# ---- block 1 ----
**Block 1: clock distribution**

(6 px per um)
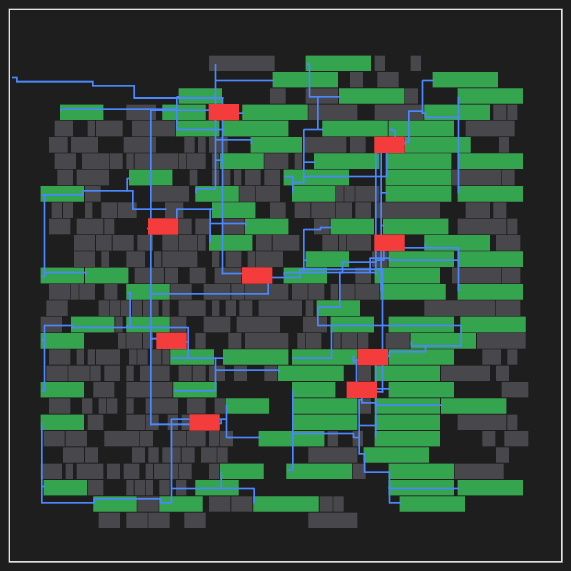
[src/rtl/huffman_pkg.sv]
// Shared types for the Huffman bit packer: FIFO entry layout and packer FSM states.
package huffman_pkg;

  localparam int PACK_WORD_W = 8;
  localparam int PAD_W       = $clog2(PACK_WORD_W);

  typedef struct packed {
    logic                   last;
    logic [PAD_W-1:0]       pad;
    logic [PACK_WORD_W-1:0] word;
  } pack_entry_t;

  typedef enum logic [1:0] {
    IDLE,
    RUN,
    DRAIN,
    DONE
  } pack_state_t;

endpackage

[src/rtl/huffman_pack_fifo.sv]
// First-word fall-through FIFO of packed words; a push into a full FIFO is only
// taken when a pop frees the head slot in the same cycle.
module huffman_pack_fifo
  import huffman_pkg::*;
#(
  parameter int DEPTH = 4
) (
  input  logic                   clk_i,
  input  logic                   rst_i,
  input  logic                   push_i,
  input  logic                   pop_i,
  input  pack_entry_t            entry_i,
  output logic                   full_o,
  output logic                   empty_o,
  output logic [$clog2(DEPTH):0] count_o,
  output pack_entry_t            head_o
);

  localparam int PTR_W = $clog2(DEPTH);

  pack_entry_t      mem [DEPTH];
  logic [PTR_W-1:0] wr_ptr;
  logic [PTR_W-1:0] rd_ptr;
  logic             do_push;
  logic             do_pop;

  assign empty_o = (count_o == '0);
  assign full_o  = (count_o == (PTR_W+1)'(DEPTH));
  assign do_pop  = pop_i && !empty_o;
  assign do_push = push_i && (!full_o || do_pop);
  assign head_o  = mem[rd_ptr];

  always_ff @(posedge clk_i) begin
    if (rst_i) begin
      wr_ptr  <= '0;
      rd_ptr  <= '0;
      count_o <= '0;
    end else begin
      if (do_push) wr_ptr <= wr_ptr + 1'b1;
      if (do_pop)  rd_ptr <= rd_ptr + 1'b1;
      case ({do_push, do_pop})
        2'b10:   count_o <= count_o + 1'b1;
        2'b01:   count_o <= count_o - 1'b1;
        default: count_o <= count_o;
      endcase
    end
  end

  // Storage needs no reset: the head is only observed while the count is non-zero.
  always_ff @(posedge clk_i) begin
    if (do_push) mem[wr_ptr] <= entry_i;
  end

endmodule

[src/rtl/huffman_bit_packer.sv]
// Packs the encoder's serial code bits MSB-first into words, queues them in a
// small FIFO and tracks message length, completion and dropped data.
module huffman_bit_packer
  import huffman_pkg::*;
#(
  parameter int WORD_W     = PACK_WORD_W,
  parameter int FIFO_DEPTH = 4,
  parameter int CNT_W      = 11
) (
  input  logic                      clk_i,
  input  logic                      rst_i,
  input  logic                      bit_valid_i,
  input  logic                      bit_i,
  input  logic                      last_i,
  output logic                      word_valid_o,
  output logic [WORD_W-1:0]         word_o,
  output logic                      word_last_o,
  output logic [$clog2(WORD_W)-1:0] pad_o,
  input  logic                      word_ready_i,
  output logic [CNT_W-1:0]          total_bit_o,
  output logic                      done_o,
  output logic                      overflow_o
);

  localparam logic [PAD_W-1:0] LAST_POS = PAD_W'(WORD_W - 1);
  localparam int               CW       = $clog2(FIFO_DEPTH) + 1;

  pack_state_t       state_q;
  logic [WORD_W-1:0] shift_q;
  logic [WORD_W-1:0] next_word;
  logic [PAD_W-1:0]  fill_q;
  logic [PAD_W-1:0]  bit_pos;
  logic              accept;
  logic              push;
  logic              pop;
  logic              drop_bit;
  logic              drop_word;
  logic              fifo_full;
  logic              fifo_empty;
  logic [CW-1:0]     fifo_count;
  pack_entry_t       push_entry;
  pack_entry_t       head;

  assign accept    = bit_valid_i && (state_q == IDLE || state_q == RUN);
  assign push      = accept && (last_i || fill_q == LAST_POS);
  assign pop       = !fifo_empty && word_ready_i;
  assign drop_bit  = bit_valid_i && (state_q == DRAIN || state_q == DONE);
  assign drop_word = push && fifo_full && !pop;
  assign bit_pos   = LAST_POS - fill_q;

  // The incoming bit lands at the next free MSB-side position; bits not yet
  // received stay zero, which is exactly the pad of a final partial word.
  always_comb begin
    next_word          = shift_q;
    next_word[bit_pos] = bit_i;
    push_entry.word    = next_word;
    push_entry.last    = last_i;
    push_entry.pad     = last_i ? bit_pos : '0;
  end

  huffman_pack_fifo #(
    .DEPTH (FIFO_DEPTH)
  ) u_fifo (
    .clk_i   (clk_i),
    .rst_i   (rst_i),
    .push_i  (push),
    .pop_i   (pop),
    .entry_i (push_entry),
    .full_o  (fifo_full),
    .empty_o (fifo_empty),
    .count_o (fifo_count),
    .head_o  (head)
  );

  assign word_valid_o = !fifo_empty;
  assign word_o       = fifo_empty ? '0 : head.word;
  assign word_last_o  = !fifo_empty && head.last;
  assign pad_o        = fifo_empty ? '0 : head.pad;

  // DRAIN looks one pop ahead so done_o rises the cycle after the final pop.
  always_ff @(posedge clk_i) begin
    if (rst_i) begin
      state_q     <= IDLE;
      shift_q     <= '0;
      fill_q      <= '0;
      total_bit_o <= '0;
      done_o      <= 1'b0;
      overflow_o  <= 1'b0;
    end else begin
      done_o <= 1'b0;
      if (drop_bit || drop_word) overflow_o <= 1'b1;

      if (accept) begin
        if (push) begin
          shift_q <= '0;
          fill_q  <= '0;
        end else begin
          shift_q <= next_word;
          fill_q  <= fill_q + 1'b1;
        end
        if (state_q == IDLE)        total_bit_o <= CNT_W'(1);
        else if (total_bit_o != '1) total_bit_o <= total_bit_o + 1'b1;
      end

      case (state_q)
        IDLE, RUN: begin
          if (accept) state_q <= last_i ? DRAIN : RUN;
        end
        DRAIN: begin
          if (fifo_empty || (pop && fifo_count == CW'(1))) begin
            state_q <= DONE;
            done_o  <= 1'b1;
          end
        end
        DONE:    state_q <= IDLE;
        default: state_q <= IDLE;
      endcase
    end
  end

endmodule

[config.mk]
export PLATFORM = sky130hd
export DESIGN_NAME = huffman_bit_packer
export DESIGN_NICKNAME = d
export VERILOG_FILES = /design/src/rtl/huffman_pkg.sv /design/src/rtl/huffman_pack_fifo.sv /design/src/rtl/huffman_bit_packer.sv
export SDC_FILE = /design/constraint.sdc
export NUM_CORES = 1
export LEC_CHECK = 0
export CAP_MARGIN = 20
export CORE_MARGIN = 5
export CORE_UTILIZATION = 56
export CTS_BUF_LIST = sky130_fd_sc_hd__clkbuf_4 sky130_fd_sc_hd__clkbuf_8
export CTS_CLUSTER_SIZE = 8
export DETAILED_ROUTE_END_ITERATION = 8
export PLACE_DENSITY = 0.79
export SYNTH_ARGS = -nofsm -noshare
export SYNTH_HDL_FRONTEND = slang
export SYNTH_SLANG_ARGS = --single-unit
export TNS_END_PERCENT = 20
[constraint.sdc]
create_clock -name clk_i -period 2.6 [get_ports clk_i]
set_clock_uncertainty 0.15 [all_clocks]
set_input_delay 0.65 -clock clk_i [delete_from_list [all_inputs] [get_ports clk_i]]
set_output_delay 0.65 -clock clk_i [all_outputs]
set_load 0.01 [all_outputs]
==> reports/qor.log <==
qor: grt.grt_overflow_total 0
qor: grt.grt_pass1_vias 2,515
qor: synth.yosys_area 0.003751 sq mm
qor: final_layout.layout.sequential_cells 83
qor: synth.post_synth_num_cell_types 57
qor: sta.worst-slew-pin-transition 506.7 ps
qor: drt.post-route-drc-count 0
qor: drt.routed.top_layer met4
qor: critical_path.worstPathMaxFanout 6
qor: run_status.failed_checks setup timing
qor: drt.wl_met2 3637 um
qor: clocking.h-tree-depth 3
qor: critical_path.arrival 1830 ps
qor: sta.fmaxAchievable 380.6 MHz
qor: placement.io_buffer_count 31
qor: sta.setup_violations 1
qor: final_layout.register_with_the_most_flip_flops u_fifo.mem
qor: sta.finalWorstSetupSlack -27.41 ps
qor: clocking.clock-sinks 83
qor: sta.final.setup.tns -27.41 ps
qor: final_layout.comb_cells 182
qor: critical_path.critPathSlowestCell mux4_2
qor: run_status.status complete, but fails checks
qor: placement.dpl.hpwl 4655 um
About 'clock distribution' of block 1:
Key: blue = clock wires [length 944 um]; red = clock-net drivers [count 9]; green = flip-flops [count 83]
Position of the flops: spread over the die.

[final timing paths]
path,endpoint,slack [ps],cells after the start
min reg2reg,total_bit_o[1]$_SDFFE_PP0P_,340,2
max,pad_o[1],-30,4
min,total_bit_o[1]$_SDFFE_PP0P_,340,2
max reg2reg,u_fifo.count_o[2]$_SDFFE_PP0P_,480,6
[cells by family (layout without fill, tap and decap cells)]
| family | Yosys count | count (layout) | synth area share |
|---|---|---|---|
| AND-OR/OR-AND | 48 | 48 | 0.09907 |
| XOR/XNOR | 3 | 3 | 0.007006 |
| adder cells (fa/ha/maj) | 11 | 11 | 0.03669 |
| buffers and inverters | 20 | 75 | 0.02468 |
| flip-flops | 83 | 83 | 0.5710 |
| multiplexers | 26 | 26 | 0.1134 |
| AND/OR/NAND/NOR | 94 | 94 | 0.1481 |
[worst register-to-register path, delay by kind of cell (launching register included)]
family / cells / cell delay, ps
mux: 1 / 310
flops: 1 / 560
simple gates: 1 / 100
compound gates: 2 / 470
fa+ha+maj: 2 / 420
[where the power goes]
group	internal [mW]	switching (mW)	total, mW
clock	0.553	0.462	1.01
sequential	1.46	0.0477	1.51
combinational	0.680	0.522	1.20
total	2.69	1.03	3.73

# ---- block 2 ----
**config.mk**
```make
export PLATFORM = sky130hd
export DESIGN_NAME = clock_sync_multi
export DESIGN_NICKNAME = d
export VERILOG_FILES = /design/src/rtl/clock_sync_pkg.sv /design/src/rtl/clock_sync_channel.sv /design/src/rtl/clock_sync_multi.sv
export SDC_FILE = /design/constraint.sdc
export NUM_CORES = 1
export LEC_CHECK = 0
export CAP_MARGIN = 20
export CORE_MARGIN = 2
export CORE_UTILIZATION = 62
export DETAILED_ROUTE_END_ITERATION = 10
export MAX_ROUTING_LAYER = met4
export PLACE_DENSITY = 0.85
export SYNTH_ARGS = -nofsm -noshare
export SYNTH_HDL_FRONTEND = slang
export SYNTH_SLANG_ARGS = --single-unit
```
**constraint.sdc**
```tcl
create_clock -name internal_clk -period 7 [get_ports internal_clk]
set_clock_uncertainty 0.05 [all_clocks]
set_input_delay 2.1 -clock internal_clk [delete_from_list [all_inputs] [get_ports internal_clk]]
set_output_delay 2.1 -clock internal_clk [all_outputs]
set_load 0.005 [all_outputs]
```
**src/rtl/clock_sync_pkg.sv**
```systemverilog
// Shared types, default parameters and helpers for the multi-channel clock qualifier.
// Latency: n/a (declarations only).
// Backpressure: n/a.
package clock_sync_pkg;

    typedef enum logic [1:0] {CH_UNKNOWN, CH_LOW, CH_HIGH} ch_state_t;

    localparam int DEF_NUM_CH         = 2;
    localparam int DEF_SYNC_STAGES    = 2;
    localparam int DEF_HIGH_THRESHOLD = 4;
    localparam int DEF_LOW_THRESHOLD  = 4;
    localparam int DEF_FILT_W         = 5;
    localparam int DEF_IDLE_TIMEOUT   = 1000;
    localparam int DEF_CNT_W          = 8;

    // Width that can hold every value 0..timeout inclusive
    function automatic int idle_cnt_w(input int timeout);
        return $clog2(timeout + 1);
    endfunction

endpackage

```
**src/rtl/clock_sync_channel.sv**
```systemverilog
// One qualifier channel: synchroniser, glitch filter, level FSM, idle timer, rise counter.
// Latency: rise/fall pulse one cycle after the SYNC_STAGES+THRESHOLD-1'th edge of a stable input.
// Backpressure: none; free-running on every internal clock edge.
module clock_sync_channel
    import clock_sync_pkg::*;
#(
    parameter int SYNC_STAGES    = DEF_SYNC_STAGES,
    parameter int HIGH_THRESHOLD = DEF_HIGH_THRESHOLD,
    parameter int LOW_THRESHOLD  = DEF_LOW_THRESHOLD,
    parameter int FILT_W         = DEF_FILT_W,
    parameter int IDLE_TIMEOUT   = DEF_IDLE_TIMEOUT,
    parameter int CNT_W          = DEF_CNT_W
) (
    input  logic             clk_i,
    input  logic             rst_i,
    input  logic             enable_i,
    input  logic             data_clk_i,
    output logic             rise_en_o,
    output logic             fall_en_o,
    output logic             level_o,
    output logic             clk_active_o,
    output logic [CNT_W-1:0] rise_count_o
);

    localparam int                IDLE_W = idle_cnt_w(IDLE_TIMEOUT);
    localparam logic [FILT_W-1:0] HI_T   = FILT_W'(HIGH_THRESHOLD);
    localparam logic [FILT_W-1:0] LO_T   = FILT_W'(LOW_THRESHOLD);
    localparam logic [IDLE_W-1:0] IDLE_T = IDLE_W'(IDLE_TIMEOUT);

    logic [SYNC_STAGES-1:0] sync_q;
    logic                   s;

    logic [FILT_W-1:0]      hi_cnt_q, hi_cnt_d;
    logic [FILT_W-1:0]      lo_cnt_q, lo_cnt_d;
    logic                   hi_hit, lo_hit;

    ch_state_t              state_q, state_d;

    logic                   rise_en_q, rise_en_d;
    logic                   fall_en_q, fall_en_d;
    logic                   level_q, level_d;
    logic                   active_q, active_d;
    logic [IDLE_W-1:0]      idle_cnt_q, idle_cnt_d;
    logic [CNT_W-1:0]       rise_cnt_q, rise_cnt_d;

    // Metastability chain; the last stage is the only use of the async input
    always_ff @(posedge clk_i or posedge rst_i) begin
        if (rst_i) begin
            sync_q <= '0;
        end else begin
            sync_q <= {sync_q[SYNC_STAGES-2:0], data_clk_i};
        end
    end

    assign s = sync_q[SYNC_STAGES-1];

    // Run-length counters of the synced level, saturating at their threshold
    always_comb begin
        hi_cnt_d = '0;
        lo_cnt_d = '0;
        if (enable_i) begin
            if (s) begin
                hi_cnt_d = (hi_cnt_q == HI_T) ? HI_T : hi_cnt_q + 1'b1;
            end else begin
                lo_cnt_d = (lo_cnt_q == LO_T) ? LO_T : lo_cnt_q + 1'b1;
            end
        end
    end

    // A hit fires only on the sample that brings the run up to its threshold,
    // so a long hold can never produce a second qualification
    assign hi_hit = enable_i &&  s && (hi_cnt_q == HI_T - 1'b1);
    assign lo_hit = enable_i && !s && (lo_cnt_q == LO_T - 1'b1);

    // Level state and filter counter registers
    always_ff @(posedge clk_i or posedge rst_i) begin
        if (rst_i) begin
            state_q  <= CH_UNKNOWN;
            hi_cnt_q <= '0;
            lo_cnt_q <= '0;
        end else begin
            state_q  <= state_d;
            hi_cnt_q <= hi_cnt_d;
            lo_cnt_q <= lo_cnt_d;
        end
    end

    // Next level state; disabling forgets the level entirely
    always_comb begin
        state_d = state_q;
        if (!enable_i) begin
            state_d = CH_UNKNOWN;
        end else begin
            case (state_q)
                CH_UNKNOWN: begin
                    if (hi_hit) begin
                        state_d = CH_HIGH;
                    end else if (lo_hit) begin
                        state_d = CH_LOW;
                    end
                end
                CH_LOW:  if (hi_hit) state_d = CH_HIGH;
                CH_HIGH: if (lo_hit) state_d = CH_LOW;
                default: state_d = CH_UNKNOWN;
            endcase
        end
    end

    // Pulses, level, idle timer and rise counter derived from the state move
    always_comb begin
        rise_en_d  = (state_q == CH_LOW)  && (state_d == CH_HIGH);
        fall_en_d  = (state_q == CH_HIGH) && (state_d == CH_LOW);
        level_d    = (state_d == CH_HIGH);
        rise_cnt_d = rise_cnt_q + {{(CNT_W-1){1'b0}}, rise_en_d};
        idle_cnt_d = '0;
        active_d   = 1'b0;
        if (enable_i) begin
            if (rise_en_d || fall_en_d) begin
                idle_cnt_d = '0;
                active_d   = 1'b1;
            end else begin
                idle_cnt_d = (idle_cnt_q == IDLE_T) ? IDLE_T : idle_cnt_q + 1'b1;
                active_d   = active_q && (idle_cnt_d != IDLE_T);
            end
        end
    end

    // Registered outputs
    always_ff @(posedge clk_i or posedge rst_i) begin
        if (rst_i) begin
            rise_en_q  <= 1'b0;
            fall_en_q  <= 1'b0;
            level_q    <= 1'b0;
            active_q   <= 1'b0;
            idle_cnt_q <= '0;
            rise_cnt_q <= '0;
        end else begin
            rise_en_q  <= rise_en_d;
            fall_en_q  <= fall_en_d;
            level_q    <= level_d;
            active_q   <= active_d;
            idle_cnt_q <= idle_cnt_d;
            rise_cnt_q <= rise_cnt_d;
        end
    end

    assign rise_en_o    = rise_en_q;
    assign fall_en_o    = fall_en_q;
    assign level_o      = level_q;
    assign clk_active_o = active_q;
    assign rise_count_o = rise_cnt_q;

endmodule

```
**src/rtl/clock_sync_multi.sv**
```systemverilog
// Qualifies NUM_CH slow external clocks into one-cycle rise/fall enables on internal_clk.
// Latency: SYNC_STAGES+THRESHOLD cycles from a stable input change to its pulse.
// Backpressure: none; channels run independently every cycle.
module clock_sync_multi
    import clock_sync_pkg::*;
#(
    parameter int NUM_CH         = DEF_NUM_CH,
    parameter int SYNC_STAGES    = DEF_SYNC_STAGES,
    parameter int HIGH_THRESHOLD = DEF_HIGH_THRESHOLD,
    parameter int LOW_THRESHOLD  = DEF_LOW_THRESHOLD,
    parameter int FILT_W         = DEF_FILT_W,
    parameter int IDLE_TIMEOUT   = DEF_IDLE_TIMEOUT,
    parameter int CNT_W          = DEF_CNT_W
) (
    input  logic                    internal_clk,
    input  logic                    reset,
    input  logic                    enable,
    input  logic [NUM_CH-1:0]       data_clk,
    output logic [NUM_CH-1:0]       rise_en,
    output logic [NUM_CH-1:0]       fall_en,
    output logic [NUM_CH-1:0]       level,
    output logic [NUM_CH-1:0]       clk_active,
    output logic [NUM_CH*CNT_W-1:0] rise_count
);

    for (genvar g = 0; g < NUM_CH; g++) begin : g_ch
        clock_sync_channel #(
            .SYNC_STAGES    (SYNC_STAGES),
            .HIGH_THRESHOLD (HIGH_THRESHOLD),
            .LOW_THRESHOLD  (LOW_THRESHOLD),
            .FILT_W         (FILT_W),
            .IDLE_TIMEOUT   (IDLE_TIMEOUT),
            .CNT_W          (CNT_W)
        ) u_ch (
            .clk_i        (internal_clk),
            .rst_i        (reset),
            .enable_i     (enable),
            .data_clk_i   (data_clk[g]),
            .rise_en_o    (rise_en[g]),
            .fall_en_o    (fall_en[g]),
            .level_o      (level[g]),
            .clk_active_o (clk_active[g]),
            .rise_count_o (rise_count[g*CNT_W +: CNT_W])
        );
    end

endmodule

```
==> reports/qor.log <==
qor: power.clk-power 0.382 mW
qor: sta.fmaxAchievable 228.7 MHz
qor: grt.antenna_found_initial 0
qor: power.p_int 0.6695 mW
qor: grt.global_route.usage.total 0.2248
qor: critical_path.arrival 4540 ps
qor: final_layout.flop_area 0.001802 sq mm
qor: synth.yosys_area 0.003455 sq mm
qor: final_layout.diodes_inserted 0
qor: power.fin_total_pwr 0.8479 mW
qor: critical_path.worstPathRequired 7170 ps
qor: synth.dominantRegCellSynth dfrtp_1
qor: floorplanning.num_rows 27
qor: power.pwr_density_cell 213.1 mW/mm^2
qor: final_layout.fraction_of_final_layout_cells_sized_beyond_drive_strength_1 0.06011
qor: floorplanning.io_pins 29
qor: sta.slew_viol_final 0
qor: run_status.status finished, final reports clean
[state kept, by name (all words and copies together) (netlist names)]
signal	count
g_ch.u_ch.sync_q	4
g_ch.u_ch.level_o	2
g_ch.u_ch.clk_active_o	2
g_ch.u_ch.lo_cnt_q	10
g_ch.u_ch.state_q	4
g_ch.u_ch.rise_en_o	2
g_ch.u_ch.rise_count_o	16
g_ch.u_ch.idle_cnt_q	20
g_ch.u_ch.fall_en_o	2
g_ch.u_ch.hi_cnt_q	10
[layout make-up]
class                   instances  area share
well taps                      72     0.02264
flip-flops and latches         72      0.4528
multi-input cells             227      0.3711
repair buffers                 30     0.07421
clock inverters                 6     0.02736
inverters                      22     0.02075
clock buffers                   9     0.03113
[metal layers]
| metal | wire length (um) | GRT usage | up-vias | share of wire |
|---|---|---|---|---|
| li1 | - | - | 1188 | - |
| met1 | 2789 | 0.2758 | 1152 | 0.47 |
| met2 | 2783 | 0.3462 | 52 | 0.47 |
| met3 | 219 | 0.05747 | 12 | 0.037 |
| met4 | 121 | 0.1158 | 0 | 0.020 |
| met5 | 0 | - | - | 0 |
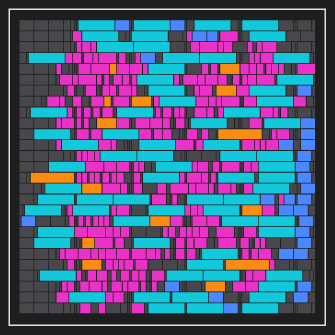
**Above:** block 2 (placement by cell class).
(4 px per um) Fill, decap, tap and diode cells in grey.
Key: cyan = registers [cells 72, share of their area 46%]; blue = remaining buffers and delay cells [cells 30, share of their area 7.6%]; orange = clock drivers and dummy loads [cells 15, share of their area 6.0%]; magenta = remaining logic cells [cells 249, share of their area 40%]


# ---- block 3 ----
**Block 3: M2 wires**

(4 px per um)
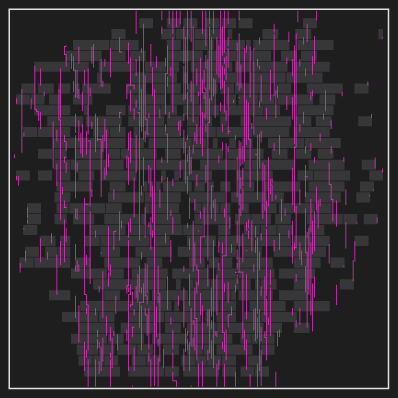
**Block 3: clock routing**

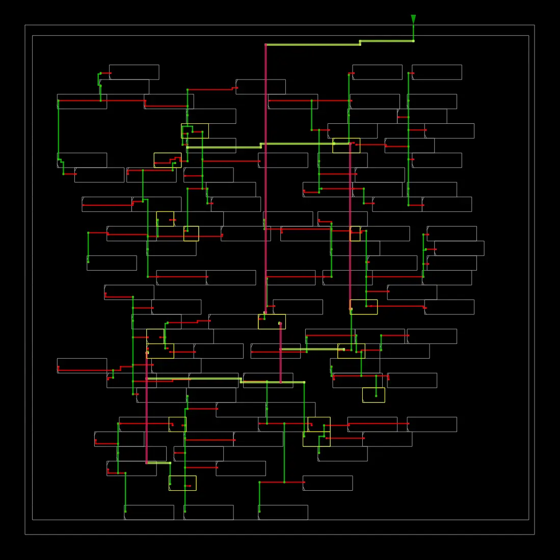
===== src/rtl/pipelined_digit_adder_pkg.sv =====
// Shared helpers for pipelined_digit_adder: stage count and per-stage digit bounds.
package pipelined_digit_adder_pkg;

    function automatic int num_stages(input int width, input int digit);
        return (width + digit - 1) / digit;
    endfunction

    function automatic int digit_lo(input int k, input int digit);
        return k * digit;
    endfunction

    // Last stage is truncated to the remaining bits of the word.
    function automatic int digit_hi(input int k, input int width, input int digit);
        int hi;
        hi = (k + 1) * digit - 1;
        return (hi > width - 1) ? width - 1 : hi;
    endfunction

endpackage


===== src/rtl/digit_adder_stage.sv =====
// One pipeline stage: ripples bits [HI:LO] and registers the partial word, remaining b bits and carry.
// With PIPELINED_DIGIT_ADDER_OVF_EN defined, the stage owning the MSB also registers signed overflow.
module digit_adder_stage
    import pipelined_digit_adder_pkg::*;
#(
    parameter int WIDTH = 16,
    parameter int LO    = 0,
    parameter int HI    = 3
) (
    input  logic             clk,
    input  logic             rst_n,
    input  logic             i_load,
    input  logic             i_valid,
    input  logic [WIDTH-1:0] i_word,
    input  logic [WIDTH-1:0] i_b,
    input  logic             i_carry,
    output logic             o_valid,
    output logic [WIDTH-1:0] o_word,
    output logic [WIDTH-1:0] o_b,
    output logic             o_carry,
    output logic             o_ovf
);

    localparam bit IS_LAST = (HI == WIDTH - 1);

    logic [WIDTH-1:0] w_sum;
    logic             w_carry;
    logic             w_cmsb;
    logic             w_c;

    logic [WIDTH-1:0] r_word;
    logic             r_carry;
    logic             r_valid;

    always_comb begin
        w_sum  = i_word;
        w_c    = i_carry;
        w_cmsb = 1'b0;
        for (int i = LO; i <= HI; i++) begin
            if (i == WIDTH - 1) w_cmsb = w_c;
            w_sum[i] = i_word[i] ^ i_b[i] ^ w_c;
            w_c      = (i_word[i] & i_b[i]) | (w_c & (i_word[i] ^ i_b[i]));
        end
        w_carry = w_c;
    end

    always_ff @(posedge clk or negedge rst_n) begin
        if (!rst_n) begin
            r_word  <= '0;
            r_carry <= 1'b0;
            r_valid <= 1'b0;
        end else if (i_load) begin
            r_word  <= w_sum;
            r_carry <= w_carry;
            r_valid <= i_valid;
        end
    end

    // Only the b bits still to be consumed travel forward.
    generate
        if (HI < WIDTH - 1) begin : g_fwd_b
            logic [WIDTH-1:HI+1] r_b;
            always_ff @(posedge clk or negedge rst_n) begin
                if (!rst_n)      r_b <= '0;
                else if (i_load) r_b <= i_b[WIDTH-1:HI+1];
            end
            assign o_b = {r_b, {(HI + 1){1'b0}}};
        end else begin : g_no_b
            assign o_b = '0;
        end
    endgenerate

`ifdef PIPELINED_DIGIT_ADDER_OVF_EN
    logic r_ovf;
    always_ff @(posedge clk or negedge rst_n) begin
        if (!rst_n)      r_ovf <= 1'b0;
        else if (i_load) r_ovf <= IS_LAST ? (w_cmsb ^ w_carry) : 1'b0;
    end
    assign o_ovf = r_ovf;
`else
    assign o_ovf = 1'b0;
`endif

    assign o_word  = r_word;
    assign o_carry = r_carry;
    assign o_valid = r_valid;

endmodule


===== src/rtl/pipelined_digit_adder.sv =====
// Digit-serial pipelined add/subtract, DIGIT bits per stage, lock-step advance with full backpressure.
// Optional signed overflow output enabled by PIPELINED_DIGIT_ADDER_OVF_EN (otherwise ovf is 0).
module pipelined_digit_adder
    import pipelined_digit_adder_pkg::*;
#(
    parameter int WIDTH = 16,
    parameter int DIGIT = 4
) (
    input  logic             clk,
    input  logic             rst_n,
    input  logic             in_valid,
    output logic             in_ready,
    input  logic             op,
    input  logic [WIDTH-1:0] a,
    input  logic [WIDTH-1:0] b,
    input  logic             cin,
    output logic             out_valid,
    input  logic             out_ready,
    output logic [WIDTH-1:0] s,
    output logic             cout,
    output logic             ovf
);

    localparam int STAGES = num_stages(WIDTH, DIGIT);

    logic             w_adv;
    logic [WIDTH-1:0] w_word  [0:STAGES];
    logic [WIDTH-1:0] w_b     [0:STAGES];
    logic             w_carry [0:STAGES];
    logic             w_valid [0:STAGES];
    logic             w_ovf   [0:STAGES-1];

    // Every stage register shares one enable, so bubbles stay in place.
    assign w_adv    = out_ready | ~out_valid;
    assign in_ready = w_adv;

    assign w_word[0]  = a;
    assign w_b[0]     = op ? ~b : b;
    assign w_carry[0] = cin;
    assign w_valid[0] = in_valid;

    generate
        for (genvar k = 0; k < STAGES; k++) begin : g_stage
            digit_adder_stage #(
                .WIDTH (WIDTH),
                .LO    (digit_lo(k, DIGIT)),
                .HI    (digit_hi(k, WIDTH, DIGIT))
            ) u_stage (
                .clk     (clk),
                .rst_n   (rst_n),
                .i_load  (w_adv),
                .i_valid (w_valid[k]),
                .i_word  (w_word[k]),
                .i_b     (w_b[k]),
                .i_carry (w_carry[k]),
                .o_valid (w_valid[k+1]),
                .o_word  (w_word[k+1]),
                .o_b     (w_b[k+1]),
                .o_carry (w_carry[k+1]),
                .o_ovf   (w_ovf[k])
            );
        end
    endgenerate

    assign s         = w_word[STAGES];
    assign cout      = w_carry[STAGES];
    assign out_valid = w_valid[STAGES];
    assign ovf       = w_ovf[STAGES-1];

endmodule


===== config.mk =====
export PLATFORM = sky130hd
export DESIGN_NAME = pipelined_digit_adder
export DESIGN_NICKNAME = d
export VERILOG_FILES = /design/src/rtl/pipelined_digit_adder_pkg.sv /design/src/rtl/digit_adder_stage.sv /design/src/rtl/pipelined_digit_adder.sv
export SDC_FILE = /design/constraint.sdc
export NUM_CORES = 1
export LEC_CHECK = 0
export ABC_AREA = 0
export CAP_MARGIN = 30
export CORE_UTILIZATION = 49
export CTS_CLUSTER_DIAMETER = 100
export DETAILED_ROUTE_END_ITERATION = 7
export PLACE_DENSITY = 0.84
export SYNTH_ARGS = -nofsm -noshare
export SYNTH_HDL_FRONTEND = slang
export SYNTH_SLANG_ARGS = --single-unit

===== constraint.sdc =====
create_clock -name clk -period 3.5 [get_ports clk]
set_input_delay 0.7 -clock clk [delete_from_list [all_inputs] [get_ports clk]]
set_output_delay 0.7 -clock clk [all_outputs]
set_load 0.05 [all_outputs]

==> reports/qor.log <==
qor: power.p_leak 2.179 nW
qor: sta.slew_viol_final 0
qor: drt.viasPerCell 4.879
qor: critical_path.worstPathMaxFanout 17
qor: placement.dp_slack 291.1 ps
qor: synth.yosys.area.top_type_share 0.5738
qor: placement.dpl_cell_area 0.004832 sq mm
qor: grt.grt_first_pass_wirelength 11,210 um
qor: synth.synthMostInstantiatedCell dfrtp_1
qor: clocking.cts.repair.resized 0
qor: synth.synth.mux.area_fraction 0.2289
qor: run_status.status finished, final reports clean
qor: synth.xor_area_frac 0.03347
qor: sta.setup_violations 0
qor: floorplanning.die_y 94.44 um
qor: floorplanning.io_pins 58
qor: synth.synth-edff-count 0
qor: job.max_cap_viol_count 0
qor: final_layout.diodes_inserted 0
qor: drt.routed.top_layer met4
qor: clocking.cts-root-to-sink-buffers 2
qor: floorplanning.core_area 0.008258 sq mm
qor: synth.ys_sh_adder 0.07651
qor: final_layout.top_layout_cells dfrtp_1 (96), mux2_2 (78), clkdlybuf4s50_1 (54), inv_1 (27), fa_1 (16)
qor: drt.wl_met2 3058 um
qor: synth.postSynth.asyncResetShare 1.000
qor: power.irDropWorstVdd 0.2778 mV
qor: grt.grt_pass1_vias 2,252
qor: grt.antenna_found_initial 0
qor: critical_path.cp-startpoint out_ready
qor: final_layout.fill_cells 650
qor: final_layout.layout-area-overhead-vs-synth 19.84%
qor: grt.global_route.usage.met3 0.03704
qor: critical_path.reg2regPathDepth 8
qor: grt.global_route.usage.total 0.1699
qor: clocking.clk_root_buffer_cell clkbuf_8
qor: sta.finalWorstSetupSlack 668.5 ps
qor: synth.ys.warnings.count 0
qor: placement.placed_cells_incl_taps 432
qor: power.fin_total_pwr 4.384 mW
qor: drt.drt-met1-wl 3056 um
qor: final_layout.final_nets 392
qor: synth.synth_compound_gate_area_share 0.01315
## Picture notes: 'M2 wires' of block 3
350 nets have wire on it. The layer carries 3,060 um of wire. The wires run mostly vertical.

## Picture notes: 'clock routing' of block 3
clock buffers: 9
clock sink count: 96
Inserted Clock Buffers: 9

[critical path: stages]
cell and delay [ps]:
clkdlybuf4s50_1 670, nor2b_4 210, buf_4 260, inv_2 90
buf_4 200
[logic make-up (layout without fill, tap and decap cells)]
logic type                 count (synthesis)  after routing
adders and majority gates                 16             16
DFF                                       96             96
buffers and inverters                     43            106
muxes                                     84             84
and+or+nand+nor                           13             13
xor gates and xnor gates                  16             16
other                                      1              1
AOI/OAI and AO/OA                         11             11
[report_power, final]
part / leakage, nW / switching, mW / internal, mW
sequential: 1.11 / 0.280 / 1.61
clock: 0.0940 / 0.401 / 0.273
combinational: 0.976 / 0.923 / 0.900
total: 2.18 / 1.60 / 2.78
[cell type report]
class / count / area [sq um] / area share
Sequential cell: 96 / 2402 / 0.4788
Multi-Input combinational cell: 141 / 1580 / 0.3150
Timing Repair Buffer: 62 / 613.1 / 0.1222
Tap cell: 105 / 131.4 / 0.02618
Clock buffer: 9 / 123.9 / 0.02469
Inverter: 28 / 105.1 / 0.02095
Clock inverter: 7 / 61.31 / 0.01222

# ---- block 4 ----
**Block 4: ports around the boundary**

(1.5 px per um) Pins as bars across the die edge, other pins in grey.
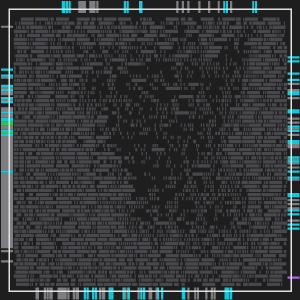
File: config.mk
export PLATFORM = sky130hd
export DESIGN_NAME = ex_mul_sequencer
export DESIGN_NICKNAME = d
export VERILOG_FILES = /design/src/rtl/ex_mul_sequencer.sv
export SDC_FILE = /design/constraint.sdc
export NUM_CORES = 1
export LEC_CHECK = 0
export ABC_AREA = 1
export CAP_MARGIN = 20
export CORE_MARGIN = 2
export CORE_UTILIZATION = 58
export DETAILED_ROUTE_END_ITERATION = 8
export PLACE_DENSITY = 0.81
export SYNTH_ARGS = -nofsm -noshare
export SYNTH_HDL_FRONTEND = slang
export SYNTH_SLANG_ARGS = --single-unit
File: constraint.sdc
create_clock -name clk -period 2.99 [get_ports clk]
set_clock_uncertainty 0.2 [all_clocks]
set_input_delay 0.7475 -clock clk [delete_from_list [all_inputs] [get_ports clk]]
set_output_delay 0.7475 -clock clk [all_outputs]
set_load 0.01 [all_outputs]
File: src/rtl/ex_mul_sequencer.sv
// ex_mul_sequencer: iterative unsigned 64x64 multiplier for the EX stage.
// Supports MUL (low half) and MULHU (high half) with a fixed latency.
// Build option: define EX_MUL_RADIX4_EN to retire two multiplier bits per
// RUN cycle (32 RUN cycles) instead of one (64 RUN cycles).
//
// state | meaning
// IDLE  | waiting for an accepted start
// RUN   | shift-add iterations, upstream stalled
// DONE  | result presented with result_valid for one cycle
module ex_mul_sequencer #(
    parameter int XLEN = 64
) (
    input  logic            clk,
    input  logic            reset,
    input  logic            start,
    input  logic [2:0]      funct3,
    input  logic [XLEN-1:0] readData1,
    input  logic [XLEN-1:0] readData2,
    input  logic            flush,
    output logic [XLEN-1:0] result,
    output logic            result_valid,
    output logic            busy,
    output logic            stall
);

    typedef enum logic [1:0] {S_IDLE, S_RUN, S_DONE} state_t;

    localparam logic [2:0] F3_MUL   = 3'b000;
    localparam logic [2:0] F3_MULHU = 3'b011;

`ifdef EX_MUL_RADIX4_EN
    localparam logic [6:0] CNT_LAST = 7'd31;
    localparam int         STEP     = 2;
`else
    localparam logic [6:0] CNT_LAST = 7'd63;
    localparam int         STEP     = 1;
`endif

    state_t              r_state;
    state_t              w_state_next;
    logic [6:0]          r_cnt;
    logic [2*XLEN-1:0]   r_prod;
    logic [2*XLEN-1:0]   w_prod_step;
    logic [XLEN-1:0]     r_mcand;
    logic [XLEN-1:0]     r_mplier;
    logic [XLEN-1:0]     r_result;
    logic                r_hi_sel;
    logic                w_accept;
    logic                w_deliver;
    logic [XLEN-1:0]     w_sel;

    // Reset low also suppresses acceptance so stall stays 0 while in reset.
    assign w_accept = reset && (r_state == S_IDLE) && start && !flush &&
                      ((funct3 == F3_MUL) || (funct3 == F3_MULHU));

`ifdef EX_MUL_RADIX4_EN
    logic [XLEN+1:0] r_mcand3;
    logic [XLEN+1:0] w_addend;
    logic [XLEN+1:0] w_sum;

    // Radix-4 step: add 0/1x/2x/3x multiplicand into the upper half, shift by 2.
    always_comb begin
        w_addend = '0;
        case (r_mplier[1:0])
            2'b00:   w_addend = '0;
            2'b01:   w_addend = {2'b00, r_mcand};
            2'b10:   w_addend = {1'b0, r_mcand, 1'b0};
            default: w_addend = r_mcand3;
        endcase
        w_sum       = {2'b00, r_prod[2*XLEN-1:XLEN]} + w_addend;
        w_prod_step = {w_sum, r_prod[XLEN-1:2]};
    end

    // 3x multiplicand is built once at accept so the RUN path has one adder.
    always_ff @(posedge clk or negedge reset) begin
        if (!reset) begin
            r_mcand3 <= '0;
        end else if (w_accept) begin
            r_mcand3 <= {2'b00, readData1} + {1'b0, readData1, 1'b0};
        end
    end
`else
    logic [XLEN:0] w_sum;

    // Radix-2 step: conditionally add multiplicand (carry kept), shift by 1.
    always_comb begin
        w_sum       = {1'b0, r_prod[2*XLEN-1:XLEN]} +
                      (r_mplier[0] ? {1'b0, r_mcand} : {(XLEN+1){1'b0}});
        w_prod_step = {w_sum, r_prod[XLEN-1:1]};
    end
`endif

    // State register.
    always_ff @(posedge clk or negedge reset) begin
        if (!reset) begin
            r_state <= S_IDLE;
        end else begin
            r_state <= w_state_next;
        end
    end

    // Next state and outputs; a flush in DONE cancels the result pulse.
    always_comb begin
        w_state_next = r_state;
        busy         = (r_state != S_IDLE);
        stall        = w_accept || (r_state == S_RUN);
        w_sel        = r_hi_sel ? r_prod[2*XLEN-1:XLEN] : r_prod[XLEN-1:0];
        w_deliver    = (r_state == S_DONE) && !flush;
        result_valid = w_deliver;
        result       = w_deliver ? w_sel : r_result;
        case (r_state)
            S_IDLE: if (w_accept) w_state_next = S_RUN;
            S_RUN: begin
                if (flush)                  w_state_next = S_IDLE;
                else if (r_cnt == CNT_LAST) w_state_next = S_DONE;
            end
            S_DONE:  w_state_next = S_IDLE;
            default: w_state_next = S_IDLE;
        endcase
    end

    // Operand latch, iteration datapath and held result.
    always_ff @(posedge clk or negedge reset) begin
        if (!reset) begin
            r_cnt    <= '0;
            r_prod   <= '0;
            r_mcand  <= '0;
            r_mplier <= '0;
            r_hi_sel <= 1'b0;
            r_result <= '0;
        end else begin
            if (w_accept) begin
                r_mcand  <= readData1;
                r_mplier <= readData2;
                r_hi_sel <= (funct3 == F3_MULHU);
                r_prod   <= '0;
                r_cnt    <= '0;
            end else if ((r_state == S_RUN) && !flush) begin
                r_prod   <= w_prod_step;
                r_mplier <= r_mplier >> STEP;
                r_cnt    <= r_cnt + 7'd1;
            end
            if (w_deliver) begin
                r_result <= w_sel;
            end
        end
    end

endmodule

==> reports/qor.log <==
qor: grt.grt_first_pass_wirelength 106,900 um
qor: grt.grt.busiest_layer met2
qor: power.sw_frac_of_total 0.3475
qor: run_status.failed_checks setup timing
qor: drt.route.antenna.remaining_nets 0
qor: sta.fin_crit_sh 1.053
qor: sta.finalWorstSetupSlack -157.8 ps
qor: run_status.status complete, but fails checks
qor: synth.yosys.area.top_type_share 0.4254
qor: placement.placed_cells_incl_taps 3,436
qor: final_layout.max_ffs_per_register 128
qor: min_path.worstHoldPathType input pin to asynchronous set/reset pin
qor: drt.viasPerCell 5.676
qor: floorplanning.floorplan.die_area 0.03495 sq mm
qor: critical_path.criticalPathCategory flop to output pin
qor: sta.setup_violations 53
qor: critical_path.worst-path-buf-inv 5
qor: placement.dpl.hpwl 43,290 um
qor: synth.synth.ff_latch_count 330
qor: synth.synth-edff-count 0
qor: drt.post-route-drc-count 0
qor: floorplanning.core_area 0.03278 sq mm
qor: power.p_leak 13.30 nW
qor: grt.globalRouteMet2Util 0.6328
qor: synth.synth_cells 2,844
qor: sta.timing.max_slew.rel_slack 0.3825
qor: power.switching_power 5.034 mW
qor: synth.post_synth_main_area_contributors dfrtp_1 (43%), nand2_1 (23%), inv_1 (10%)
About 'ports around the boundary' of block 4:
Key: cyan = `result` [pins 64, direction output, edge 22 east, 18 south, 12 north, 12 west]; purple = `reset` [pins 1, direction input, edge east]; green = `funct3` [pins 3, direction input, edge west]
Die Span Y: 186.9 um
die width: 186.9 um

logic make-up after synthesis:
logic type,after synthesis,synth area share
XOR/XNOR,6,0.002707
buffers and inverters,621,0.1251
flip-flops,330,0.4254
adder cells (fa/ha/maj),66,0.04293
AND/OR/NAND/NOR,1518,0.3052
AND-OR/OR-AND,303,0.09862
stage by stage:
stage                     power [mW]  area (sq um)  setup TNS, ps
after floorplan                8.250         19410              0
after global placement         9.448         22090         -50400
after detailed placement       9.650         22090         -75100
after CTS                      14.04         23960          -2805
after global routing           15.10         24460          -6886
final                          14.49         24460          -2954
final cells by class:
class	instances	area, sq um
tap	442	553.0
inverter	524	1972
fill	2323	8324
sequential	330	8260
clock inverter	12	148.9
antenna	1	2.502
multi-input combinational	1893	9328
clock buffer	46	957.2
timing repair buffer	327	3238
repair_timing:
item,4_1_cts,5_1_grt
gates resized,297,126
endpoints found under the setup margin,66,95
buffers inserted,55,19
pin swaps,4,4
cloned,11,1
power by group through the flow:
stage	registers (mW)	clock network (mW)	logic, mW
after floorplan	5.95	0	2.30
after global placement	6.07	0	3.38
after detailed placement	6.11	0	3.54
after CTS	6.07	4.33	3.64
after global routing	6.24	4.54	4.32
final	6.17	4.36	3.95

# ---- block 5 ----
[src/rtl/flex_stp_word_rx.sv]
// rtl/flex_stp_word_rx.sv - serial-to-parallel word receiver with held output buffer and overrun flag
module flex_stp_word_rx #(
  parameter int unsigned NUM_BITS  = 8,
  parameter int unsigned RESET_VAL = 1,
  localparam int unsigned CNT_W    = $clog2(NUM_BITS)
) (
  input  logic                clk,
  input  logic                n_rst,
  input  logic                shift_enable,
  input  logic                serial_in,
  input  logic                msb_first,
  input  logic                clear,
  input  logic                word_ready,
  input  logic                overrun_clr,
  output logic [NUM_BITS-1:0] parallel_out,
  output logic [CNT_W-1:0]    bit_count,
  output logic [NUM_BITS-1:0] word_out,
  output logic                word_valid,
  output logic                overrun
);

  localparam logic [NUM_BITS-1:0] SR_RST   = NUM_BITS'(RESET_VAL);
  localparam logic [CNT_W-1:0]    CNT_LAST = CNT_W'(NUM_BITS - 1);

  logic [NUM_BITS-1:0] sr_q, sr_d;
  logic [CNT_W-1:0]    cnt_q, cnt_d;
  logic [NUM_BITS-1:0] word_q, word_d;
  logic                valid_q, valid_d;
  logic                ovr_q, ovr_d;
  logic [NUM_BITS-1:0] sr_shift;
  logic                complete;
  logic                accept;

  // Shift candidate; direction is re-sampled on every shift so mid-word changes apply per bit
  always_comb begin
    sr_shift = sr_q;
    if (msb_first) begin
      sr_shift = {sr_q[NUM_BITS-2:0], serial_in};
    end else begin
      sr_shift = {serial_in, sr_q[NUM_BITS-1:1]};
    end
  end

  // Next-state: shift/clear, bit counting, word hand-off and overrun tracking
  always_comb begin
    sr_d     = sr_q;
    cnt_d    = cnt_q;
    word_d   = word_q;
    valid_d  = valid_q;
    ovr_d    = ovr_q;
    complete = 1'b0;
    accept   = 1'b0;

    if (clear) begin
      sr_d  = SR_RST;
      cnt_d = '0;
    end else if (shift_enable) begin
      sr_d = sr_shift;
      if (cnt_q == CNT_LAST) begin
        cnt_d    = '0;
        complete = 1'b1;
      end else begin
        cnt_d = cnt_q + CNT_W'(1);
      end
    end

    // Consumer takes the held word; a same-edge completion may refill it below
    if (valid_q && word_ready) begin
      valid_d = 1'b0;
    end

    if (overrun_clr) begin
      ovr_d = 1'b0;
    end

    // Buffer is free if empty or being drained this edge; otherwise the new word is lost
    if (complete) begin
      accept = !valid_q || word_ready;
      if (accept) begin
        word_d  = sr_shift;
        valid_d = 1'b1;
      end else begin
        ovr_d = 1'b1;
      end
    end
  end

  // State registers with synchronous active-low reset
  always_ff @(posedge clk) begin
    if (!n_rst) begin
      sr_q    <= SR_RST;
      cnt_q   <= '0;
      word_q  <= '0;
      valid_q <= 1'b0;
      ovr_q   <= 1'b0;
    end else begin
      sr_q    <= sr_d;
      cnt_q   <= cnt_d;
      word_q  <= word_d;
      valid_q <= valid_d;
      ovr_q   <= ovr_d;
    end
  end

  assign parallel_out = sr_q;
  assign bit_count    = cnt_q;
  assign word_out     = word_q;
  assign word_valid   = valid_q;
  assign overrun      = ovr_q;

endmodule

[config.mk]
export PLATFORM = sky130hd
export DESIGN_NAME = flex_stp_word_rx
export DESIGN_NICKNAME = d
export VERILOG_FILES = /design/src/rtl/flex_stp_word_rx.sv
export SDC_FILE = /design/constraint.sdc
export NUM_CORES = 1
export LEC_CHECK = 0
export CORE_ASPECT_RATIO = 1.2
export CORE_MARGIN = 10
export CORE_UTILIZATION = 35
export CTS_BUF_LIST = sky130_fd_sc_hd__clkbuf_4
export CTS_CLUSTER_SIZE = 30
export DETAILED_ROUTE_END_ITERATION = 7
export GPL_ROUTABILITY_DRIVEN = 0
export MAX_ROUTING_LAYER = met4
export SLEW_MARGIN = 20
export SYNTH_ARGS = -nofsm -noshare
export SYNTH_HDL_FRONTEND = slang
export SYNTH_SLANG_ARGS = --single-unit
[constraint.sdc]
create_clock -name clk -period 2.3 [get_ports clk]
set_clock_uncertainty 0.2 [all_clocks]
set_input_delay 0.46 -clock clk [delete_from_list [all_inputs] [get_ports clk]]
set_output_delay 0.46 -clock clk [all_outputs]
set_load 0.02 [all_outputs]
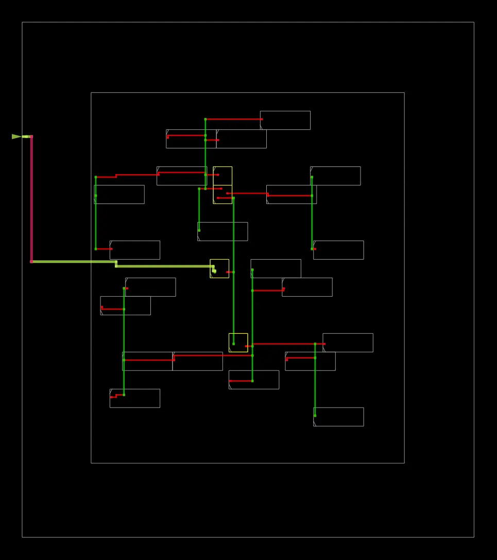
**Above:** block 5 (clock routing).
clock buffers: 4
flip-flops: 21
clock insertion delay at the later pin of the skew report: 290 ps
Inserted Clock Buffers: 3

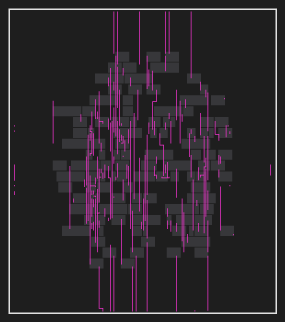
**Above:** block 5 (M2 wires).
(4 px per um)
111 nets have wire on it. The layer holds 47% of the routed length.

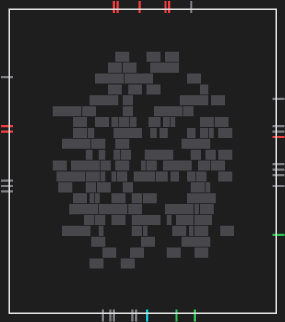
**Above:** block 5 (ports around the boundary).
(4 px per um) Pins as bars across the die edge, other pins in grey.
Key: green = `bit_count` [pins 3, direction output, edge 2 south, 1 east]; red = `word_out` [pins 8, direction output, edge 5 north, 2 west, 1 east]; cyan = `msb_first` [pins 1, direction input, edge south]
All pins by edge: 9 east, 8 south, 6 west, 6 north.

==> reports/qor.log <==
qor: clocking.h-tree-depth 1
qor: power.switching_power 0.1480 mW
qor: critical_path.crit-reg2reg-launch bit_count[0]$_SDFFE_PP0P_
qor: synth.synth-edff-count 0
qor: critical_path.criticalPathCategory flop to output pin
qor: synth.synth-cells-yosys 88
qor: sta.whs 256.0 ps
qor: floorplanning.io_pins 29
qor: grt.grt.busiest_layer met2
qor: sta.timing.max_slew.rel_slack 0.7251
qor: clocking.cts_tree yes
qor: placement.dpl_cell_area 0.001202 sq mm
qor: synth.synth_compound_gate_area_share 0.1664
qor: synth.mappedNetlistArea 902.1 sq um
qor: sta.final.setup.tns 0 ps
qor: critical_path.setup.worst_path.end parallel_out[6]
qor: synth.yosys.area.top_type_share 0.4660
qor: floorplanning.die_y 75.62 um
qor: final_layout.final_cell_count_no_fill 149
qor: drt.wl_met2 959 um
qor: synth.synthesized_area_per_cell 10.25 sq um
qor: synth.synth.comb.largest_family AND-OR/OR-AND gates
qor: sta.fin_crit 1987 ps
qor: final_layout.final_nets 127
qor: critical_path.crit_path_max_incr_delay 630 ps
qor: synth.post_synth_num_cell_types 25
qor: clocking.cts.repair.resized 0
qor: synth.ys.warnings.count 0
qor: grt.grt_first_pass_wirelength 3588 um
qor: synth.synthMostInstantiatedCell dfxtp_1
qor: final_layout.fraction_of_final_layout_cells_sized_beyond_drive_strength_1 0.08621
qor: sta.worst-slew-pin-transition 412.3 ps
qor: min_path.worstHoldPathType flop to flop
qor: floorplanning.core_util_floorplan 0.3605
qor: drt.dr_wl_met3 149 um
qor: power.p_leak 0.5568 nW
qor: drt.post-route-drc-count 0
qor: run_status.status finished, final reports clean
qor: synth.synth.top_cells.by_count dfxtp_1 (21), nor2_1 (11), mux2i_1 (10)
qor: floorplanning.floorplan.die_area 0.005017 sq mm
qor: synth.synth-simple-area-share 0.1512
qor: drt.detailroute.via_count 734
qor: final_layout.finalInstanceArea 0.001232 sq mm
qor: final_layout.layout-area-overhead-vs-synth 36.62%
qor: floorplanning.fp.dieW 66.35 um
qor: drt.detailedRoute.firstIterationViolations 19
qor: synth.post-synth-top-area-cell dfxtp_1
qor: sta.finalWorstSetupSlack 313.4 ps
qor: clocking.clkSlewWorstSetupHoldPaths 110 ps
qor: critical_path.crit_cells 1
qor: final_layout.final_util 0.4925
qor: min_path.worstHoldPathCells 2
qor: synth.synth.ff_latch_count 21
qor: critical_path.timing.critical_path.to_type output pin
qor: critical_path.reg2reg_slack 560 ps
qor: power.sw_frac_of_total 0.2326
qor: placement.dpl.hpwl 1560 um
qor: synth.postSynthSeqShare 0.4660
qor: synth.ys_sh_adder 0.02774
qor: power.clockPowerShare 0.291
qor: drt.route.antenna.remaining_nets 0
qor: critical_path.rr_endpoint word_out[1]$_SDFFE_PN0P_
-- cell families (layout without fill, tap and decap cells) --
group           count (synthesis)  count (layout)
compound gates                 18              18
fa+ha+maj                       2               2
buf+inv                         9              37
flops                          21              21
mux                            11              11
simple gates                   27              27
-- layout make-up --
type / count / share of cell area
multi-input combinational: 58 / 0.3462
sequential: 21 / 0.3411
timing repair buffer: 32 / 0.2518
tap: 33 / 0.03350
clock buffer: 4 / 0.02437
inverter: 1 / 0.003046
-- sequential cells by signal, indices dropped and copies added (netlist names) --
signal / count
word_out: 8
parallel_out: 8
word_valid: 1
bit_count: 3
overrun: 1
-- power groups by stage --
stage | sequential [mW] | clock, mW | combinational, mW
after floorplan | 0.391 | 0 | 0.0348
after CTS | 0.376 | 0.193 | 0.0757
after global placement | 0.385 | 0 | 0.0753
final | 0.376 | 0.185 | 0.0751
after global routing | 0.378 | 0.213 | 0.0825
after detailed placement | 0.385 | 0 | 0.0753
-- placed cells by master (no fill, tap or decap), types with 4 or more instances in the layout --
cell             instances
clkdlybuf4s50_1         28
dfxtp_1                 21
nor2_1                  11
mux2i_1                 10
nand3_1                  7
o211a_1                  7
a211oi_1                 7
clkbuf_4                 4
buf_4                    4

# ---- block 6 ----
**Block 6: ports around the boundary**

(2 px per um) Pins as bars across the die edge, other pins in grey.
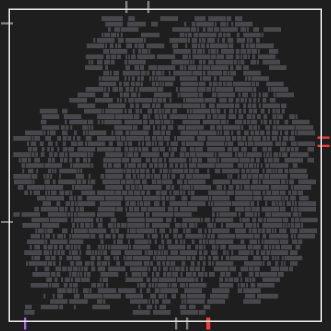
**Block 6: M2 wires**

(2 px per um)
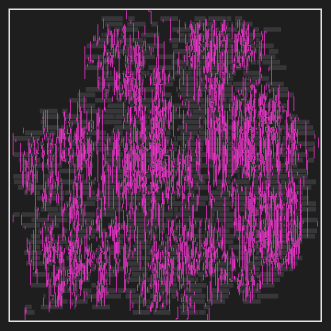
File: src/rtl/key_pulser_pkg.sv
// Shared definitions for the key pulser: channel FSM encoding, key bit indices
// and the counter-width helper.
package key_pulser_pkg;

    typedef enum logic [2:0] {
        ST_IDLE        = 3'd0,
        ST_PRESS_DB    = 3'd1,
        ST_HELD_DELAY  = 3'd2,
        ST_HELD_REPEAT = 3'd3,
        ST_RELEASE_DB  = 3'd4
    } ch_state_e;

    localparam int KEY_LEFT  = 3;
    localparam int KEY_UP    = 2;
    localparam int KEY_DOWN  = 1;
    localparam int KEY_RIGHT = 0;

    // One width serves every counter so each can hold the largest timing parameter.
    function automatic int cnt_width(input int a, input int b, input int c);
        int m;
        m = a;
        if (b > m) m = b;
        if (c > m) m = c;
        return (m < 1) ? 1 : $clog2(m + 1);
    endfunction

endpackage

File: src/rtl/key_channel.sv
// Single pushbutton channel: 2-flop synchronizer, debounce/auto-repeat FSM and
// a registered one-cycle pulse output.
module key_channel
    import key_pulser_pkg::*;
#(
    parameter int DEBOUNCE_CYCLES = 500000,
    parameter int REPEAT_DELAY    = 25000000,
    parameter int REPEAT_RATE     = 5000000,
    parameter int CNT_W           = cnt_width(DEBOUNCE_CYCLES, REPEAT_DELAY, REPEAT_RATE)
)(
    input  logic i_clk,
    input  logic i_rst_n,
    input  logic i_key_n,
    output logic o_pulse
);

    localparam logic [CNT_W-1:0] DB_C    = CNT_W'(DEBOUNCE_CYCLES);
    localparam logic [CNT_W-1:0] RD_LAST = CNT_W'(REPEAT_DELAY - 1);
    localparam logic [CNT_W-1:0] RR_LAST = CNT_W'(REPEAT_RATE - 1);

    logic             r_sync1, r_sync2;
    ch_state_e        r_state, w_nxt;
    logic [CNT_W-1:0] r_dcnt, r_rcnt;
    logic [CNT_W-1:0] w_dcnt_inc, w_rcnt_inc;
    logic             r_pulse, w_fire;
    logic             w_pressed;

    assign w_pressed  = ~r_sync2;
    assign w_dcnt_inc = (r_dcnt == '1) ? r_dcnt : r_dcnt + 1'b1;
    assign w_rcnt_inc = (r_rcnt == '1) ? r_rcnt : r_rcnt + 1'b1;

    always_ff @(posedge i_clk or negedge i_rst_n) begin
        if (!i_rst_n) begin
            r_sync1 <= 1'b1;
            r_sync2 <= 1'b1;
        end else begin
            r_sync1 <= i_key_n;
            r_sync2 <= r_sync1;
        end
    end

    always_ff @(posedge i_clk or negedge i_rst_n) begin
        if (!i_rst_n) r_state <= ST_IDLE;
        else          r_state <= w_nxt;
    end

    always_comb begin
        w_nxt = r_state;
        case (r_state)
            ST_IDLE:        if (w_pressed) w_nxt = ST_PRESS_DB;
            ST_PRESS_DB:    if (!w_pressed) w_nxt = ST_IDLE;
                            else if (r_dcnt >= DB_C) w_nxt = ST_HELD_DELAY;
            ST_HELD_DELAY:  if (!w_pressed) w_nxt = ST_RELEASE_DB;
                            else if (r_rcnt >= RD_LAST) w_nxt = ST_HELD_REPEAT;
            ST_HELD_REPEAT: if (!w_pressed) w_nxt = ST_RELEASE_DB;
            ST_RELEASE_DB:  if (w_pressed) w_nxt = ST_HELD_REPEAT;
                            else if (r_dcnt >= DB_C) w_nxt = ST_IDLE;
            default:        w_nxt = ST_IDLE;
        endcase
    end

    always_comb begin
        w_fire = 1'b0;
        if (w_pressed) begin
            case (r_state)
                ST_PRESS_DB:    w_fire = (r_dcnt >= DB_C);
                ST_HELD_DELAY:  w_fire = (r_rcnt >= RD_LAST);
                ST_HELD_REPEAT: w_fire = (r_rcnt >= RR_LAST);
                default:        w_fire = 1'b0;
            endcase
        end
    end

    // Repeat counter restarts on every pulse so the next one lands a full period later.
    always_ff @(posedge i_clk or negedge i_rst_n) begin
        if (!i_rst_n) begin
            r_dcnt  <= '0;
            r_rcnt  <= '0;
            r_pulse <= 1'b0;
        end else begin
            r_pulse <= w_fire;
            case (r_state)
                ST_IDLE: begin
                    r_dcnt <= w_pressed ? CNT_W'(1) : '0;
                    r_rcnt <= '0;
                end
                ST_PRESS_DB: begin
                    r_rcnt <= '0;
                    if (!w_pressed || w_fire) r_dcnt <= '0;
                    else                      r_dcnt <= w_dcnt_inc;
                end
                ST_HELD_DELAY, ST_HELD_REPEAT: begin
                    if (!w_pressed) begin
                        r_dcnt <= CNT_W'(1);
                        r_rcnt <= '0;
                    end else begin
                        r_dcnt <= '0;
                        r_rcnt <= w_fire ? '0 : w_rcnt_inc;
                    end
                end
                ST_RELEASE_DB: begin
                    r_rcnt <= '0;
                    if (w_pressed || r_dcnt >= DB_C) r_dcnt <= '0;
                    else                             r_dcnt <= w_dcnt_inc;
                end
                default: begin
                    r_dcnt <= '0;
                    r_rcnt <= '0;
                end
            endcase
        end
    end

    assign o_pulse = r_pulse;

endmodule

File: src/rtl/key_pulser.sv
// Four debounced auto-repeat key channels with opposing-direction suppression,
// enable gating and a registered active-high pulse output.
module key_pulser
    import key_pulser_pkg::*;
#(
    parameter int DEBOUNCE_CYCLES = 500000,
    parameter int REPEAT_DELAY    = 25000000,
    parameter int REPEAT_RATE     = 5000000
)(
    input  logic       i_clk,
    input  logic       i_rst_n,
    input  logic       i_enable,
    input  logic [3:0] i_KEY_N,
    output logic [3:0] o_KEY
);

    localparam int CNT_W = cnt_width(DEBOUNCE_CYCLES, REPEAT_DELAY, REPEAT_RATE);

    logic [3:0] w_pulse;
    logic [3:0] w_masked;
    logic [3:0] r_key;

    key_channel #(
        .DEBOUNCE_CYCLES (DEBOUNCE_CYCLES),
        .REPEAT_DELAY    (REPEAT_DELAY),
        .REPEAT_RATE     (REPEAT_RATE),
        .CNT_W           (CNT_W)
    ) u_ch [3:0] (
        .i_clk   (i_clk),
        .i_rst_n (i_rst_n),
        .i_key_n (i_KEY_N),
        .o_pulse (w_pulse)
    );

    // Simultaneous opposing moves cancel; the orthogonal pair passes untouched.
    always_comb begin
        w_masked = w_pulse;
        if (w_pulse[KEY_LEFT] && w_pulse[KEY_RIGHT]) begin
            w_masked[KEY_LEFT]  = 1'b0;
            w_masked[KEY_RIGHT] = 1'b0;
        end
        if (w_pulse[KEY_UP] && w_pulse[KEY_DOWN]) begin
            w_masked[KEY_UP]   = 1'b0;
            w_masked[KEY_DOWN] = 1'b0;
        end
    end

    always_ff @(posedge i_clk or negedge i_rst_n) begin
        if (!i_rst_n) r_key <= 4'b0000;
        else          r_key <= i_enable ? w_masked : 4'b0000;
    end

    assign o_KEY = r_key;

endmodule

File: config.mk
export PLATFORM = sky130hd
export DESIGN_NAME = key_pulser
export DESIGN_NICKNAME = d
export VERILOG_FILES = /design/src/rtl/key_pulser_pkg.sv /design/src/rtl/key_channel.sv /design/src/rtl/key_pulser.sv
export SDC_FILE = /design/constraint.sdc
export NUM_CORES = 1
export LEC_CHECK = 0
export CORE_UTILIZATION = 50
export DETAILED_ROUTE_END_ITERATION = 10
export HOLD_SLACK_MARGIN = 0.05
export PLACE_DENSITY = 0.77
export SETUP_SLACK_MARGIN = 0.5
export SYNTH_ARGS = -nofsm -noshare
export SYNTH_HDL_FRONTEND = slang
export SYNTH_SLANG_ARGS = --single-unit
export TNS_END_PERCENT = 20
File: constraint.sdc
create_clock -name i_clk -period 2.5 [get_ports i_clk]
set_clock_uncertainty 0.15 [all_clocks]
set_input_delay 0.5 -clock i_clk [delete_from_list [all_inputs] [get_ports i_clk]]
set_output_delay 0.5 -clock i_clk [all_outputs]
set_load 0.005 [all_outputs]
==> reports/qor.log <==
qor: run_status.status finished, final reports clean
qor: power.fin_total_pwr 8.519 mW
qor: critical_path.worstPathMaxFanout 7
qor: power.clk-power 3.89 mW
qor: sta.finalWorstSetupSlack 197.4 ps
qor: critical_path.timing.critical_path.to_type flop
qor: critical_path.crit_chain nor4_2 -> o221ai_1 -> a31o_1 -> a41o_1 -> a2111o_1 -> buf_6 -> nor2_4
qor: synth.ys.warnings.count 0
qor: final_layout.diodes_inserted 0
qor: clocking.cts.repair.resized 69
qor: synth.synth-edff-count 0
qor: sta.fin_crit_sh 0.9210
qor: floorplanning.io_pins 11
qor: placement.dpl.hpwl 15,450 um
qor: synth.synthMostInstantiatedCell nor2_1
qor: final_layout.layout-area-overhead-vs-synth 24.59%
qor: synth.synth-cells-yosys 1,250
qor: drt.route.antenna.remaining_nets 0
qor: power.p_int 6.516 mW
qor: critical_path.cp-startpoint u_ch[3].r_rcnt[23]$_DFFE_PN0P_
qor: grt.grt_first_pass_wirelength 43,890 um
qor: critical_path.setup.worst_path.end u_ch[3].r_rcnt[0]$_DFFE_PN0P_
qor: synth.synth.comb.largest_family simple AND/OR/NAND/NOR gates
qor: final_layout.final_util 0.6407
qor: synth.synth_compound_gate_area_share 0.08125
Notes on 'ports around the boundary' of block 6 above:
Key: purple = `i_rst_n` [pins 1, direction input, edge south]; red = `o_KEY` [pins 4, direction output, edge 2 east, 2 south]

Notes on 'M2 wires' of block 6 above:
The longest straight run is 44.3 um. The layer carries 12,900 um of wire. 1,199 nets have wire on it. The layer holds 49% of the routed length.

## registers in the layout (all words and copies together), names as in the netlist
register,cells
u_ch.r_state,12
u_ch.o_pulse,4
u_ch.r_sync2,4
u_ch.r_rcnt,100
o_KEY,4
u_ch.r_dcnt,100
u_ch.r_sync1,4
## layout by cell type (no fill, tap or decap), types with 28 or more instances in the layout
cell type	count
a21oi_1	29
nand2_1	86
nor2_1	197
nand3_1	65
dfrtp_1	208
nor3_1	45
xor2_1	73
and3_1	28
xnor2_1	71
nand4_1	65
buf_4	98
## area by class of cell
type | instances | share of cell area
inverters | 22 | 0.005641
flip-flops and latches | 228 | 0.3915
repair buffers | 129 | 0.08068
well taps | 313 | 0.02675
clock inverters | 13 | 0.01239
multi-input cells | 980 | 0.4347
clock buffers | 31 | 0.04838
## routing by layer
metal | GRT usage | vias up | part of all wire
li1 | - | 4692 | -
met1 | 0.2902 | 4800 | 0.44
met2 | 0.3629 | 203 | 0.49
met3 | 0.02953 | 69 | 0.035
met4 | 0.06769 | 0 | 0.027
met5 | 0 | - | 0
## cells by family after synthesis
family          count (synthesis)
xor+xnor                      148
fa+ha+maj                      12
mux                             6
buf+inv                        65
simple gates                  656
other cells                     1
compound gates                134
flops                         228

# ---- block 7 ----
File: config.mk
export PLATFORM = sky130hd
export DESIGN_NAME = keypad_scan_deb
export DESIGN_NICKNAME = d
export VERILOG_FILES = /design/src/rtl/keypad_pkg.sv /design/src/rtl/scan_tick_gen.sv /design/src/rtl/keypad_scan_deb.sv
export SDC_FILE = /design/constraint.sdc
export NUM_CORES = 1
export LEC_CHECK = 0
export CORE_UTILIZATION = 50
export CTS_CLUSTER_SIZE = 30
export DETAILED_ROUTE_END_ITERATION = 16
export PLACE_DENSITY = 0.81
export SYNTH_ARGS = -nofsm -noshare
export SYNTH_HDL_FRONTEND = slang
export SYNTH_SLANG_ARGS = --single-unit
File: constraint.sdc
create_clock -name CLK -period 2.1 [get_ports CLK]
set_input_delay 0.21 -clock CLK [delete_from_list [all_inputs] [get_ports CLK]]
set_output_delay 0.21 -clock CLK [all_outputs]
set_load 0.05 [all_outputs]
File: src/rtl/keypad_pkg.sv
// Shared types and helpers for the matrix keypad scanner.
package keypad_pkg;

    // Widest row or column bus the scanner supports.
    localparam int MAX_LINES = 16;

    // Scanner control states.
    typedef enum logic [1:0] {
        IDLE    = 2'd0,
        SCAN    = 2'd1,
        CONFIRM = 2'd2,
        HELD    = 2'd3
    } scan_state_t;

    // Smallest width w such that 2**w >= value (0 for value <= 1).
    function automatic int clog2(input int value);
        int width;
        width = 0;
        for (int w = 31; w >= 0; w--) begin
            if ((64'd1 << w) >= 64'(value)) begin
                width = w;
            end
        end
        return width;
    endfunction

    // Width of a key code covering every row/column crossing.
    function automatic int code_width(input int n_rows, input int n_cols);
        return clog2(n_rows * n_cols);
    endfunction

    // Index of the lowest set bit; zero when no bit is set.
    function automatic logic [3:0] lowest_set(input logic [MAX_LINES-1:0] pattern);
        logic [3:0] index;
        index = '0;
        for (int i = MAX_LINES - 1; i >= 0; i--) begin
            if (pattern[i]) begin
                index = 4'(i);
            end
        end
        return index;
    endfunction

endpackage

File: src/rtl/scan_tick_gen.sv
// Column dwell counter: emits a sample strobe once every SCAN_DIV cycles.
module scan_tick_gen
    import keypad_pkg::*;
#(
    parameter int SCAN_DIV = 1000
) (
    input  logic CLK,
    input  logic RESET,
    input  logic clear,
    output logic strobe
);

    localparam int DWELL_W = clog2(SCAN_DIV);
    localparam logic [DWELL_W-1:0] DWELL_LAST = DWELL_W'(SCAN_DIV - 1);

    logic [DWELL_W-1:0] dwell;

    // Count the dwell of the driven column, wrapping after the sampling cycle.
    always_ff @(posedge CLK) begin
        if (RESET || clear) begin
            dwell <= '0;
        end else if (dwell == DWELL_LAST) begin
            dwell <= '0;
        end else begin
            dwell <= dwell + 1'b1;
        end
    end

    assign strobe = !clear && (dwell == DWELL_LAST);

endmodule

File: src/rtl/keypad_scan_deb.sv
// Matrix keypad scanner with press/release debounce and a one-entry key register.
module keypad_scan_deb
    import keypad_pkg::*;
#(
    parameter int N_COLS   = 4,
    parameter int N_ROWS   = 4,
    parameter int SCAN_DIV = 1000,
    parameter int DEBOUNCE = 4
) (
    input  logic                                    CLK,
    input  logic                                    RESET,
    input  logic                                    en,
    input  logic [N_ROWS-1:0]                       row_in,
    output logic [N_COLS-1:0]                       col_drv,
    output logic [code_width(N_ROWS, N_COLS)-1:0]   key_code,
    output logic                                    key_valid,
    input  logic                                    key_ready,
    output logic                                    key_held,
    output logic                                    overflow
);

    localparam int CODE_W = code_width(N_ROWS, N_COLS);
    localparam int COL_W  = clog2(N_COLS);
    localparam int CNT_W  = clog2(DEBOUNCE + 1);

    localparam logic [COL_W-1:0]  COL_LAST = COL_W'(N_COLS - 1);
    localparam logic [CNT_W-1:0]  CNT_LAST = CNT_W'(DEBOUNCE - 1);
    localparam logic [CNT_W-1:0]  CNT_ONE  = CNT_W'(1);
    localparam logic [N_COLS-1:0] COL_ONE  = N_COLS'(1);

    scan_state_t        state;
    logic [COL_W-1:0]   col;
    logic [COL_W-1:0]   col_next;
    logic [N_ROWS-1:0]  pattern;
    logic [CNT_W-1:0]   deb_cnt;
    logic [CODE_W-1:0]  emit_code;
    logic               sample_strobe;
    logic               scan_clear;
    logic               row_zero;
    logic               row_match;
    logic               confirm_now;

    // The dwell counter only runs while a column is actually being scanned.
    assign scan_clear = (state == IDLE) || !en;

    scan_tick_gen #(
        .SCAN_DIV (SCAN_DIV)
    ) u_tick (
        .CLK    (CLK),
        .RESET  (RESET),
        .clear  (scan_clear),
        .strobe (sample_strobe)
    );

    // Next column with explicit wrap, sample classification and the code to emit.
    always_comb begin
        col_next  = (col == COL_LAST) ? '0 : col + 1'b1;
        row_zero  = (row_in == '0);
        row_match = (row_in == pattern);
        emit_code = CODE_W'(int'(lowest_set(MAX_LINES'(row_in))) * N_COLS + int'(col));
        confirm_now = 1'b0;
        if (sample_strobe && !row_zero) begin
            if (state == SCAN && DEBOUNCE == 1) begin
                confirm_now = 1'b1;
            end else if (state == CONFIRM && row_match && deb_cnt == CNT_LAST) begin
                confirm_now = 1'b1;
            end
        end
    end

    // Scan FSM, debounce counter and the registered key/handshake outputs.
    always_ff @(posedge CLK) begin
        if (RESET) begin
            state     <= IDLE;
            col       <= '0;
            pattern   <= '0;
            deb_cnt   <= '0;
            col_drv   <= '0;
            key_code  <= '0;
            key_valid <= 1'b0;
            key_held  <= 1'b0;
            overflow  <= 1'b0;
        end else begin
            overflow <= 1'b0;
            if (key_valid && key_ready) begin
                key_valid <= 1'b0;
            end

            if (!en) begin
                state    <= IDLE;
                col      <= '0;
                pattern  <= '0;
                deb_cnt  <= '0;
                col_drv  <= '0;
                key_held <= 1'b0;
            end else if (confirm_now) begin
                if (!key_valid || key_ready) begin
                    key_code  <= emit_code;
                    key_valid <= 1'b1;
                end else begin
                    overflow <= 1'b1;
                end
                key_held <= 1'b1;
                pattern  <= row_in;
                deb_cnt  <= '0;
                state    <= HELD;
            end else begin
                case (state)
                    IDLE: begin
                        state   <= SCAN;
                        col     <= '0;
                        col_drv <= COL_ONE;
                        deb_cnt <= '0;
                    end
                    SCAN: begin
                        if (sample_strobe) begin
                            if (row_zero) begin
                                col     <= col_next;
                                col_drv <= COL_ONE << col_next;
                            end else begin
                                pattern <= row_in;
                                deb_cnt <= CNT_ONE;
                                state   <= CONFIRM;
                            end
                        end
                    end
                    CONFIRM: begin
                        if (sample_strobe) begin
                            if (row_zero) begin
                                state   <= SCAN;
                                deb_cnt <= '0;
                                col     <= col_next;
                                col_drv <= COL_ONE << col_next;
                            end else if (row_match) begin
                                deb_cnt <= deb_cnt + 1'b1;
                            end else begin
                                pattern <= row_in;
                                deb_cnt <= CNT_ONE;
                            end
                        end
                    end
                    HELD: begin
                        if (sample_strobe) begin
                            if (!row_zero) begin
                                deb_cnt <= '0;
                            end else if (deb_cnt == CNT_LAST) begin
                                key_held <= 1'b0;
                                deb_cnt  <= '0;
                                state    <= SCAN;
                                col      <= col_next;
                                col_drv  <= COL_ONE << col_next;
                            end else begin
                                deb_cnt <= deb_cnt + 1'b1;
                            end
                        end
                    end
                    default: begin
                        state <= IDLE;
                    end
                endcase
            end
        end
    end

endmodule

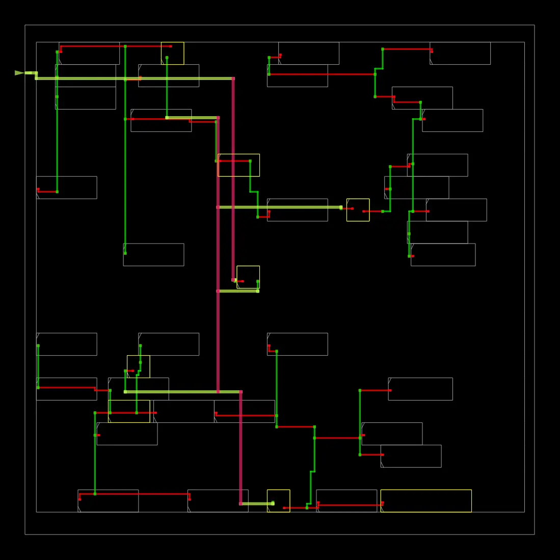
**Above:** block 7 (clock routing).
flip-flops: 32
clock insertion delay at the later pin of the skew report: 350 ps
Power Clock: 0.540 mW
clock sink count: 32

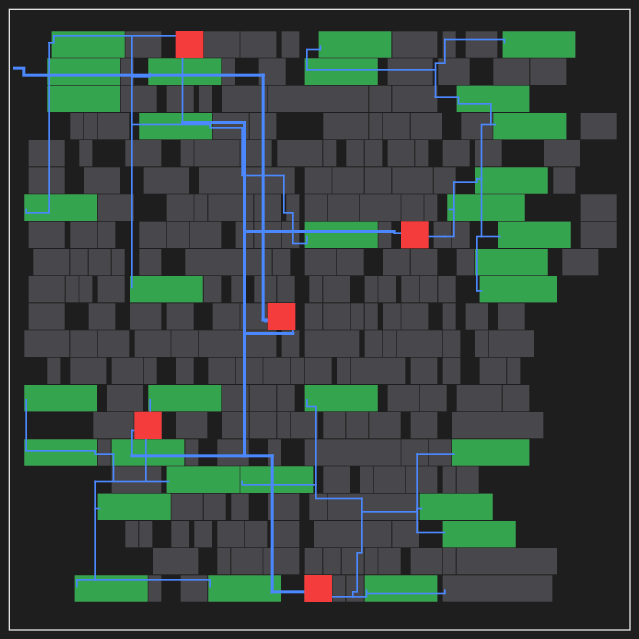
**Above:** block 7 (clock distribution).
(10 px per um)
Key: red = clock-net drivers [count 5]; blue = clock wires [length 444 um]; green = flip-flops [count 32]
Position of the flops: spread over the die.

==> reports/qor.log <==
qor: run_status.status finished, final reports clean
qor: synth.mappedNetlistArea 0.001795 sq mm
qor: final_layout.diodes_inserted 0
qor: final_layout.area.share.combinational 0.4722
qor: synth.xor_area_frac 0.04878
qor: final_layout.flop_area 644.4 sq um
qor: min_path.worstHoldPathType input pin to flop
qor: final_layout.fill_cells 227
qor: placement.io_buffer_count 18
qor: synth.ys_sh_adder 0.09059
qor: floorplanning.floorplan.die_area 0.003835 sq mm
qor: final_layout.inverters_excl_clock 10
qor: floorplanning.tap-cell-count 46
qor: drt.post-route-drc-count 0
qor: synth.dominantRegCellSynth dfxtp_1
qor: critical_path.crit-reg2reg-launch state[1]$_SDFFE_PP0P_
qor: critical_path.timing.critical_path.to_type flop
qor: critical_path.reg2regPathDepth 9
qor: synth.postSynth.asyncResetShare 0
qor: final_layout.fraction_of_final_layout_cells_sized_beyond_drive_strength_1 0.2713
qor: final_layout.clock_tree_area_fraction 0.03810
qor: power.irDropWorstVdd 0.3990 mV
qor: clocking.post-cts-setup-buffer-count 1
qor: clocking.clk_root_buffer_cell clkbuf_4
qor: sta.fin_crit 2074 ps
qor: synth.yosys.area.top_type_share 0.3568
qor: synth.post_synth_num_cell_types 48
qor: floorplanning.core_area 0.003390 sq mm
qor: clocking.clkSlewWorstSetupHoldPaths 110 ps
qor: drt.routed_wire_length_per_instance 15.49 um
qor: power.clockPowerShare 0.404
qor: critical_path.critPathLaunchType input pin
qor: grt.grt_pass1_vias 1,576
qor: floorplanning.die_y 61.93 um
qor: synth.synth.mux.area_fraction 0.04460
qor: final_layout.final_util 0.7364
qor: power.fin_total_pwr 1.335 mW
qor: sta.whs 309.3 ps
qor: sta.final.setup.tns 0 ps
qor: grt.grt_first_pass_wirelength 7058 um
qor: synth.ys.warnings.count 0
qor: clocking.cts.repair.resized 3
qor: synth.synthMostInstantiatedCell dfxtp_1
qor: sta.fin_crit_sh 0.9877
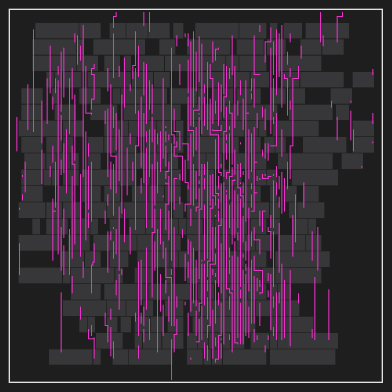
**Above:** block 7 (M2 wires).
(6 px per um)
236 nets have wire on it. The layer carries 2,190 um of wire. The layer holds 46% of the routed length. The longest straight run is 28.9 um.
global routing usage on met2: 0.4255
Vias: 1,740
total wire length: 4709 um

[power by group through the flow]
stage                     combinational, mW  sequential (mW)  clock (mW)
final                                 0.174            0.621       0.540
after global routing                  0.186            0.622       0.576
after CTS                             0.157            0.620       0.545
after detailed placement              0.154            0.634           0
after global placement                0.151            0.634           0
after floorplan                      0.0760            0.643           0
[placed cells by master, fill, tap and decap left out, types with 6 or more instances in the layout]
cell / instances
buf_4: 40
dfxtp_1: 29
nor2_1: 24
clkdlybuf4s50_1: 17
ha_1: 12
a21oi_1: 11
nand2_1: 10
o21ai_0: 10
inv_1: 8
mux2i_1: 8
xor2_1: 7
nand3_1: 6
[flip-flops by register name, indices dropped and copies added, names as in the netlist]
signal and flops:
col 2, u_tick.dwell 10, state 2, pattern 4
key_held 1, key_valid 1, key_code 4, deb_cnt 3
col_drv 4, overflow 1
[routing by layer]
metal,up-vias,track usage,wire length (um)
met2,92,0.4255,2185
met4,0,0.1460,205
met5,-,0,0
li1,831,-,-
met1,792,0.3198,1966
met3,25,0.05590,351
[critical path, cell delays in order]
cell             delay [ps]
clkdlybuf4s50_1         470
xor2_1                  180
or4_1                   610
o31a_1                  300
or3_1                   360
a211oi_2                230

# ---- block 8 ----
**Block 8: placement by cell class**

(1 px per um) Fill, decap, tap and diode cells in grey.
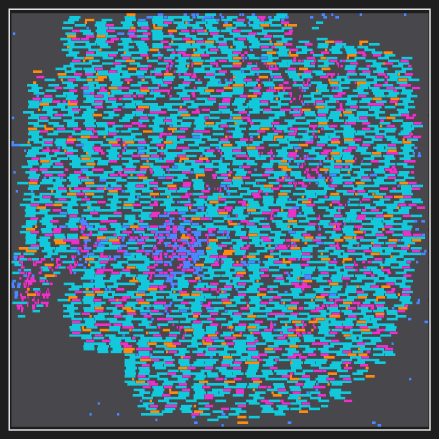
**config.mk**
```make
export PLATFORM = sky130hd
export DESIGN_NAME = capture_sram_flat
export DESIGN_NICKNAME = d
export VERILOG_FILES = /design/src/rtl/capture_sram_if.sv /design/src/rtl/capture_sram.sv /design/src/flat_wrapper.sv
export SDC_FILE = /design/constraint.sdc
export NUM_CORES = 2
export LEC_CHECK = 0
export CELL_PAD_IN_SITES_DETAIL_PLACEMENT = 0
export CELL_PAD_IN_SITES_GLOBAL_PLACEMENT = 2
export CORE_MARGIN = 1
export CORE_UTILIZATION = 46
export CTS_CLUSTER_DIAMETER = 200
export DETAILED_ROUTE_END_ITERATION = 8
export PLACE_DENSITY = 0.74
export SYNTH_ARGS = -nofsm -noshare
export SYNTH_HDL_FRONTEND = slang
export SYNTH_SLANG_ARGS = --single-unit
```
**constraint.sdc**
```tcl
create_clock -name clk_i -period 3.3 [get_ports clk_i]
set_input_delay 0.66 -clock clk_i [delete_from_list [all_inputs] [get_ports clk_i]]
set_output_delay 0.66 -clock clk_i [all_outputs]
set_load 0.02 [all_outputs]
```
**src/rtl/capture_sram_if.sv**
```systemverilog
// rtl/capture_sram_if.sv - Bus bundle between the capture SRAM and its host.
// Purpose: carries the read-only SRAM bus and the capture stream/control
//   signals so they can be passed as one port.
// Signals:
//   mem_addr_i     [7:2] word read address from the SRAM bus
//   mem_data_o     [31:0] registered read data
//   sample_i       [31:0] capture data word
//   sample_valid_i qualifies sample_i
//   arm_i          one-cycle pulse that starts a capture
//   trig_i         trigger level
//   busy_o         capture in progress (ARMED or TRIGGERED)
//   done_o         capture complete
//   trig_pos_o     [5:0] word address of the trigger sample
// Modports: master drives the inputs, slave is the capture block.
interface capture_sram_if;
  logic [7:2]  mem_addr_i;
  logic [31:0] mem_data_o;
  logic [31:0] sample_i;
  logic        sample_valid_i;
  logic        arm_i;
  logic        trig_i;
  logic        busy_o;
  logic        done_o;
  logic [5:0]  trig_pos_o;

  modport master (
    output mem_addr_i, sample_i, sample_valid_i, arm_i, trig_i,
    input  mem_data_o, busy_o, done_o, trig_pos_o
  );

  modport slave (
    input  mem_addr_i, sample_i, sample_valid_i, arm_i, trig_i,
    output mem_data_o, busy_o, done_o, trig_pos_o
  );
endinterface

```
**src/rtl/capture_sram.sv**
```systemverilog
// rtl/capture_sram.sv - Triggered sample capture into a 64x32 SRAM with a read port.
// Purpose: after arm_i, writes valid samples into a circular 64-word buffer;
//   the first valid sample with trig_i high marks the trigger, and capture
//   stops once POST_TRIG samples (trigger included) have been written.
//   The buffer is readable at any time with one cycle of latency.
// Ports:
//   clk_i  single clock
//   rst_i  synchronous active-high reset (does not clear memory)
//   bus    capture_sram_if.slave: SRAM read bus, sample stream, arm/trigger
//          control and busy/done/trig_pos status
module capture_sram #(
  parameter int unsigned POST_TRIG = 32
) (
  input  logic           clk_i,
  input  logic           rst_i,
  capture_sram_if.slave  bus
);

  typedef enum logic [1:0] {
    ST_IDLE,
    ST_ARMED,
    ST_TRIGGERED,
    ST_DONE
  } state_e;

  localparam logic [6:0] POST_TRIG_C = 7'(POST_TRIG);

  state_e      state_q, state_d;
  logic [5:0]  wr_ptr_q, wr_ptr_d;
  logic [6:0]  post_cnt_q, post_cnt_d;
  logic [5:0]  trig_pos_q, trig_pos_d;
  logic [31:0] mem_data_q;
  logic [31:0] mem_q [64];
  logic        wr_en;

  always_ff @(posedge clk_i) begin
    if (rst_i) begin
      state_q    <= ST_IDLE;
      wr_ptr_q   <= 6'd0;
      post_cnt_q <= 7'd0;
      trig_pos_q <= 6'd0;
    end else begin
      state_q    <= state_d;
      wr_ptr_q   <= wr_ptr_d;
      post_cnt_q <= post_cnt_d;
      trig_pos_q <= trig_pos_d;
    end
  end

  always_comb begin
    state_d    = state_q;
    wr_ptr_d   = wr_ptr_q;
    post_cnt_d = post_cnt_q;
    trig_pos_d = trig_pos_q;
    wr_en      = 1'b0;

    if (bus.arm_i) begin
      // arm restarts from any state and suppresses the write of that cycle
      state_d    = ST_ARMED;
      wr_ptr_d   = 6'd0;
      post_cnt_d = 7'd0;
    end else begin
      case (state_q)
        ST_ARMED: begin
          if (bus.sample_valid_i) begin
            wr_en    = 1'b1;
            wr_ptr_d = wr_ptr_q + 6'd1;
            // a trigger only counts when it lands on a valid sample
            if (bus.trig_i) begin
              trig_pos_d = wr_ptr_q;
              post_cnt_d = 7'd1;
              state_d    = (POST_TRIG_C == 7'd1) ? ST_DONE : ST_TRIGGERED;
            end
          end
        end
        ST_TRIGGERED: begin
          if (bus.sample_valid_i) begin
            wr_en    = 1'b1;
            wr_ptr_d = wr_ptr_q + 6'd1;
            if (post_cnt_q != 7'h7f) begin
              post_cnt_d = post_cnt_q + 7'd1;
            end
            if (post_cnt_q + 7'd1 == POST_TRIG_C) begin
              state_d = ST_DONE;
            end
          end
        end
        default: begin
        end
      endcase
    end
  end

  // No reset on the array: captured data survives a reset.
  always_ff @(posedge clk_i) begin
    if (wr_en && !rst_i) begin
      mem_q[wr_ptr_q] <= bus.sample_i;
    end
  end

  // Non-blocking read of the pre-write word gives old data on a collision.
  always_ff @(posedge clk_i) begin
    if (rst_i) begin
      mem_data_q <= 32'd0;
    end else begin
      mem_data_q <= mem_q[bus.mem_addr_i];
    end
  end

  assign bus.mem_data_o = mem_data_q;
  assign bus.busy_o     = (state_q == ST_ARMED) || (state_q == ST_TRIGGERED);
  assign bus.done_o     = (state_q == ST_DONE);
  assign bus.trig_pos_o = trig_pos_q;

endmodule

```
**src/flat_wrapper.sv**
```systemverilog
// flat-port wrapper written by rule: the top's interface ports become plain ports
module capture_sram_flat 
#(
  parameter int unsigned POST_TRIG = 32
)
  (clk_i, rst_i, bus_mem_addr_i, bus_sample_i, bus_sample_valid_i, bus_arm_i, bus_trig_i, bus_mem_data_o, bus_busy_o, bus_done_o, bus_trig_pos_o);
  capture_sram_if bus_i ();
  input  logic clk_i;
  input  logic rst_i;
  input wire logic [$bits(bus_i.mem_addr_i)-1:0] bus_mem_addr_i;
  input wire logic [$bits(bus_i.sample_i)-1:0] bus_sample_i;
  input wire logic [$bits(bus_i.sample_valid_i)-1:0] bus_sample_valid_i;
  input wire logic [$bits(bus_i.arm_i)-1:0] bus_arm_i;
  input wire logic [$bits(bus_i.trig_i)-1:0] bus_trig_i;
  output wire logic [$bits(bus_i.mem_data_o)-1:0] bus_mem_data_o;
  output wire logic [$bits(bus_i.busy_o)-1:0] bus_busy_o;
  output wire logic [$bits(bus_i.done_o)-1:0] bus_done_o;
  output wire logic [$bits(bus_i.trig_pos_o)-1:0] bus_trig_pos_o;
  assign bus_i.mem_addr_i = bus_mem_addr_i;
  assign bus_i.sample_i = bus_sample_i;
  assign bus_i.sample_valid_i = bus_sample_valid_i;
  assign bus_i.arm_i = bus_arm_i;
  assign bus_i.trig_i = bus_trig_i;
  assign bus_mem_data_o = bus_i.mem_data_o;
  assign bus_busy_o = bus_i.busy_o;
  assign bus_done_o = bus_i.done_o;
  assign bus_trig_pos_o = bus_i.trig_pos_o;
  capture_sram #(.POST_TRIG(POST_TRIG)) u_core (.clk_i(clk_i), .rst_i(rst_i), .bus(bus_i));
endmodule
```
==> reports/qor.log <==
qor: run_status.status finished, final reports clean
qor: final_layout.clock_buffer_count 280
qor: synth.synth-edff-count 2,048
qor: synth.ys.warnings.count 0
qor: final_layout.final_nets 3,869
qor: synth.syn-num-nets 3,467
qor: critical_path.worstPathRequired 2640 ps
qor: final_layout.diodes_inserted 3
qor: drt.firstDrtPassIters 5
qor: drt.routed_wirelength 227,100 um
qor: synth.post_synth_main_area_contributors edfxtp_1 (77%), mux4_2 (16%), mux2i_1 (1.4%)
qor: placement.placed_cells_incl_taps 5,921
qor: critical_path.setup.worst_path.end bus_busy_o
qor: floorplanning.floorplan.die_area 0.1759 sq mm
qor: floorplanning.core_area 0.1723 sq mm
qor: clocking.h-tree-depth 4
qor: critical_path.reg2regPathDepth 10
qor: placement.io_buffer_count 82
qor: final_layout.layout.sequential_cells 2,101
qor: floorplanning.die_y 419.4 um
qor: final_layout.layout-area-overhead-vs-synth 16.10%
qor: drt.routed.top_layer met4
qor: final_layout.finalInstanceArea 0.09302 sq mm
qor: critical_path.crit-reg2reg-launch u_core.state_q[0]$_SDFFE_PP0P_
qor: drt.routed_wire_length_per_instance 36.05 um
qor: clocking.cts.repair.resized 0
qor: critical_path.rr_endpoint u_core.mem_q[46][12]$_DFFE_PP_
qor: placement.dpl.hpwl 130,600 um
qor: final_layout.area.share.combinational 0.1824
qor: critical_path.critPathLaunchType flop
qor: clocking.clkSlewWorstSetupHoldPaths 60 ps
qor: synth.synth_cells 3,419
qor: synth.synth-cells-yosys 3,419
qor: final_layout.top_layout_cells edfxtp_1 (2,048), mux4_2 (568), clkbuf_16 (211), buf_4 (181), mux2i_1 (115)
qor: clocking.cts_made_buffers 208
qor: final_layout.seq-cell-share 0.6725
qor: sta.final_hold_viols 0
qor: clocking.clk_root_buffer_cell clkbuf_16
qor: final_layout.non_clock_buffer_count 369
qor: grt.global_route.usage.total 0.2614
qor: drt.wl_met2 106,700 um
qor: final_layout.fill_cells 13.04k
qor: min_path.min-delay-start rst_i
qor: power.pwr_density_cell 585.7 mW/mm^2
## Picture notes: 'placement by cell class' of block 8
Key: orange = clock drivers and dummy loads [cells 376, share of their area 7.1%]; cyan = registers [cells 2,101, share of their area 69%]; magenta = remaining logic cells [cells 1,141, share of their area 19%]; blue = remaining buffers and delay cells [cells 369, share of their area 4.6%]

-- cells in the mapped netlist, drive strengths merged (13+ instances only) --
cell type and count:
a21oi 32, mux2i 115, mux2 22, clkbuf 43, o21ai 18, o211ai 17
mux4 568, edfxtp 2048, nor2 117, dfxtp 53, a22oi 45, o22ai 13
nand3 16, buf 134, nand2 71
-- critical path, cell delays in order (launching register included) --
cell,delay [ps]
dfxtp_1,400
inv_1,60
ha_1,300
inv_1,70
clkdlybuf4s50_1,600
-- power groups by stage --
stage	clock, mW	sequential (mW)	combinational (mW)
6_report	22.5	29.4	2.63
5_1_grt	23.8	29.4	2.77
4_1_cts	22.8	29.4	2.65
3_5_place_dp	0	30.0	2.64
3_3_place_gp	0	30.0	2.61
2_1_floorplan	0	29.9	1.37
-- kinds of logic (layout without fill, tap and decap cells) --
kind of cell,Yosys count,count (layout),synth area share
AND-OR/OR-AND,155,155,0.01291
AND/OR/NAND/NOR,259,259,0.01415
multiplexers,705,705,0.1771
XOR/XNOR,7,7,0.0007652
buffers and inverters,187,755,0.01348
adder cells (fa/ha/maj),5,5,0.0007808
other,0,3,0
flip-flops,2101,2101,0.7808

# ---- block 9 ----
$ cat src/rtl/replace_num_ctrl_pkg.sv
// replace_num_ctrl_pkg
// Shared constants for the replacement-number path of the delay-line harness:
// default data/address widths, the sequencer state encodings and the
// requester slot numbers used on the write-port arbiter.
package replace_num_ctrl_pkg;

  localparam int UART_REPLACE_NUM_DATA_WIDTH = 32;
  localparam int UART_REPLACE_NUM_ADDR_WIDTH = 8;

  typedef enum logic [1:0] {
    RNC_ERASE   = 2'd0,
    RNC_IDLE    = 2'd1,
    RNC_CAPTURE = 2'd2,
    RNC_OUT     = 2'd3
  } rnc_state_e;

  // Arbiter slots; slot 0 is also the arbiter's reset value for last_grant.
  localparam int REQ_STREAM = 0;
  localparam int REQ_WRITE  = 1;

endpackage

$ cat src/rtl/replace_num_ctrl_if.sv
// replace_num_ctrl_if
// Bundles the stream input, stream output, UART write handshake and the
// memory-side signals of replace_num_ctrl.
//   slave  : the controller's view (replace_num_ctrl)
//   master : the surrounding harness view (source, sink, UART decoder, memory)
interface replace_num_ctrl_if
  import replace_num_ctrl_pkg::*;
#(
  parameter int DATA_WIDTH = UART_REPLACE_NUM_DATA_WIDTH,
  parameter int ADDR_WIDTH = UART_REPLACE_NUM_ADDR_WIDTH
);
  logic [DATA_WIDTH-1:0] in_data;
  logic                  in_valid;
  logic                  in_ready;
  logic [DATA_WIDTH-1:0] out_data;
  logic                  out_valid;
  logic                  out_ready;
  logic                  out_replaced;
  logic                  wr_req;
  logic                  wr_ack;
  logic                  mem_wr_en;
  logic                  mem_rd_en;
  logic [ADDR_WIDTH-1:0] mem_rd_addr;
  logic [DATA_WIDTH-1:0] mem_data;
  logic                  mem_valid;
  logic                  mem_n_reset;
  logic                  busy;

  modport slave (
    input  in_data, in_valid, out_ready, wr_req, mem_data, mem_valid,
    output in_ready, out_data, out_valid, out_replaced, wr_ack,
           mem_wr_en, mem_rd_en, mem_rd_addr, mem_n_reset, busy
  );

  modport master (
    output in_data, in_valid, out_ready, wr_req, mem_data, mem_valid,
    input  in_ready, out_data, out_valid, out_replaced, wr_ack,
           mem_wr_en, mem_rd_en, mem_rd_addr, mem_n_reset, busy
  );
endinterface

$ cat src/rtl/replace_num_ctrl_rr_arb2.sv
// rr_arb2
// Two-requester round-robin arbiter. A lone request is granted at once; when
// both request, the one not granted last time wins.
//   clk, n_reset : clock, synchronous active-low reset (last_grant -> slot 0)
//   en           : arbitration allowed this cycle
//   req[1:0]     : requests
//   gnt[1:0]     : one-hot (or zero) grant, combinational
module rr_arb2 (
  input  logic       clk,
  input  logic       n_reset,
  input  logic       en,
  input  logic [1:0] req,
  output logic [1:0] gnt
);
  logic last_grant;

  always_comb begin
    gnt = 2'b00;
    if (en) begin
      if (&req) begin
        gnt = last_grant ? 2'b01 : 2'b10;
      end else begin
        gnt = req;
      end
    end
  end

  always_ff @(posedge clk) begin
    if (!n_reset) begin
      last_grant <= 1'b0;
    end else if (gnt[1]) begin
      last_grant <= 1'b1;
    end else if (gnt[0]) begin
      last_grant <= 1'b0;
    end
  end
endmodule

$ cat src/rtl/replace_num_ctrl.sv
// replace_num_ctrl
// Numbers each outgoing stream word with a wrapping sequence index, reads the
// replacement memory at that index and substitutes the stored word when it is
// valid. Shares the memory write port between UART write packets and the
// stream, and drives the memory erase reset after every controller reset.
//   clk, n_reset : clock, synchronous active-low reset
//   bus          : replace_num_ctrl_if.slave (stream in/out, wr_req/wr_ack,
//                  memory read/write/erase, busy)
//
// state       | meaning
// ------------+--------------------------------------------------------------
// RNC_ERASE   | memory held in erase for 2**ADDR_WIDTH+1 cycles, no grants
// RNC_IDLE    | arbitrate stream word vs UART write
// RNC_CAPTURE | memory read data valid; no write so the read-clear executes
// RNC_OUT     | output word held until out_ready
module replace_num_ctrl
  import replace_num_ctrl_pkg::*;
#(
  parameter int DATA_WIDTH = UART_REPLACE_NUM_DATA_WIDTH,
  parameter int ADDR_WIDTH = UART_REPLACE_NUM_ADDR_WIDTH
) (
  input logic               clk,
  input logic               n_reset,
  replace_num_ctrl_if.slave bus
);
  // Last erase cycle: the count of 2**ADDR_WIDTH (counter starts at 0), so the
  // erase spans depth+1 cycles, the extra one draining the memory's write stage.
  localparam logic [ADDR_WIDTH:0] ERASE_TC = {1'b1, {ADDR_WIDTH{1'b0}}};

  rnc_state_e            state, state_nxt;
  logic [ADDR_WIDTH:0]   erase_ctr;
  logic [ADDR_WIDTH-1:0] seq;
  logic [DATA_WIDTH-1:0] hold_reg;
  logic [DATA_WIDTH-1:0] out_data_r;
  logic                  out_valid_r;
  logic                  out_replaced_r;

  logic                  arb_en;
  logic [1:0]            req, gnt;
  logic                  erase_done;

  assign erase_done = (erase_ctr == ERASE_TC);

  assign req[REQ_STREAM] = bus.in_valid;
  assign req[REQ_WRITE]  = bus.wr_req;

  rr_arb2 u_arb (
    .clk     (clk),
    .n_reset (n_reset),
    .en      (arb_en),
    .req     (req),
    .gnt     (gnt)
  );

  always_ff @(posedge clk) begin
    if (!n_reset) begin
      state <= RNC_ERASE;
    end else begin
      state <= state_nxt;
    end
  end

  always_comb begin
    state_nxt = state;
    case (state)
      RNC_ERASE:   if (erase_done) state_nxt = RNC_IDLE;
      RNC_IDLE:    if (gnt[REQ_STREAM]) state_nxt = RNC_CAPTURE;
      RNC_CAPTURE: state_nxt = RNC_OUT;
      RNC_OUT:     if (bus.out_ready) state_nxt = RNC_IDLE;
      default:     state_nxt = RNC_ERASE;
    endcase
  end

  // Grants only exist in IDLE, so a write can never land on a read cycle or
  // on the CAPTURE cycle that the memory uses for its read-clear.
  always_comb begin
    arb_en          = (state == RNC_IDLE);
    bus.in_ready    = gnt[REQ_STREAM];
    bus.mem_rd_en   = gnt[REQ_STREAM];
    bus.wr_ack      = gnt[REQ_WRITE];
    bus.mem_wr_en   = gnt[REQ_WRITE];
    bus.mem_n_reset = (state != RNC_ERASE);
    bus.busy        = (state == RNC_ERASE);
  end

  assign bus.mem_rd_addr  = seq;
  assign bus.out_data     = out_data_r;
  assign bus.out_valid    = out_valid_r;
  assign bus.out_replaced = out_replaced_r;

  always_ff @(posedge clk) begin
    if (!n_reset) begin
      erase_ctr      <= '0;
      seq            <= '0;
      hold_reg       <= '0;
      out_data_r     <= '0;
      out_valid_r    <= 1'b0;
      out_replaced_r <= 1'b0;
    end else begin
      if (state == RNC_ERASE) begin
        erase_ctr <= erase_ctr + 1'b1;
      end
      if (gnt[REQ_STREAM]) begin
        hold_reg <= bus.in_data;
      end
      if (state == RNC_CAPTURE) begin
        out_data_r     <= bus.mem_valid ? bus.mem_data : hold_reg;
        out_replaced_r <= bus.mem_valid;
        out_valid_r    <= 1'b1;
        seq            <= seq + 1'b1;
      end else if (state == RNC_OUT && bus.out_ready) begin
        out_valid_r <= 1'b0;
      end
    end
  end
endmodule

$ cat src/flat_wrapper.sv
// flat-port wrapper written by rule: the top's interface ports become plain ports
module replace_num_ctrl_flat import replace_num_ctrl_pkg::*;
#(
  parameter int DATA_WIDTH = UART_REPLACE_NUM_DATA_WIDTH,
  parameter int ADDR_WIDTH = UART_REPLACE_NUM_ADDR_WIDTH
)
  (clk, n_reset, bus_in_data, bus_in_valid, bus_out_ready, bus_wr_req, bus_mem_data, bus_mem_valid, bus_in_ready, bus_out_data, bus_out_valid, bus_out_replaced, bus_wr_ack, bus_mem_wr_en, bus_mem_rd_en, bus_mem_rd_addr, bus_mem_n_reset, bus_busy);
  replace_num_ctrl_if #(.DATA_WIDTH(DATA_WIDTH), .ADDR_WIDTH(ADDR_WIDTH)) bus_i ();
  input logic clk;
  input logic n_reset;
  input wire logic [$bits(bus_i.in_data)-1:0] bus_in_data;
  input wire logic [$bits(bus_i.in_valid)-1:0] bus_in_valid;
  input wire logic [$bits(bus_i.out_ready)-1:0] bus_out_ready;
  input wire logic [$bits(bus_i.wr_req)-1:0] bus_wr_req;
  input wire logic [$bits(bus_i.mem_data)-1:0] bus_mem_data;
  input wire logic [$bits(bus_i.mem_valid)-1:0] bus_mem_valid;
  output wire logic [$bits(bus_i.in_ready)-1:0] bus_in_ready;
  output wire logic [$bits(bus_i.out_data)-1:0] bus_out_data;
  output wire logic [$bits(bus_i.out_valid)-1:0] bus_out_valid;
  output wire logic [$bits(bus_i.out_replaced)-1:0] bus_out_replaced;
  output wire logic [$bits(bus_i.wr_ack)-1:0] bus_wr_ack;
  output wire logic [$bits(bus_i.mem_wr_en)-1:0] bus_mem_wr_en;
  output wire logic [$bits(bus_i.mem_rd_en)-1:0] bus_mem_rd_en;
  output wire logic [$bits(bus_i.mem_rd_addr)-1:0] bus_mem_rd_addr;
  output wire logic [$bits(bus_i.mem_n_reset)-1:0] bus_mem_n_reset;
  output wire logic [$bits(bus_i.busy)-1:0] bus_busy;
  assign bus_i.in_data = bus_in_data;
  assign bus_i.in_valid = bus_in_valid;
  assign bus_i.out_ready = bus_out_ready;
  assign bus_i.wr_req = bus_wr_req;
  assign bus_i.mem_data = bus_mem_data;
  assign bus_i.mem_valid = bus_mem_valid;
  assign bus_in_ready = bus_i.in_ready;
  assign bus_out_data = bus_i.out_data;
  assign bus_out_valid = bus_i.out_valid;
  assign bus_out_replaced = bus_i.out_replaced;
  assign bus_wr_ack = bus_i.wr_ack;
  assign bus_mem_wr_en = bus_i.mem_wr_en;
  assign bus_mem_rd_en = bus_i.mem_rd_en;
  assign bus_mem_rd_addr = bus_i.mem_rd_addr;
  assign bus_mem_n_reset = bus_i.mem_n_reset;
  assign bus_busy = bus_i.busy;
  replace_num_ctrl #(.DATA_WIDTH(DATA_WIDTH), .ADDR_WIDTH(ADDR_WIDTH)) u_core (.clk(clk), .n_reset(n_reset), .bus(bus_i));
endmodule
$ cat config.mk
export PLATFORM = sky130hd
export DESIGN_NAME = replace_num_ctrl_flat
export DESIGN_NICKNAME = d
export VERILOG_FILES = /design/src/rtl/replace_num_ctrl_pkg.sv /design/src/rtl/replace_num_ctrl_if.sv /design/src/rtl/replace_num_ctrl_rr_arb2.sv /design/src/rtl/replace_num_ctrl.sv /design/src/flat_wrapper.sv
export SDC_FILE = /design/constraint.sdc
export NUM_CORES = 1
export LEC_CHECK = 0
export CAP_MARGIN = 20
export CORE_ASPECT_RATIO = 1.1
export CORE_MARGIN = 3
export CORE_UTILIZATION = 50
export CTS_CLUSTER_DIAMETER = 150
export CTS_CLUSTER_SIZE = 25
export DETAILED_ROUTE_END_ITERATION = 7
export PLACE_DENSITY = 0.86
export SLEW_MARGIN = 5
export SYNTH_ARGS = -nofsm -noshare
export SYNTH_HDL_FRONTEND = slang
export SYNTH_SLANG_ARGS = --single-unit
$ cat constraint.sdc
create_clock -name clk -period 3.35 [get_ports clk]
set_input_delay 0.67 -clock clk [delete_from_list [all_inputs] [get_ports clk]]
set_output_delay 0.67 -clock clk [all_outputs]
set_load 0.05 [all_outputs]
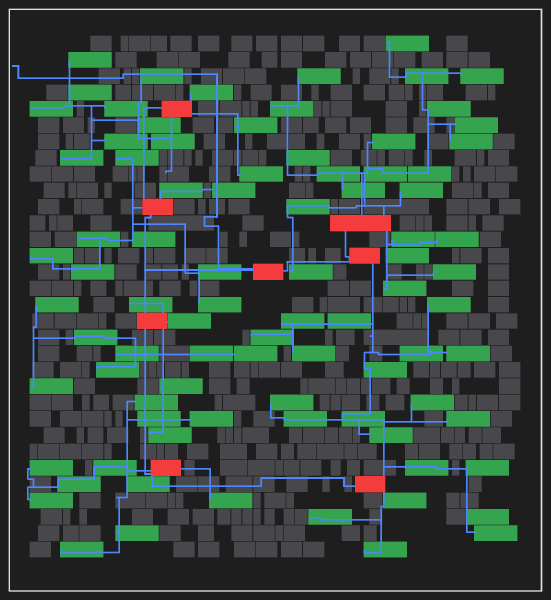
**Above:** block 9 (clock distribution).
(6 px per um)
Key: red = clock-net drivers [count 9]; blue = clock wires [length 981 um]; green = flip-flops [count 86]
There are 10 routed clock nets. Position of the flops: spread over the die.

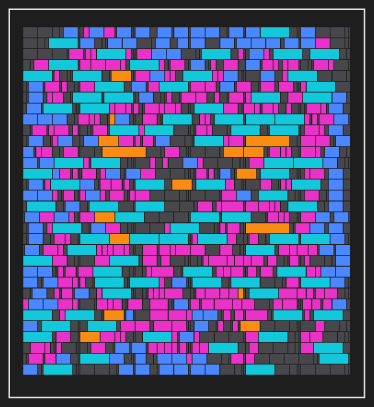
**Above:** block 9 (placement by cell class).
(4 px per um) Fill, decap, tap and diode cells in grey.
Key: blue = remaining buffers and delay cells [cells 120, share of their area 23%]; orange = clock drivers and dummy loads [cells 16, share of their area 4.9%]; cyan = registers [cells 86, share of their area 34%]; magenta = remaining logic cells [cells 282, share of their area 37%]
flop share of the area: 0.3350
area of the core: 0.007127 sq mm

==> reports/qor.log <==
qor: synth.postSynthSeqShare 0.4604
qor: run_status.status finished, final reports clean
qor: final_layout.area.share.combinational 0.3608
qor: synth.synth-simple-area-share 0.1696
qor: floorplanning.tap-cell-count 85
qor: synth.synthMostInstantiatedCell nand2_1
qor: final_layout.final_cell_count_no_fill 589
qor: grt.global_route.usage.met3 0.05877
qor: clocking.cts-root-to-sink-buffers 2
qor: sta.worst-slew-pin-transition 1028 ps
qor: final_layout.buffer_area_frac 0.2293
qor: critical_path.timing.critical_path.to_type output pin
qor: sta.finalWorstSetupSlack 449.8 ps
qor: final_layout.final_nets 577
qor: floorplanning.die_y 96.71 um
qor: grt.grt_first_pass_wirelength 14,120 um
qor: final_layout.fill_cells 528
qor: final_layout.clock_buffer_count 13
qor: synth.synth-cells-yosys 398
qor: sta.grt_setup_unrepaired false
qor: synth.synth-edff-count 0
qor: synth.post_synth_num_cell_types 29
qor: power.fin_total_pwr 2.568 mW
qor: critical_path.critPathLaunchType input pin
qor: placement.gp_routability_congestion 0.7588
qor: clocking.cts_made_buffers 9
qor: sta.fin_worst_skew 8.282 ps
==> worst min-delay path, delay by kind of cell, from the launching register on <==
kind	cells	cell delay, ps
DFF	1	310
and+or+nand+nor	1	50
AOI/OAI and AO/OA	1	50
==> layout by cell type, fill, tap and decap left out, drive strengths merged, types with 3 or more instances in the layout <==
cell           count
inv                7
xnor2             11
mux2i             37
clkbuf            13
nand3              4
o21ai              3
buf                7
nor2b              5
and2              13
nand4              5
and3               3
a21oi              4
clkdlybuf4s50    113
dfxtp             86
o211a             32
a21boi            34
ha                 8
bufinv             3
nand2            105
==> power by group <==
group / leakage [nW] / total, mW / switching [mW] / internal (mW)
clock: 0.124 / 0.883 / 0.346 / 0.537
combinational: 1.35 / 0.549 / 0.303 / 0.245
sequential: 0.693 / 1.14 / 0.0542 / 1.08
total: 2.17 / 2.57 / 0.704 / 1.86
==> logic make-up (layout without fill, tap and decap cells) <==
kind of cell / Yosys count / count (layout)
flip-flops: 86 / 86
AND/OR/NAND/NOR: 141 / 141
adder cells (fa/ha/maj): 8 / 8
multiplexers: 37 / 37
buffers and inverters: 38 / 144
XOR/XNOR: 13 / 13
AND-OR/OR-AND: 75 / 75

# ---- block 10 ----
**config.mk**
```make
export PLATFORM = sky130hd
export DESIGN_NAME = chan_seq_fsm
export DESIGN_NICKNAME = d
export VERILOG_FILES = /design/src/rtl/chan_seq_fsm.sv
export SDC_FILE = /design/constraint.sdc
export NUM_CORES = 1
export LEC_CHECK = 0
export CAP_MARGIN = 10
export CORE_MARGIN = 8
export CORE_UTILIZATION = 26
export CTS_CLUSTER_SIZE = 20
export DETAILED_ROUTE_END_ITERATION = 8
export PLACE_DENSITY_LB_ADDON = 0.25
export SYNTH_ARGS = -nofsm -noshare
export SYNTH_HDL_FRONTEND = slang
export SYNTH_SLANG_ARGS = --single-unit
```
**constraint.sdc**
```tcl
create_clock -name clk -period 2.1 [get_ports clk]
set_input_delay 0.42 -clock clk [delete_from_list [all_inputs] [get_ports clk]]
set_output_delay 0.42 -clock clk [all_outputs]
set_load 0.05 [all_outputs]
```
**src/rtl/chan_seq_fsm.sv**
```systemverilog
// chan_seq_fsm: walks NUM_CH channel words from the highest index down to 0
// and presents one word per beat on a valid/ready port. It runs one-shot or
// continuous-wrap, with start/stop control and a one-cycle done pulse.
// Optional build macro CHSEQ_MASK_EN adds a ch_mask port. Only channels whose
// mask bit is set are visited.
module chan_seq_fsm #(
    parameter int WIDTH  = 32,
    parameter int NUM_CH = 4,
    parameter int IDX_W  = $clog2(NUM_CH)
) (
    input  logic                      clk,
    input  logic                      reset,
    input  logic                      start,
    input  logic                      stop,
    input  logic                      mode_wrap,
    input  logic [NUM_CH*WIDTH-1:0]   data,
`ifdef CHSEQ_MASK_EN
    input  logic [NUM_CH-1:0]         ch_mask,
`endif
    input  logic                      out_ready,
    output logic                      out_valid,
    output logic [WIDTH-1:0]          out_data,
    output logic [IDX_W-1:0]          out_ch,
    output logic                      out_last,
    output logic                      busy,
    output logic                      done
);

    typedef enum logic [1:0] {
        S_IDLE = 2'd0,
        S_RUN  = 2'd1,
        S_DONE = 2'd2
    } state_t;

    localparam logic [IDX_W-1:0] LP_TOP  = IDX_W'(NUM_CH - 1);
    localparam logic [IDX_W-1:0] LP_ZERO = {IDX_W{1'b0}};

    state_t           r_state;
    state_t           w_next_state;
    logic [IDX_W-1:0] r_ch_idx;
    logic [IDX_W-1:0] w_next_idx;
    logic             r_mode;
    logic             w_next_mode;

    // First channel on start, first channel after a wrap, the channel that
    // ends a pass, the channel after the current one, and "any channel enabled".
    logic [IDX_W-1:0] w_first_start;
    logic [IDX_W-1:0] w_wrap_top;
    logic [IDX_W-1:0] w_lowest;
    logic [IDX_W-1:0] w_next_lower;
    logic             w_any_start;
    logic             w_is_last;
    logic             w_xfer;

`ifdef CHSEQ_MASK_EN
    logic [NUM_CH-1:0] r_mask;
    logic [NUM_CH-1:0] w_next_mask;

    function automatic logic [IDX_W-1:0] f_highest(input logic [NUM_CH-1:0] m);
        logic [IDX_W-1:0] res;
        res = LP_ZERO;
        for (int i = 0; i < NUM_CH; i++) begin
            if (m[i]) res = IDX_W'(i);
        end
        return res;
    endfunction

    function automatic logic [IDX_W-1:0] f_lowest(input logic [NUM_CH-1:0] m);
        logic [IDX_W-1:0] res;
        res = LP_ZERO;
        for (int i = NUM_CH - 1; i >= 0; i--) begin
            if (m[i]) res = IDX_W'(i);
        end
        return res;
    endfunction

    function automatic logic [IDX_W-1:0] f_next_lower(input logic [NUM_CH-1:0] m,
                                                      input logic [IDX_W-1:0]  cur);
        logic [IDX_W-1:0] res;
        res = LP_ZERO;
        for (int i = 0; i < NUM_CH; i++) begin
            if (m[i] && (i < int'(cur))) res = IDX_W'(i);
        end
        return res;
    endfunction

    assign w_first_start = f_highest(ch_mask);
    assign w_any_start   = |ch_mask;
    assign w_wrap_top    = f_highest(r_mask);
    assign w_lowest      = f_lowest(r_mask);
    assign w_next_lower  = f_next_lower(r_mask, r_ch_idx);
`else
    assign w_first_start = LP_TOP;
    assign w_any_start   = 1'b1;
    assign w_wrap_top    = LP_TOP;
    assign w_lowest      = LP_ZERO;
    assign w_next_lower  = r_ch_idx - IDX_W'(1);
`endif

    assign w_is_last = (r_ch_idx == w_lowest);
    assign w_xfer    = (r_state == S_RUN) && out_ready;

    // State, channel index and mode registers; asynchronous active-low reset.
    always_ff @(posedge clk or negedge reset) begin
        if (!reset) begin
            r_state  <= S_IDLE;
            r_ch_idx <= LP_ZERO;
            r_mode   <= 1'b0;
        end else begin
            r_state  <= w_next_state;
            r_ch_idx <= w_next_idx;
            r_mode   <= w_next_mode;
        end
    end

`ifdef CHSEQ_MASK_EN
    // Channel mask captured on the accepted start.
    always_ff @(posedge clk or negedge reset) begin
        if (!reset) begin
            r_mask <= {NUM_CH{1'b0}};
        end else begin
            r_mask <= w_next_mask;
        end
    end

    // Load the mask only when a start is accepted in IDLE.
    always_comb begin
        w_next_mask = r_mask;
        if ((r_state == S_IDLE) && start && !stop) begin
            w_next_mask = ch_mask;
        end else begin
            w_next_mask = r_mask;
        end
    end
`endif

    // Next-state and index sequencing; stop overrides start and every transfer.
    always_comb begin
        w_next_state = r_state;
        w_next_idx   = r_ch_idx;
        w_next_mode  = r_mode;
        case (r_state)
            S_IDLE: begin
                if (start && !stop) begin
                    w_next_mode = mode_wrap;
                    if (w_any_start) begin
                        w_next_state = S_RUN;
                        w_next_idx   = w_first_start;
                    end else begin
                        w_next_state = S_DONE;
                        w_next_idx   = LP_ZERO;
                    end
                end else begin
                    w_next_state = S_IDLE;
                end
            end
            S_RUN: begin
                if (stop) begin
                    w_next_state = S_IDLE;
                    w_next_idx   = LP_ZERO;
                end else if (w_xfer) begin
                    if (!w_is_last) begin
                        w_next_idx = w_next_lower;
                    end else if (r_mode) begin
                        w_next_idx = w_wrap_top;
                    end else begin
                        w_next_state = S_DONE;
                        w_next_idx   = LP_ZERO;
                    end
                end else begin
                    w_next_state = S_RUN;
                end
            end
            S_DONE: begin
                w_next_state = S_IDLE;
                w_next_idx   = LP_ZERO;
            end
            default: begin
                w_next_state = S_IDLE;
                w_next_idx   = LP_ZERO;
            end
        endcase
    end

    // Output decode from the state register. The data word comes straight from the live input.
    always_comb begin
        out_valid = 1'b0;
        out_data  = {WIDTH{1'b0}};
        out_ch    = LP_ZERO;
        out_last  = 1'b0;
        busy      = 1'b0;
        done      = 1'b0;
        case (r_state)
            S_RUN: begin
                out_valid = 1'b1;
                out_data  = data[int'(r_ch_idx)*WIDTH +: WIDTH];
                out_ch    = r_ch_idx;
                out_last  = w_is_last;
                busy      = 1'b1;
            end
            S_DONE: begin
                busy = 1'b1;
                done = 1'b1;
            end
            default: begin
                busy = 1'b0;
            end
        endcase
    end

endmodule

```
==> reports/qor.log <==
qor: grt.global_route.usage.total 0.1820
qor: clocking.clk_root_buffer_cell clkbuf_8
qor: clocking.postCtsHoldBufs 0
qor: floorplanning.tap-cell-count 70
qor: drt.routed.top_layer met4
qor: final_layout.final_layout_top_logic_cell clkdlybuf4s50_1
qor: clocking.h-tree-depth 1
qor: final_layout.comb_cells 89
qor: drt.firstDrtPassIters 4
qor: synth.post-synth-top-area-cell mux4_2
qor: floorplanning.core_util_floorplan 0.2627
qor: synth.post_synth_main_area_contributors mux4_2 (55%), and2_1 (16%), dfrtp_1 (9.5%)
qor: final_layout.layout-area-overhead-vs-synth 175.8%
qor: critical_path.critPathLaunchType flop
qor: synth.synthMostInstantiatedCell and2_1
qor: critical_path.worstPathRequired 1680 ps
qor: final_layout.seq-cell-share 0.03482
qor: power.irDropWorstVdd 0.6270 mV
qor: synth.post_synth_num_cell_types 22
qor: clocking.clock-sinks 5
qor: synth.synth.top_cells.by_count and2_1 (34), mux4_2 (32), buf_2 (6)
qor: sta.grt_setup_unrepaired true
qor: synth.syn-num-nets 245
qor: final_layout.clock_tree_area_fraction 0.01241
qor: floorplanning.io_pins 172
qor: synth.yosys_area 0.001316 sq mm
qor: placement.placed_cells_incl_taps 344
qor: critical_path.crit_path_max_incr_delay 520 ps
qor: run_status.status finished, final reports clean
qor: power.p_leak 1.401 nW
qor: critical_path.crit_chain buf_12 -> mux4_2 -> and2_4 -> buf_12
qor: drt.routed_wirelength 7388 um
qor: grt.globalRouteMet2Util 0.3595
qor: clocking.cts_made_buffers 3
qor: drt.drt-met1-wl 2482 um
qor: grt.grt_max_degree 30
qor: floorplanning.num_rows 26
qor: drt.detailroute.via_count 1,711
qor: final_layout.fill_cells 354
qor: synth.postSynthSeqShare 0.09506
qor: grt.grt_overflow_total 0
qor: power.fin_total_pwr 2.808 mW
qor: synth.ys.warnings.count 0
qor: sta.final.setup.tns 0 ps
qor: sta.timing.max_slew.rel_slack 0.7925
qor: drt.detailedRoute.firstIterationViolations 59
qor: grt.antenna_found_initial 0
qor: grt.grt_pass1_vias 1,843
qor: final_layout.flop_area 126.4 sq um
qor: final_layout.final_nets 416
qor: sta.whs 426.8 ps
qor: synth.synth_cells 108
qor: final_layout.buffer_area_frac 0.5922
qor: final_layout.fraction_of_final_layout_cells_sized_beyond_drive_strength_1 0.4209
## report_power, final
part / switching, mW / leakage (nW) / internal, mW / total [mW]
clock: 0.0491 / 0.0228 / 0.130 / 0.180
combinational: 1.08 / 1.32 / 1.40 / 2.48
sequential: 0.0270 / 0.0601 / 0.121 / 0.148
total: 1.16 / 1.40 / 1.65 / 2.81
## final timing paths
check	from	endpoint	slack, ps	depth (start not counted)
max in group asynchronous	reset	r_ch_idx[0]$_DFFE_PN0P_	1460	1
worst min register to register	r_state[0]$_DFFE_PN0P_	r_state[0]$_DFFE_PN0P_	560	1
worst max-delay path	r_ch_idx[0]$_DFFE_PN0P_	out_data[27]	0.2	4
worst min-delay path	reset	r_state[0]$_DFFE_PN0P_	430	1
worst max register to register	r_state[1]$_DFFE_PN0P_	r_ch_idx[1]$_DFFE_PN0P_	470	6
min in group clk	r_state[0]$_DFFE_PN0P_	r_state[0]$_DFFE_PN0P_	560	1
## logic make-up after synthesis
kind of cell | share of synthesized area
buf+inv | 0.05703
flops | 0.09506
simple gates | 0.2243
mux | 0.5561
fa+ha+maj | 0.02852
compound gates | 0.03897
## flip-flops by register name (all words and copies together) (netlist names)
register / cells
r_ch_idx: 2
r_mode: 1
r_state: 2
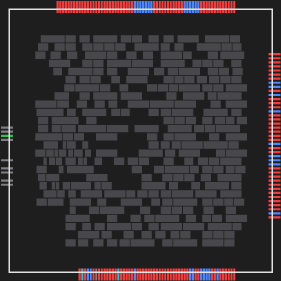
**Above:** block 10 (ports around the boundary).
(3 px per um) Pins as bars across the die edge, other pins in grey.
Key: green = `mode_wrap` [pins 1, direction input, edge west]; blue = `out_data` [pins 32, direction output, edge 13 north, 10 south, 9 east]; red = `data` [pins 128, direction input, edge 52 north, 44 south, 32 east]; cyan = `out_ch` [pins 2, direction output, edge south]
number of buffers added on ports: 171
die width: 87.15 um
Die Span Y: 87.15 um

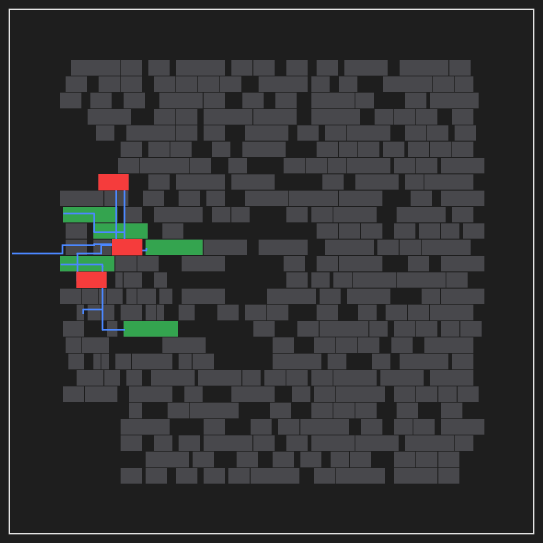
**Above:** block 10 (clock distribution).
(6 px per um)
Key: green = flip-flops [count 5]; blue = clock wires [length 101 um]; red = clock-net drivers [count 3]
Position of the flops: west. There are 4 routed clock nets.
Clock Skews: 0.1975 ps
Power Clock: 0.180 mW
Clock Power Share: 0.064
clock insertion delay at the later pin of the skew report: 220 ps

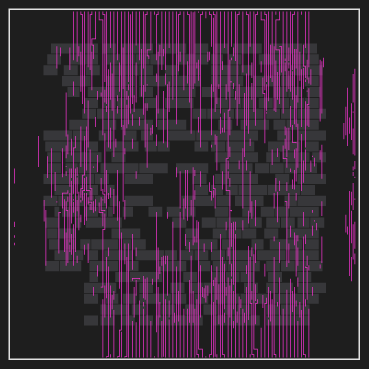
**Above:** block 10 (M2 wires).
(4 px per um)
The layer holds 58% of the routed length. The longest straight run is 36.2 um. The wires run mostly vertical. The layer carries 4,260 um of wire. 389 nets have wire on it.


# ---- block 11 ----
File: config.mk
export PLATFORM = sky130hd
export DESIGN_NAME = conv_fifo_sched
export DESIGN_NICKNAME = d
export VERILOG_FILES = /design/src/rtl/conv_fifo_sched_pkg.sv /design/src/rtl/conv_fifo_sched_watchdog.sv /design/src/rtl/conv_fifo_sched.sv
export SDC_FILE = /design/constraint.sdc
export NUM_CORES = 1
export LEC_CHECK = 0
export CAP_MARGIN = 20
export CORE_MARGIN = 2
export CORE_UTILIZATION = 52
export DETAILED_ROUTE_END_ITERATION = 6
export PLACE_DENSITY_LB_ADDON = 0.2
export SYNTH_ARGS = -nofsm -noshare
export SYNTH_HDL_FRONTEND = slang
export SYNTH_SLANG_ARGS = --single-unit
File: constraint.sdc
create_clock -name clk -period 3.6 [get_ports clk]
set_clock_uncertainty 0.15 [all_clocks]
set_input_delay 0.36 -clock clk [delete_from_list [all_inputs] [get_ports clk]]
set_output_delay 0.36 -clock clk [all_outputs]
set_load 0.005 [all_outputs]
File: src/rtl/conv_fifo_sched_pkg.sv
// conv_fifo_sched_pkg: shared FSM state encoding and default sizing for conv_fifo_sched
package conv_fifo_sched_pkg;
  localparam int DEF_ADDR_BITS = 10;
  localparam int DEF_ROW_BITS = 12;
  localparam int DEF_TIMEOUT = 4096;
  typedef enum logic [2:0] {IDLE, WAIT, BURST, GAP, FLUSH, DONE} state_t;
endpackage

File: src/rtl/conv_fifo_sched_watchdog.sv
// sched_watchdog: counts consecutive WAIT cycles, flags expiry at TIMEOUT (exists only with SCHED_TIMEOUT_EN)
`ifdef SCHED_TIMEOUT_EN
module sched_watchdog
  import conv_fifo_sched_pkg::*;
#(
  parameter int TIMEOUT = DEF_TIMEOUT
) (
  input  logic clk,
  input  logic rst_n,
  input  logic run,
  output logic expired
);
  localparam int W = $clog2(TIMEOUT + 1);
  logic [W-1:0] cnt;
  // count while running; any cycle outside WAIT restarts the count for the next entry
  always_ff @(posedge clk or negedge rst_n)
    if (!rst_n) cnt <= '0;
    else cnt <= run ? cnt + W'(1) : '0;
  assign expired = run && (cnt == W'(TIMEOUT - 1));
endmodule
`endif

File: src/rtl/conv_fifo_sched.sv
// conv_fifo_sched: burst read scheduler for a threshold FIFO; optional WAIT watchdog via SCHED_TIMEOUT_EN
module conv_fifo_sched
  import conv_fifo_sched_pkg::*;
#(
  parameter int ADDR_BITS = DEF_ADDR_BITS,
  parameter int ROW_BITS = DEF_ROW_BITS,
  parameter int TIMEOUT = DEF_TIMEOUT
) (
  input  logic                 clk,
  input  logic                 rst_n,
  input  logic                 start,
  input  logic [ADDR_BITS:0]   burst_len,
  input  logic [ROW_BITS-1:0]  num_bursts,
  input  logic                 m_ready,
  input  logic                 empty,
  input  logic                 eng_ready,
  output logic [ADDR_BITS:0]   m_count,
  output logic                 rd_en,
  output logic                 next_reg,
  output logic                 dout_valid,
  output logic [ROW_BITS-1:0]  burst_cnt,
  output logic                 busy,
  output logic                 done,
  output logic                 err
);
  state_t state, state_nx;
  logic [ADDR_BITS:0] len_q, wcnt, wcnt_inc;
  logic [ROW_BITS-1:0] nb_q;
  logic last_rd, to_hit;

  assign m_count = len_q;
  assign busy = state != IDLE;
  assign wcnt_inc = wcnt + (ADDR_BITS + 1)'(1);
  assign last_rd = wcnt_inc == len_q;

`ifdef SCHED_TIMEOUT_EN
  logic wd_expired;
  sched_watchdog #(.TIMEOUT(TIMEOUT)) u_wd (
    .clk(clk),
    .rst_n(rst_n),
    .run(state == WAIT),
    .expired(wd_expired)
  );
  assign to_hit = wd_expired & ~m_ready;
  // sticky timeout flag, cleared only by reset
  always_ff @(posedge clk or negedge rst_n)
    if (!rst_n) err <= 1'b0;
    else if (state == WAIT && to_hit) err <= 1'b1;
`else
  localparam int unused_timeout = TIMEOUT;
  assign to_hit = 1'b0;
  assign err = 1'b0;
`endif

  // next-state and per-state strobes; data arriving in WAIT wins over a coincident timeout
  always_comb begin
    state_nx = state;
    rd_en = 1'b0;
    next_reg = 1'b0;
    done = 1'b0;
    case (state)
      IDLE:    if (start) state_nx = (burst_len == '0 || num_bursts == '0) ? FLUSH : WAIT;
      WAIT:    state_nx = m_ready ? BURST : to_hit ? FLUSH : WAIT;
      BURST: begin
        rd_en = eng_ready & ~empty;
        if (rd_en && last_rd) state_nx = GAP;
      end
      GAP:     state_nx = (burst_cnt == nb_q) ? FLUSH : WAIT;
      FLUSH: begin
        next_reg = 1'b1;
        state_nx = DONE;
      end
      DONE: begin
        done = 1'b1;
        state_nx = IDLE;
      end
      default: state_nx = IDLE;
    endcase
  end

  // state, job latches, word/burst counters and the read-latency-matched valid
  always_ff @(posedge clk or negedge rst_n)
    if (!rst_n) begin
      state <= IDLE;
      len_q <= '0;
      nb_q <= '0;
      wcnt <= '0;
      burst_cnt <= '0;
      dout_valid <= 1'b0;
    end else begin
      state <= state_nx;
      dout_valid <= rd_en;
      if (state == IDLE && start) begin
        len_q <= burst_len;
        nb_q <= num_bursts;
        wcnt <= '0;
        burst_cnt <= '0;
      end else if (rd_en) begin
        wcnt <= last_rd ? '0 : wcnt_inc;
        if (last_rd) burst_cnt <= burst_cnt + ROW_BITS'(1);
      end
    end
endmodule
==> reports/qor.log <==
qor: sta.setup_violations 0
qor: synth.yosys.area.top_type_share 0.4270
qor: final_layout.diodes_inserted 0
qor: run_status.status finished, final reports clean
qor: final_layout.non_clock_buffer_count 61
qor: final_layout.clock_tree_area_fraction 0.02620
qor: power.pwr_density_cell 596.7 mW/mm^2
qor: final_layout.area.share.combinational 0.4319
qor: synth.mappedNetlistArea 0.002930 sq mm
qor: sta.final.setup.tns 0 ps
qor: min_path.worstHoldPathCells 1
qor: synth.post_synth_main_area_contributors dfrtp_1 (43%), mux2_2 (12%), xnor2_1 (4.5%)
qor: synth.synthesized_area_per_cell 9.833 sq um
qor: clocking.clkSlewWorstSetupHoldPaths 100 ps
qor: critical_path.worst-path-buf-inv 1
qor: grt.globalRouteMet1Util 0.3361
qor: clocking.postCtsHoldBufs 1
qor: min_path.min-delay-start nb_q[1]$_DFFE_PN0P_
qor: drt.route.antenna.remaining_nets 0
qor: drt.drt-met1-wl 3136 um
-- per-stage QoR --
| stage | instance area, sq um | cells | total power [mW] | hold WS [ps] | util |
|---|---|---|---|---|---|
| final | 3630 | 424 | 2.166 | 389.0 | 0.6632 |
| after global routing | 3630 | 424 | 2.317 | 405.4 | 0.6632 |
| after CTS | 3630 | 424 | 2.177 | 389.5 | 0.6632 |
| after detailed placement | 3525 | 415 | 1.825 | 209.8 | 0.6440 |
| after global placement | 3525 | 415 | 1.786 | 207.6 | 0.6440 |
| after floorplan | 2930 | 298 | 1.481 | -85.59 | - |
-- kinds of logic after synthesis --
family	synth area share
other	0.001280
and+or+nand+nor	0.2246
DFF	0.4270
muxes	0.1366
AOI/OAI and AO/OA	0.08284
adders and majority gates	0.008538
xor gates and xnor gates	0.07942
buffers and inverters	0.03971
-- flip-flops by register name (all words and copies together), names as in the netlist --
name,cells
nb_q,12
dout_valid,1
state,3
m_count,11
burst_cnt,12
wcnt,11
-- report_power, final --
| part | internal, mW | switching [mW] |
|---|---|---|
| Clock | 0.155 | 0.192 |
| Sequential | 0.734 | 0.204 |
| Combinational | 0.492 | 0.390 |
| Total | 1.38 | 0.785 |
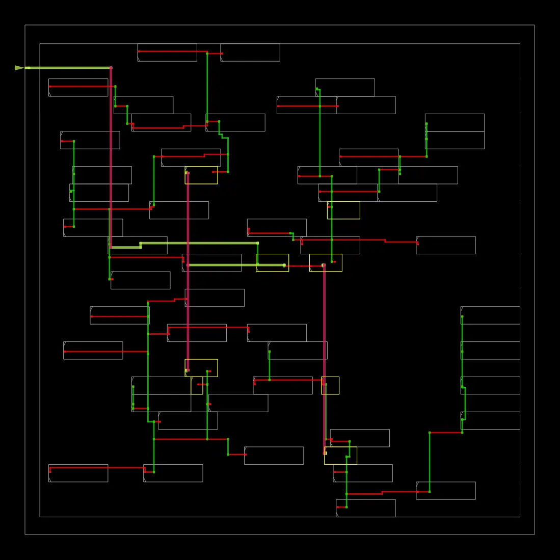
**Above:** block 11 (clock routing).
Power Clock: 0.346 mW
clock sink count: 50
clock insertion delay at the later pin of the skew report: 310 ps
Inserted Clock Buffers: 5
flip-flops: 50



==> layout pictures side by side <==
M2 wires.
Plate I
(4 px per um)
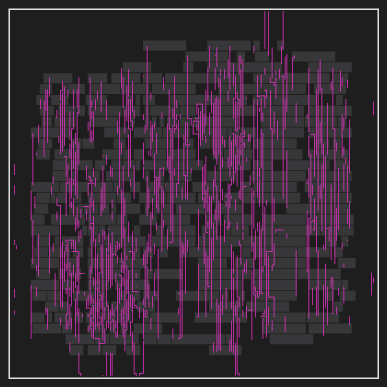
Plate II
(2 px per um)
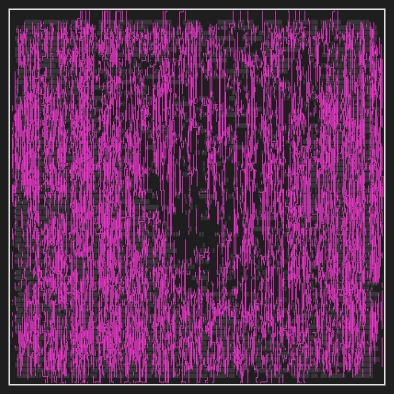
Plate III
(1 px per um)
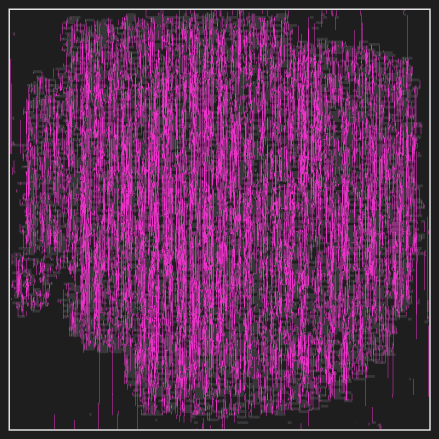
Plate IV
(4 px per um)
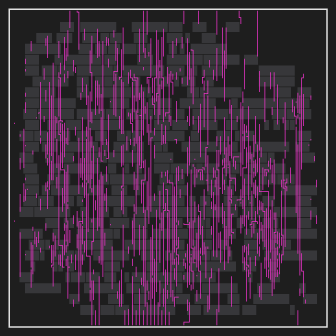
Plate V
(4 px per um)
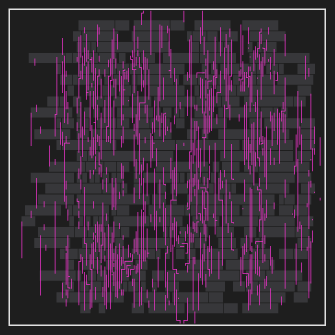
Plate VI
(4 px per um)
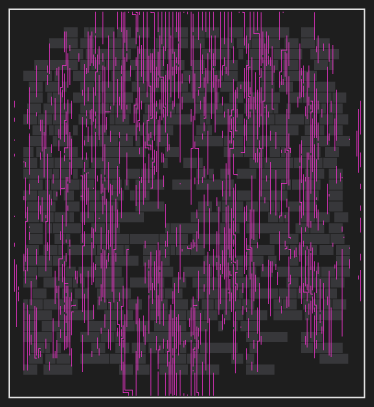
For block 11, see Plate IV.
For block 1, see Plate I.
For block 4, see Plate II.
For block 9, see Plate VI.
For block 2, see Plate V.
For block 8, see Plate III.
The one with the largest die is Plate III.


==> screenshots <==
Clock routing.
shot_01.png
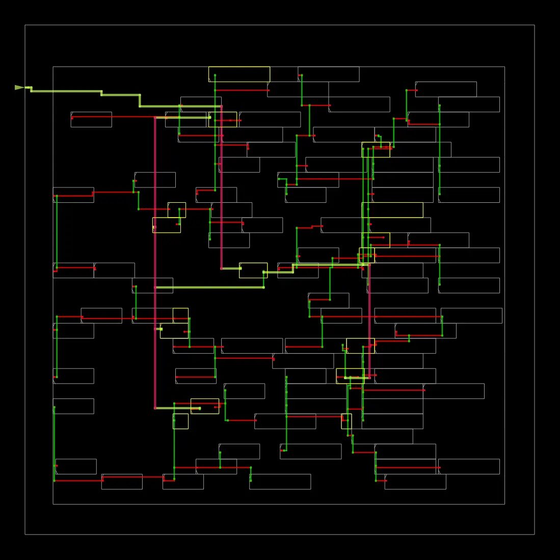
shot_02.png
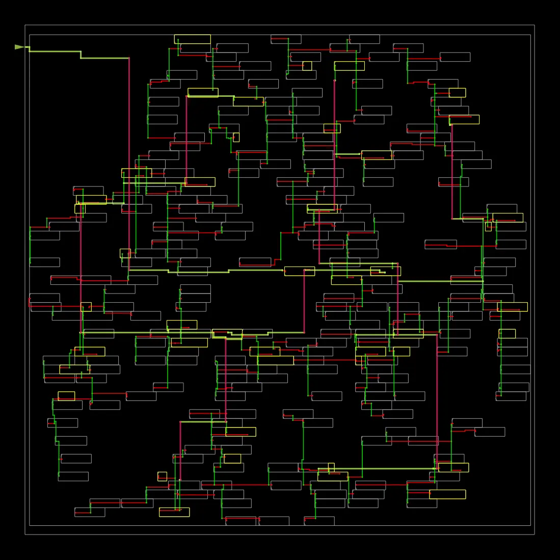
shot_03.png
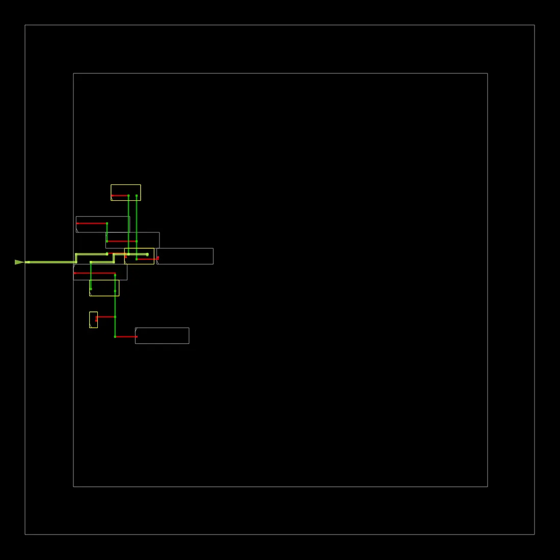
shot_04.png
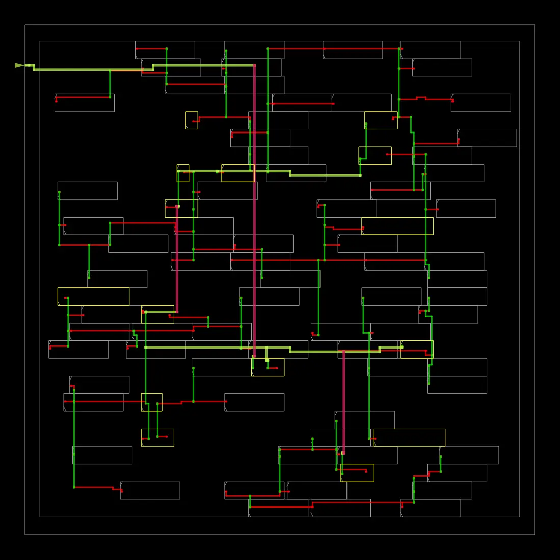
shot_05.png
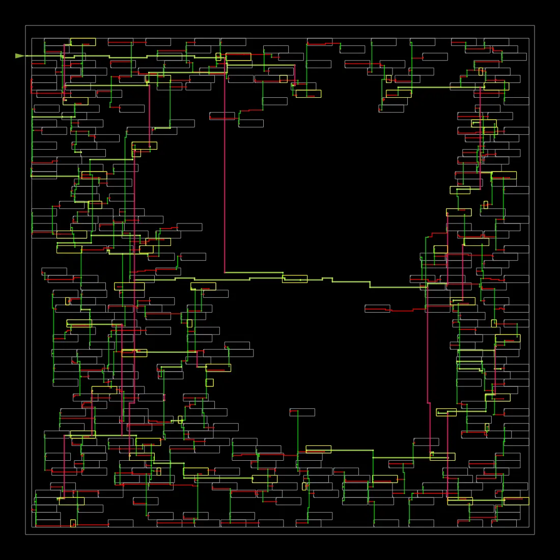
shot_06.png
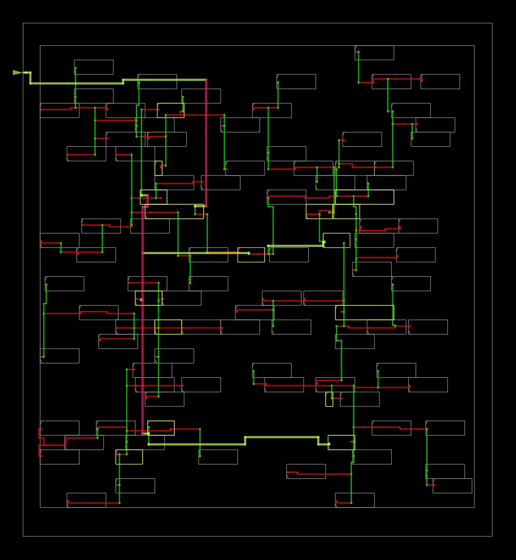
| picture | from |
|---|---|
| shot_03.png | block 10 |
| shot_01.png | block 1 |
| shot_04.png | block 2 |
| shot_06.png | block 9 |
| shot_05.png | block 4 |
| shot_02.png | block 6 |

Power and IR drop assume default switching activity.
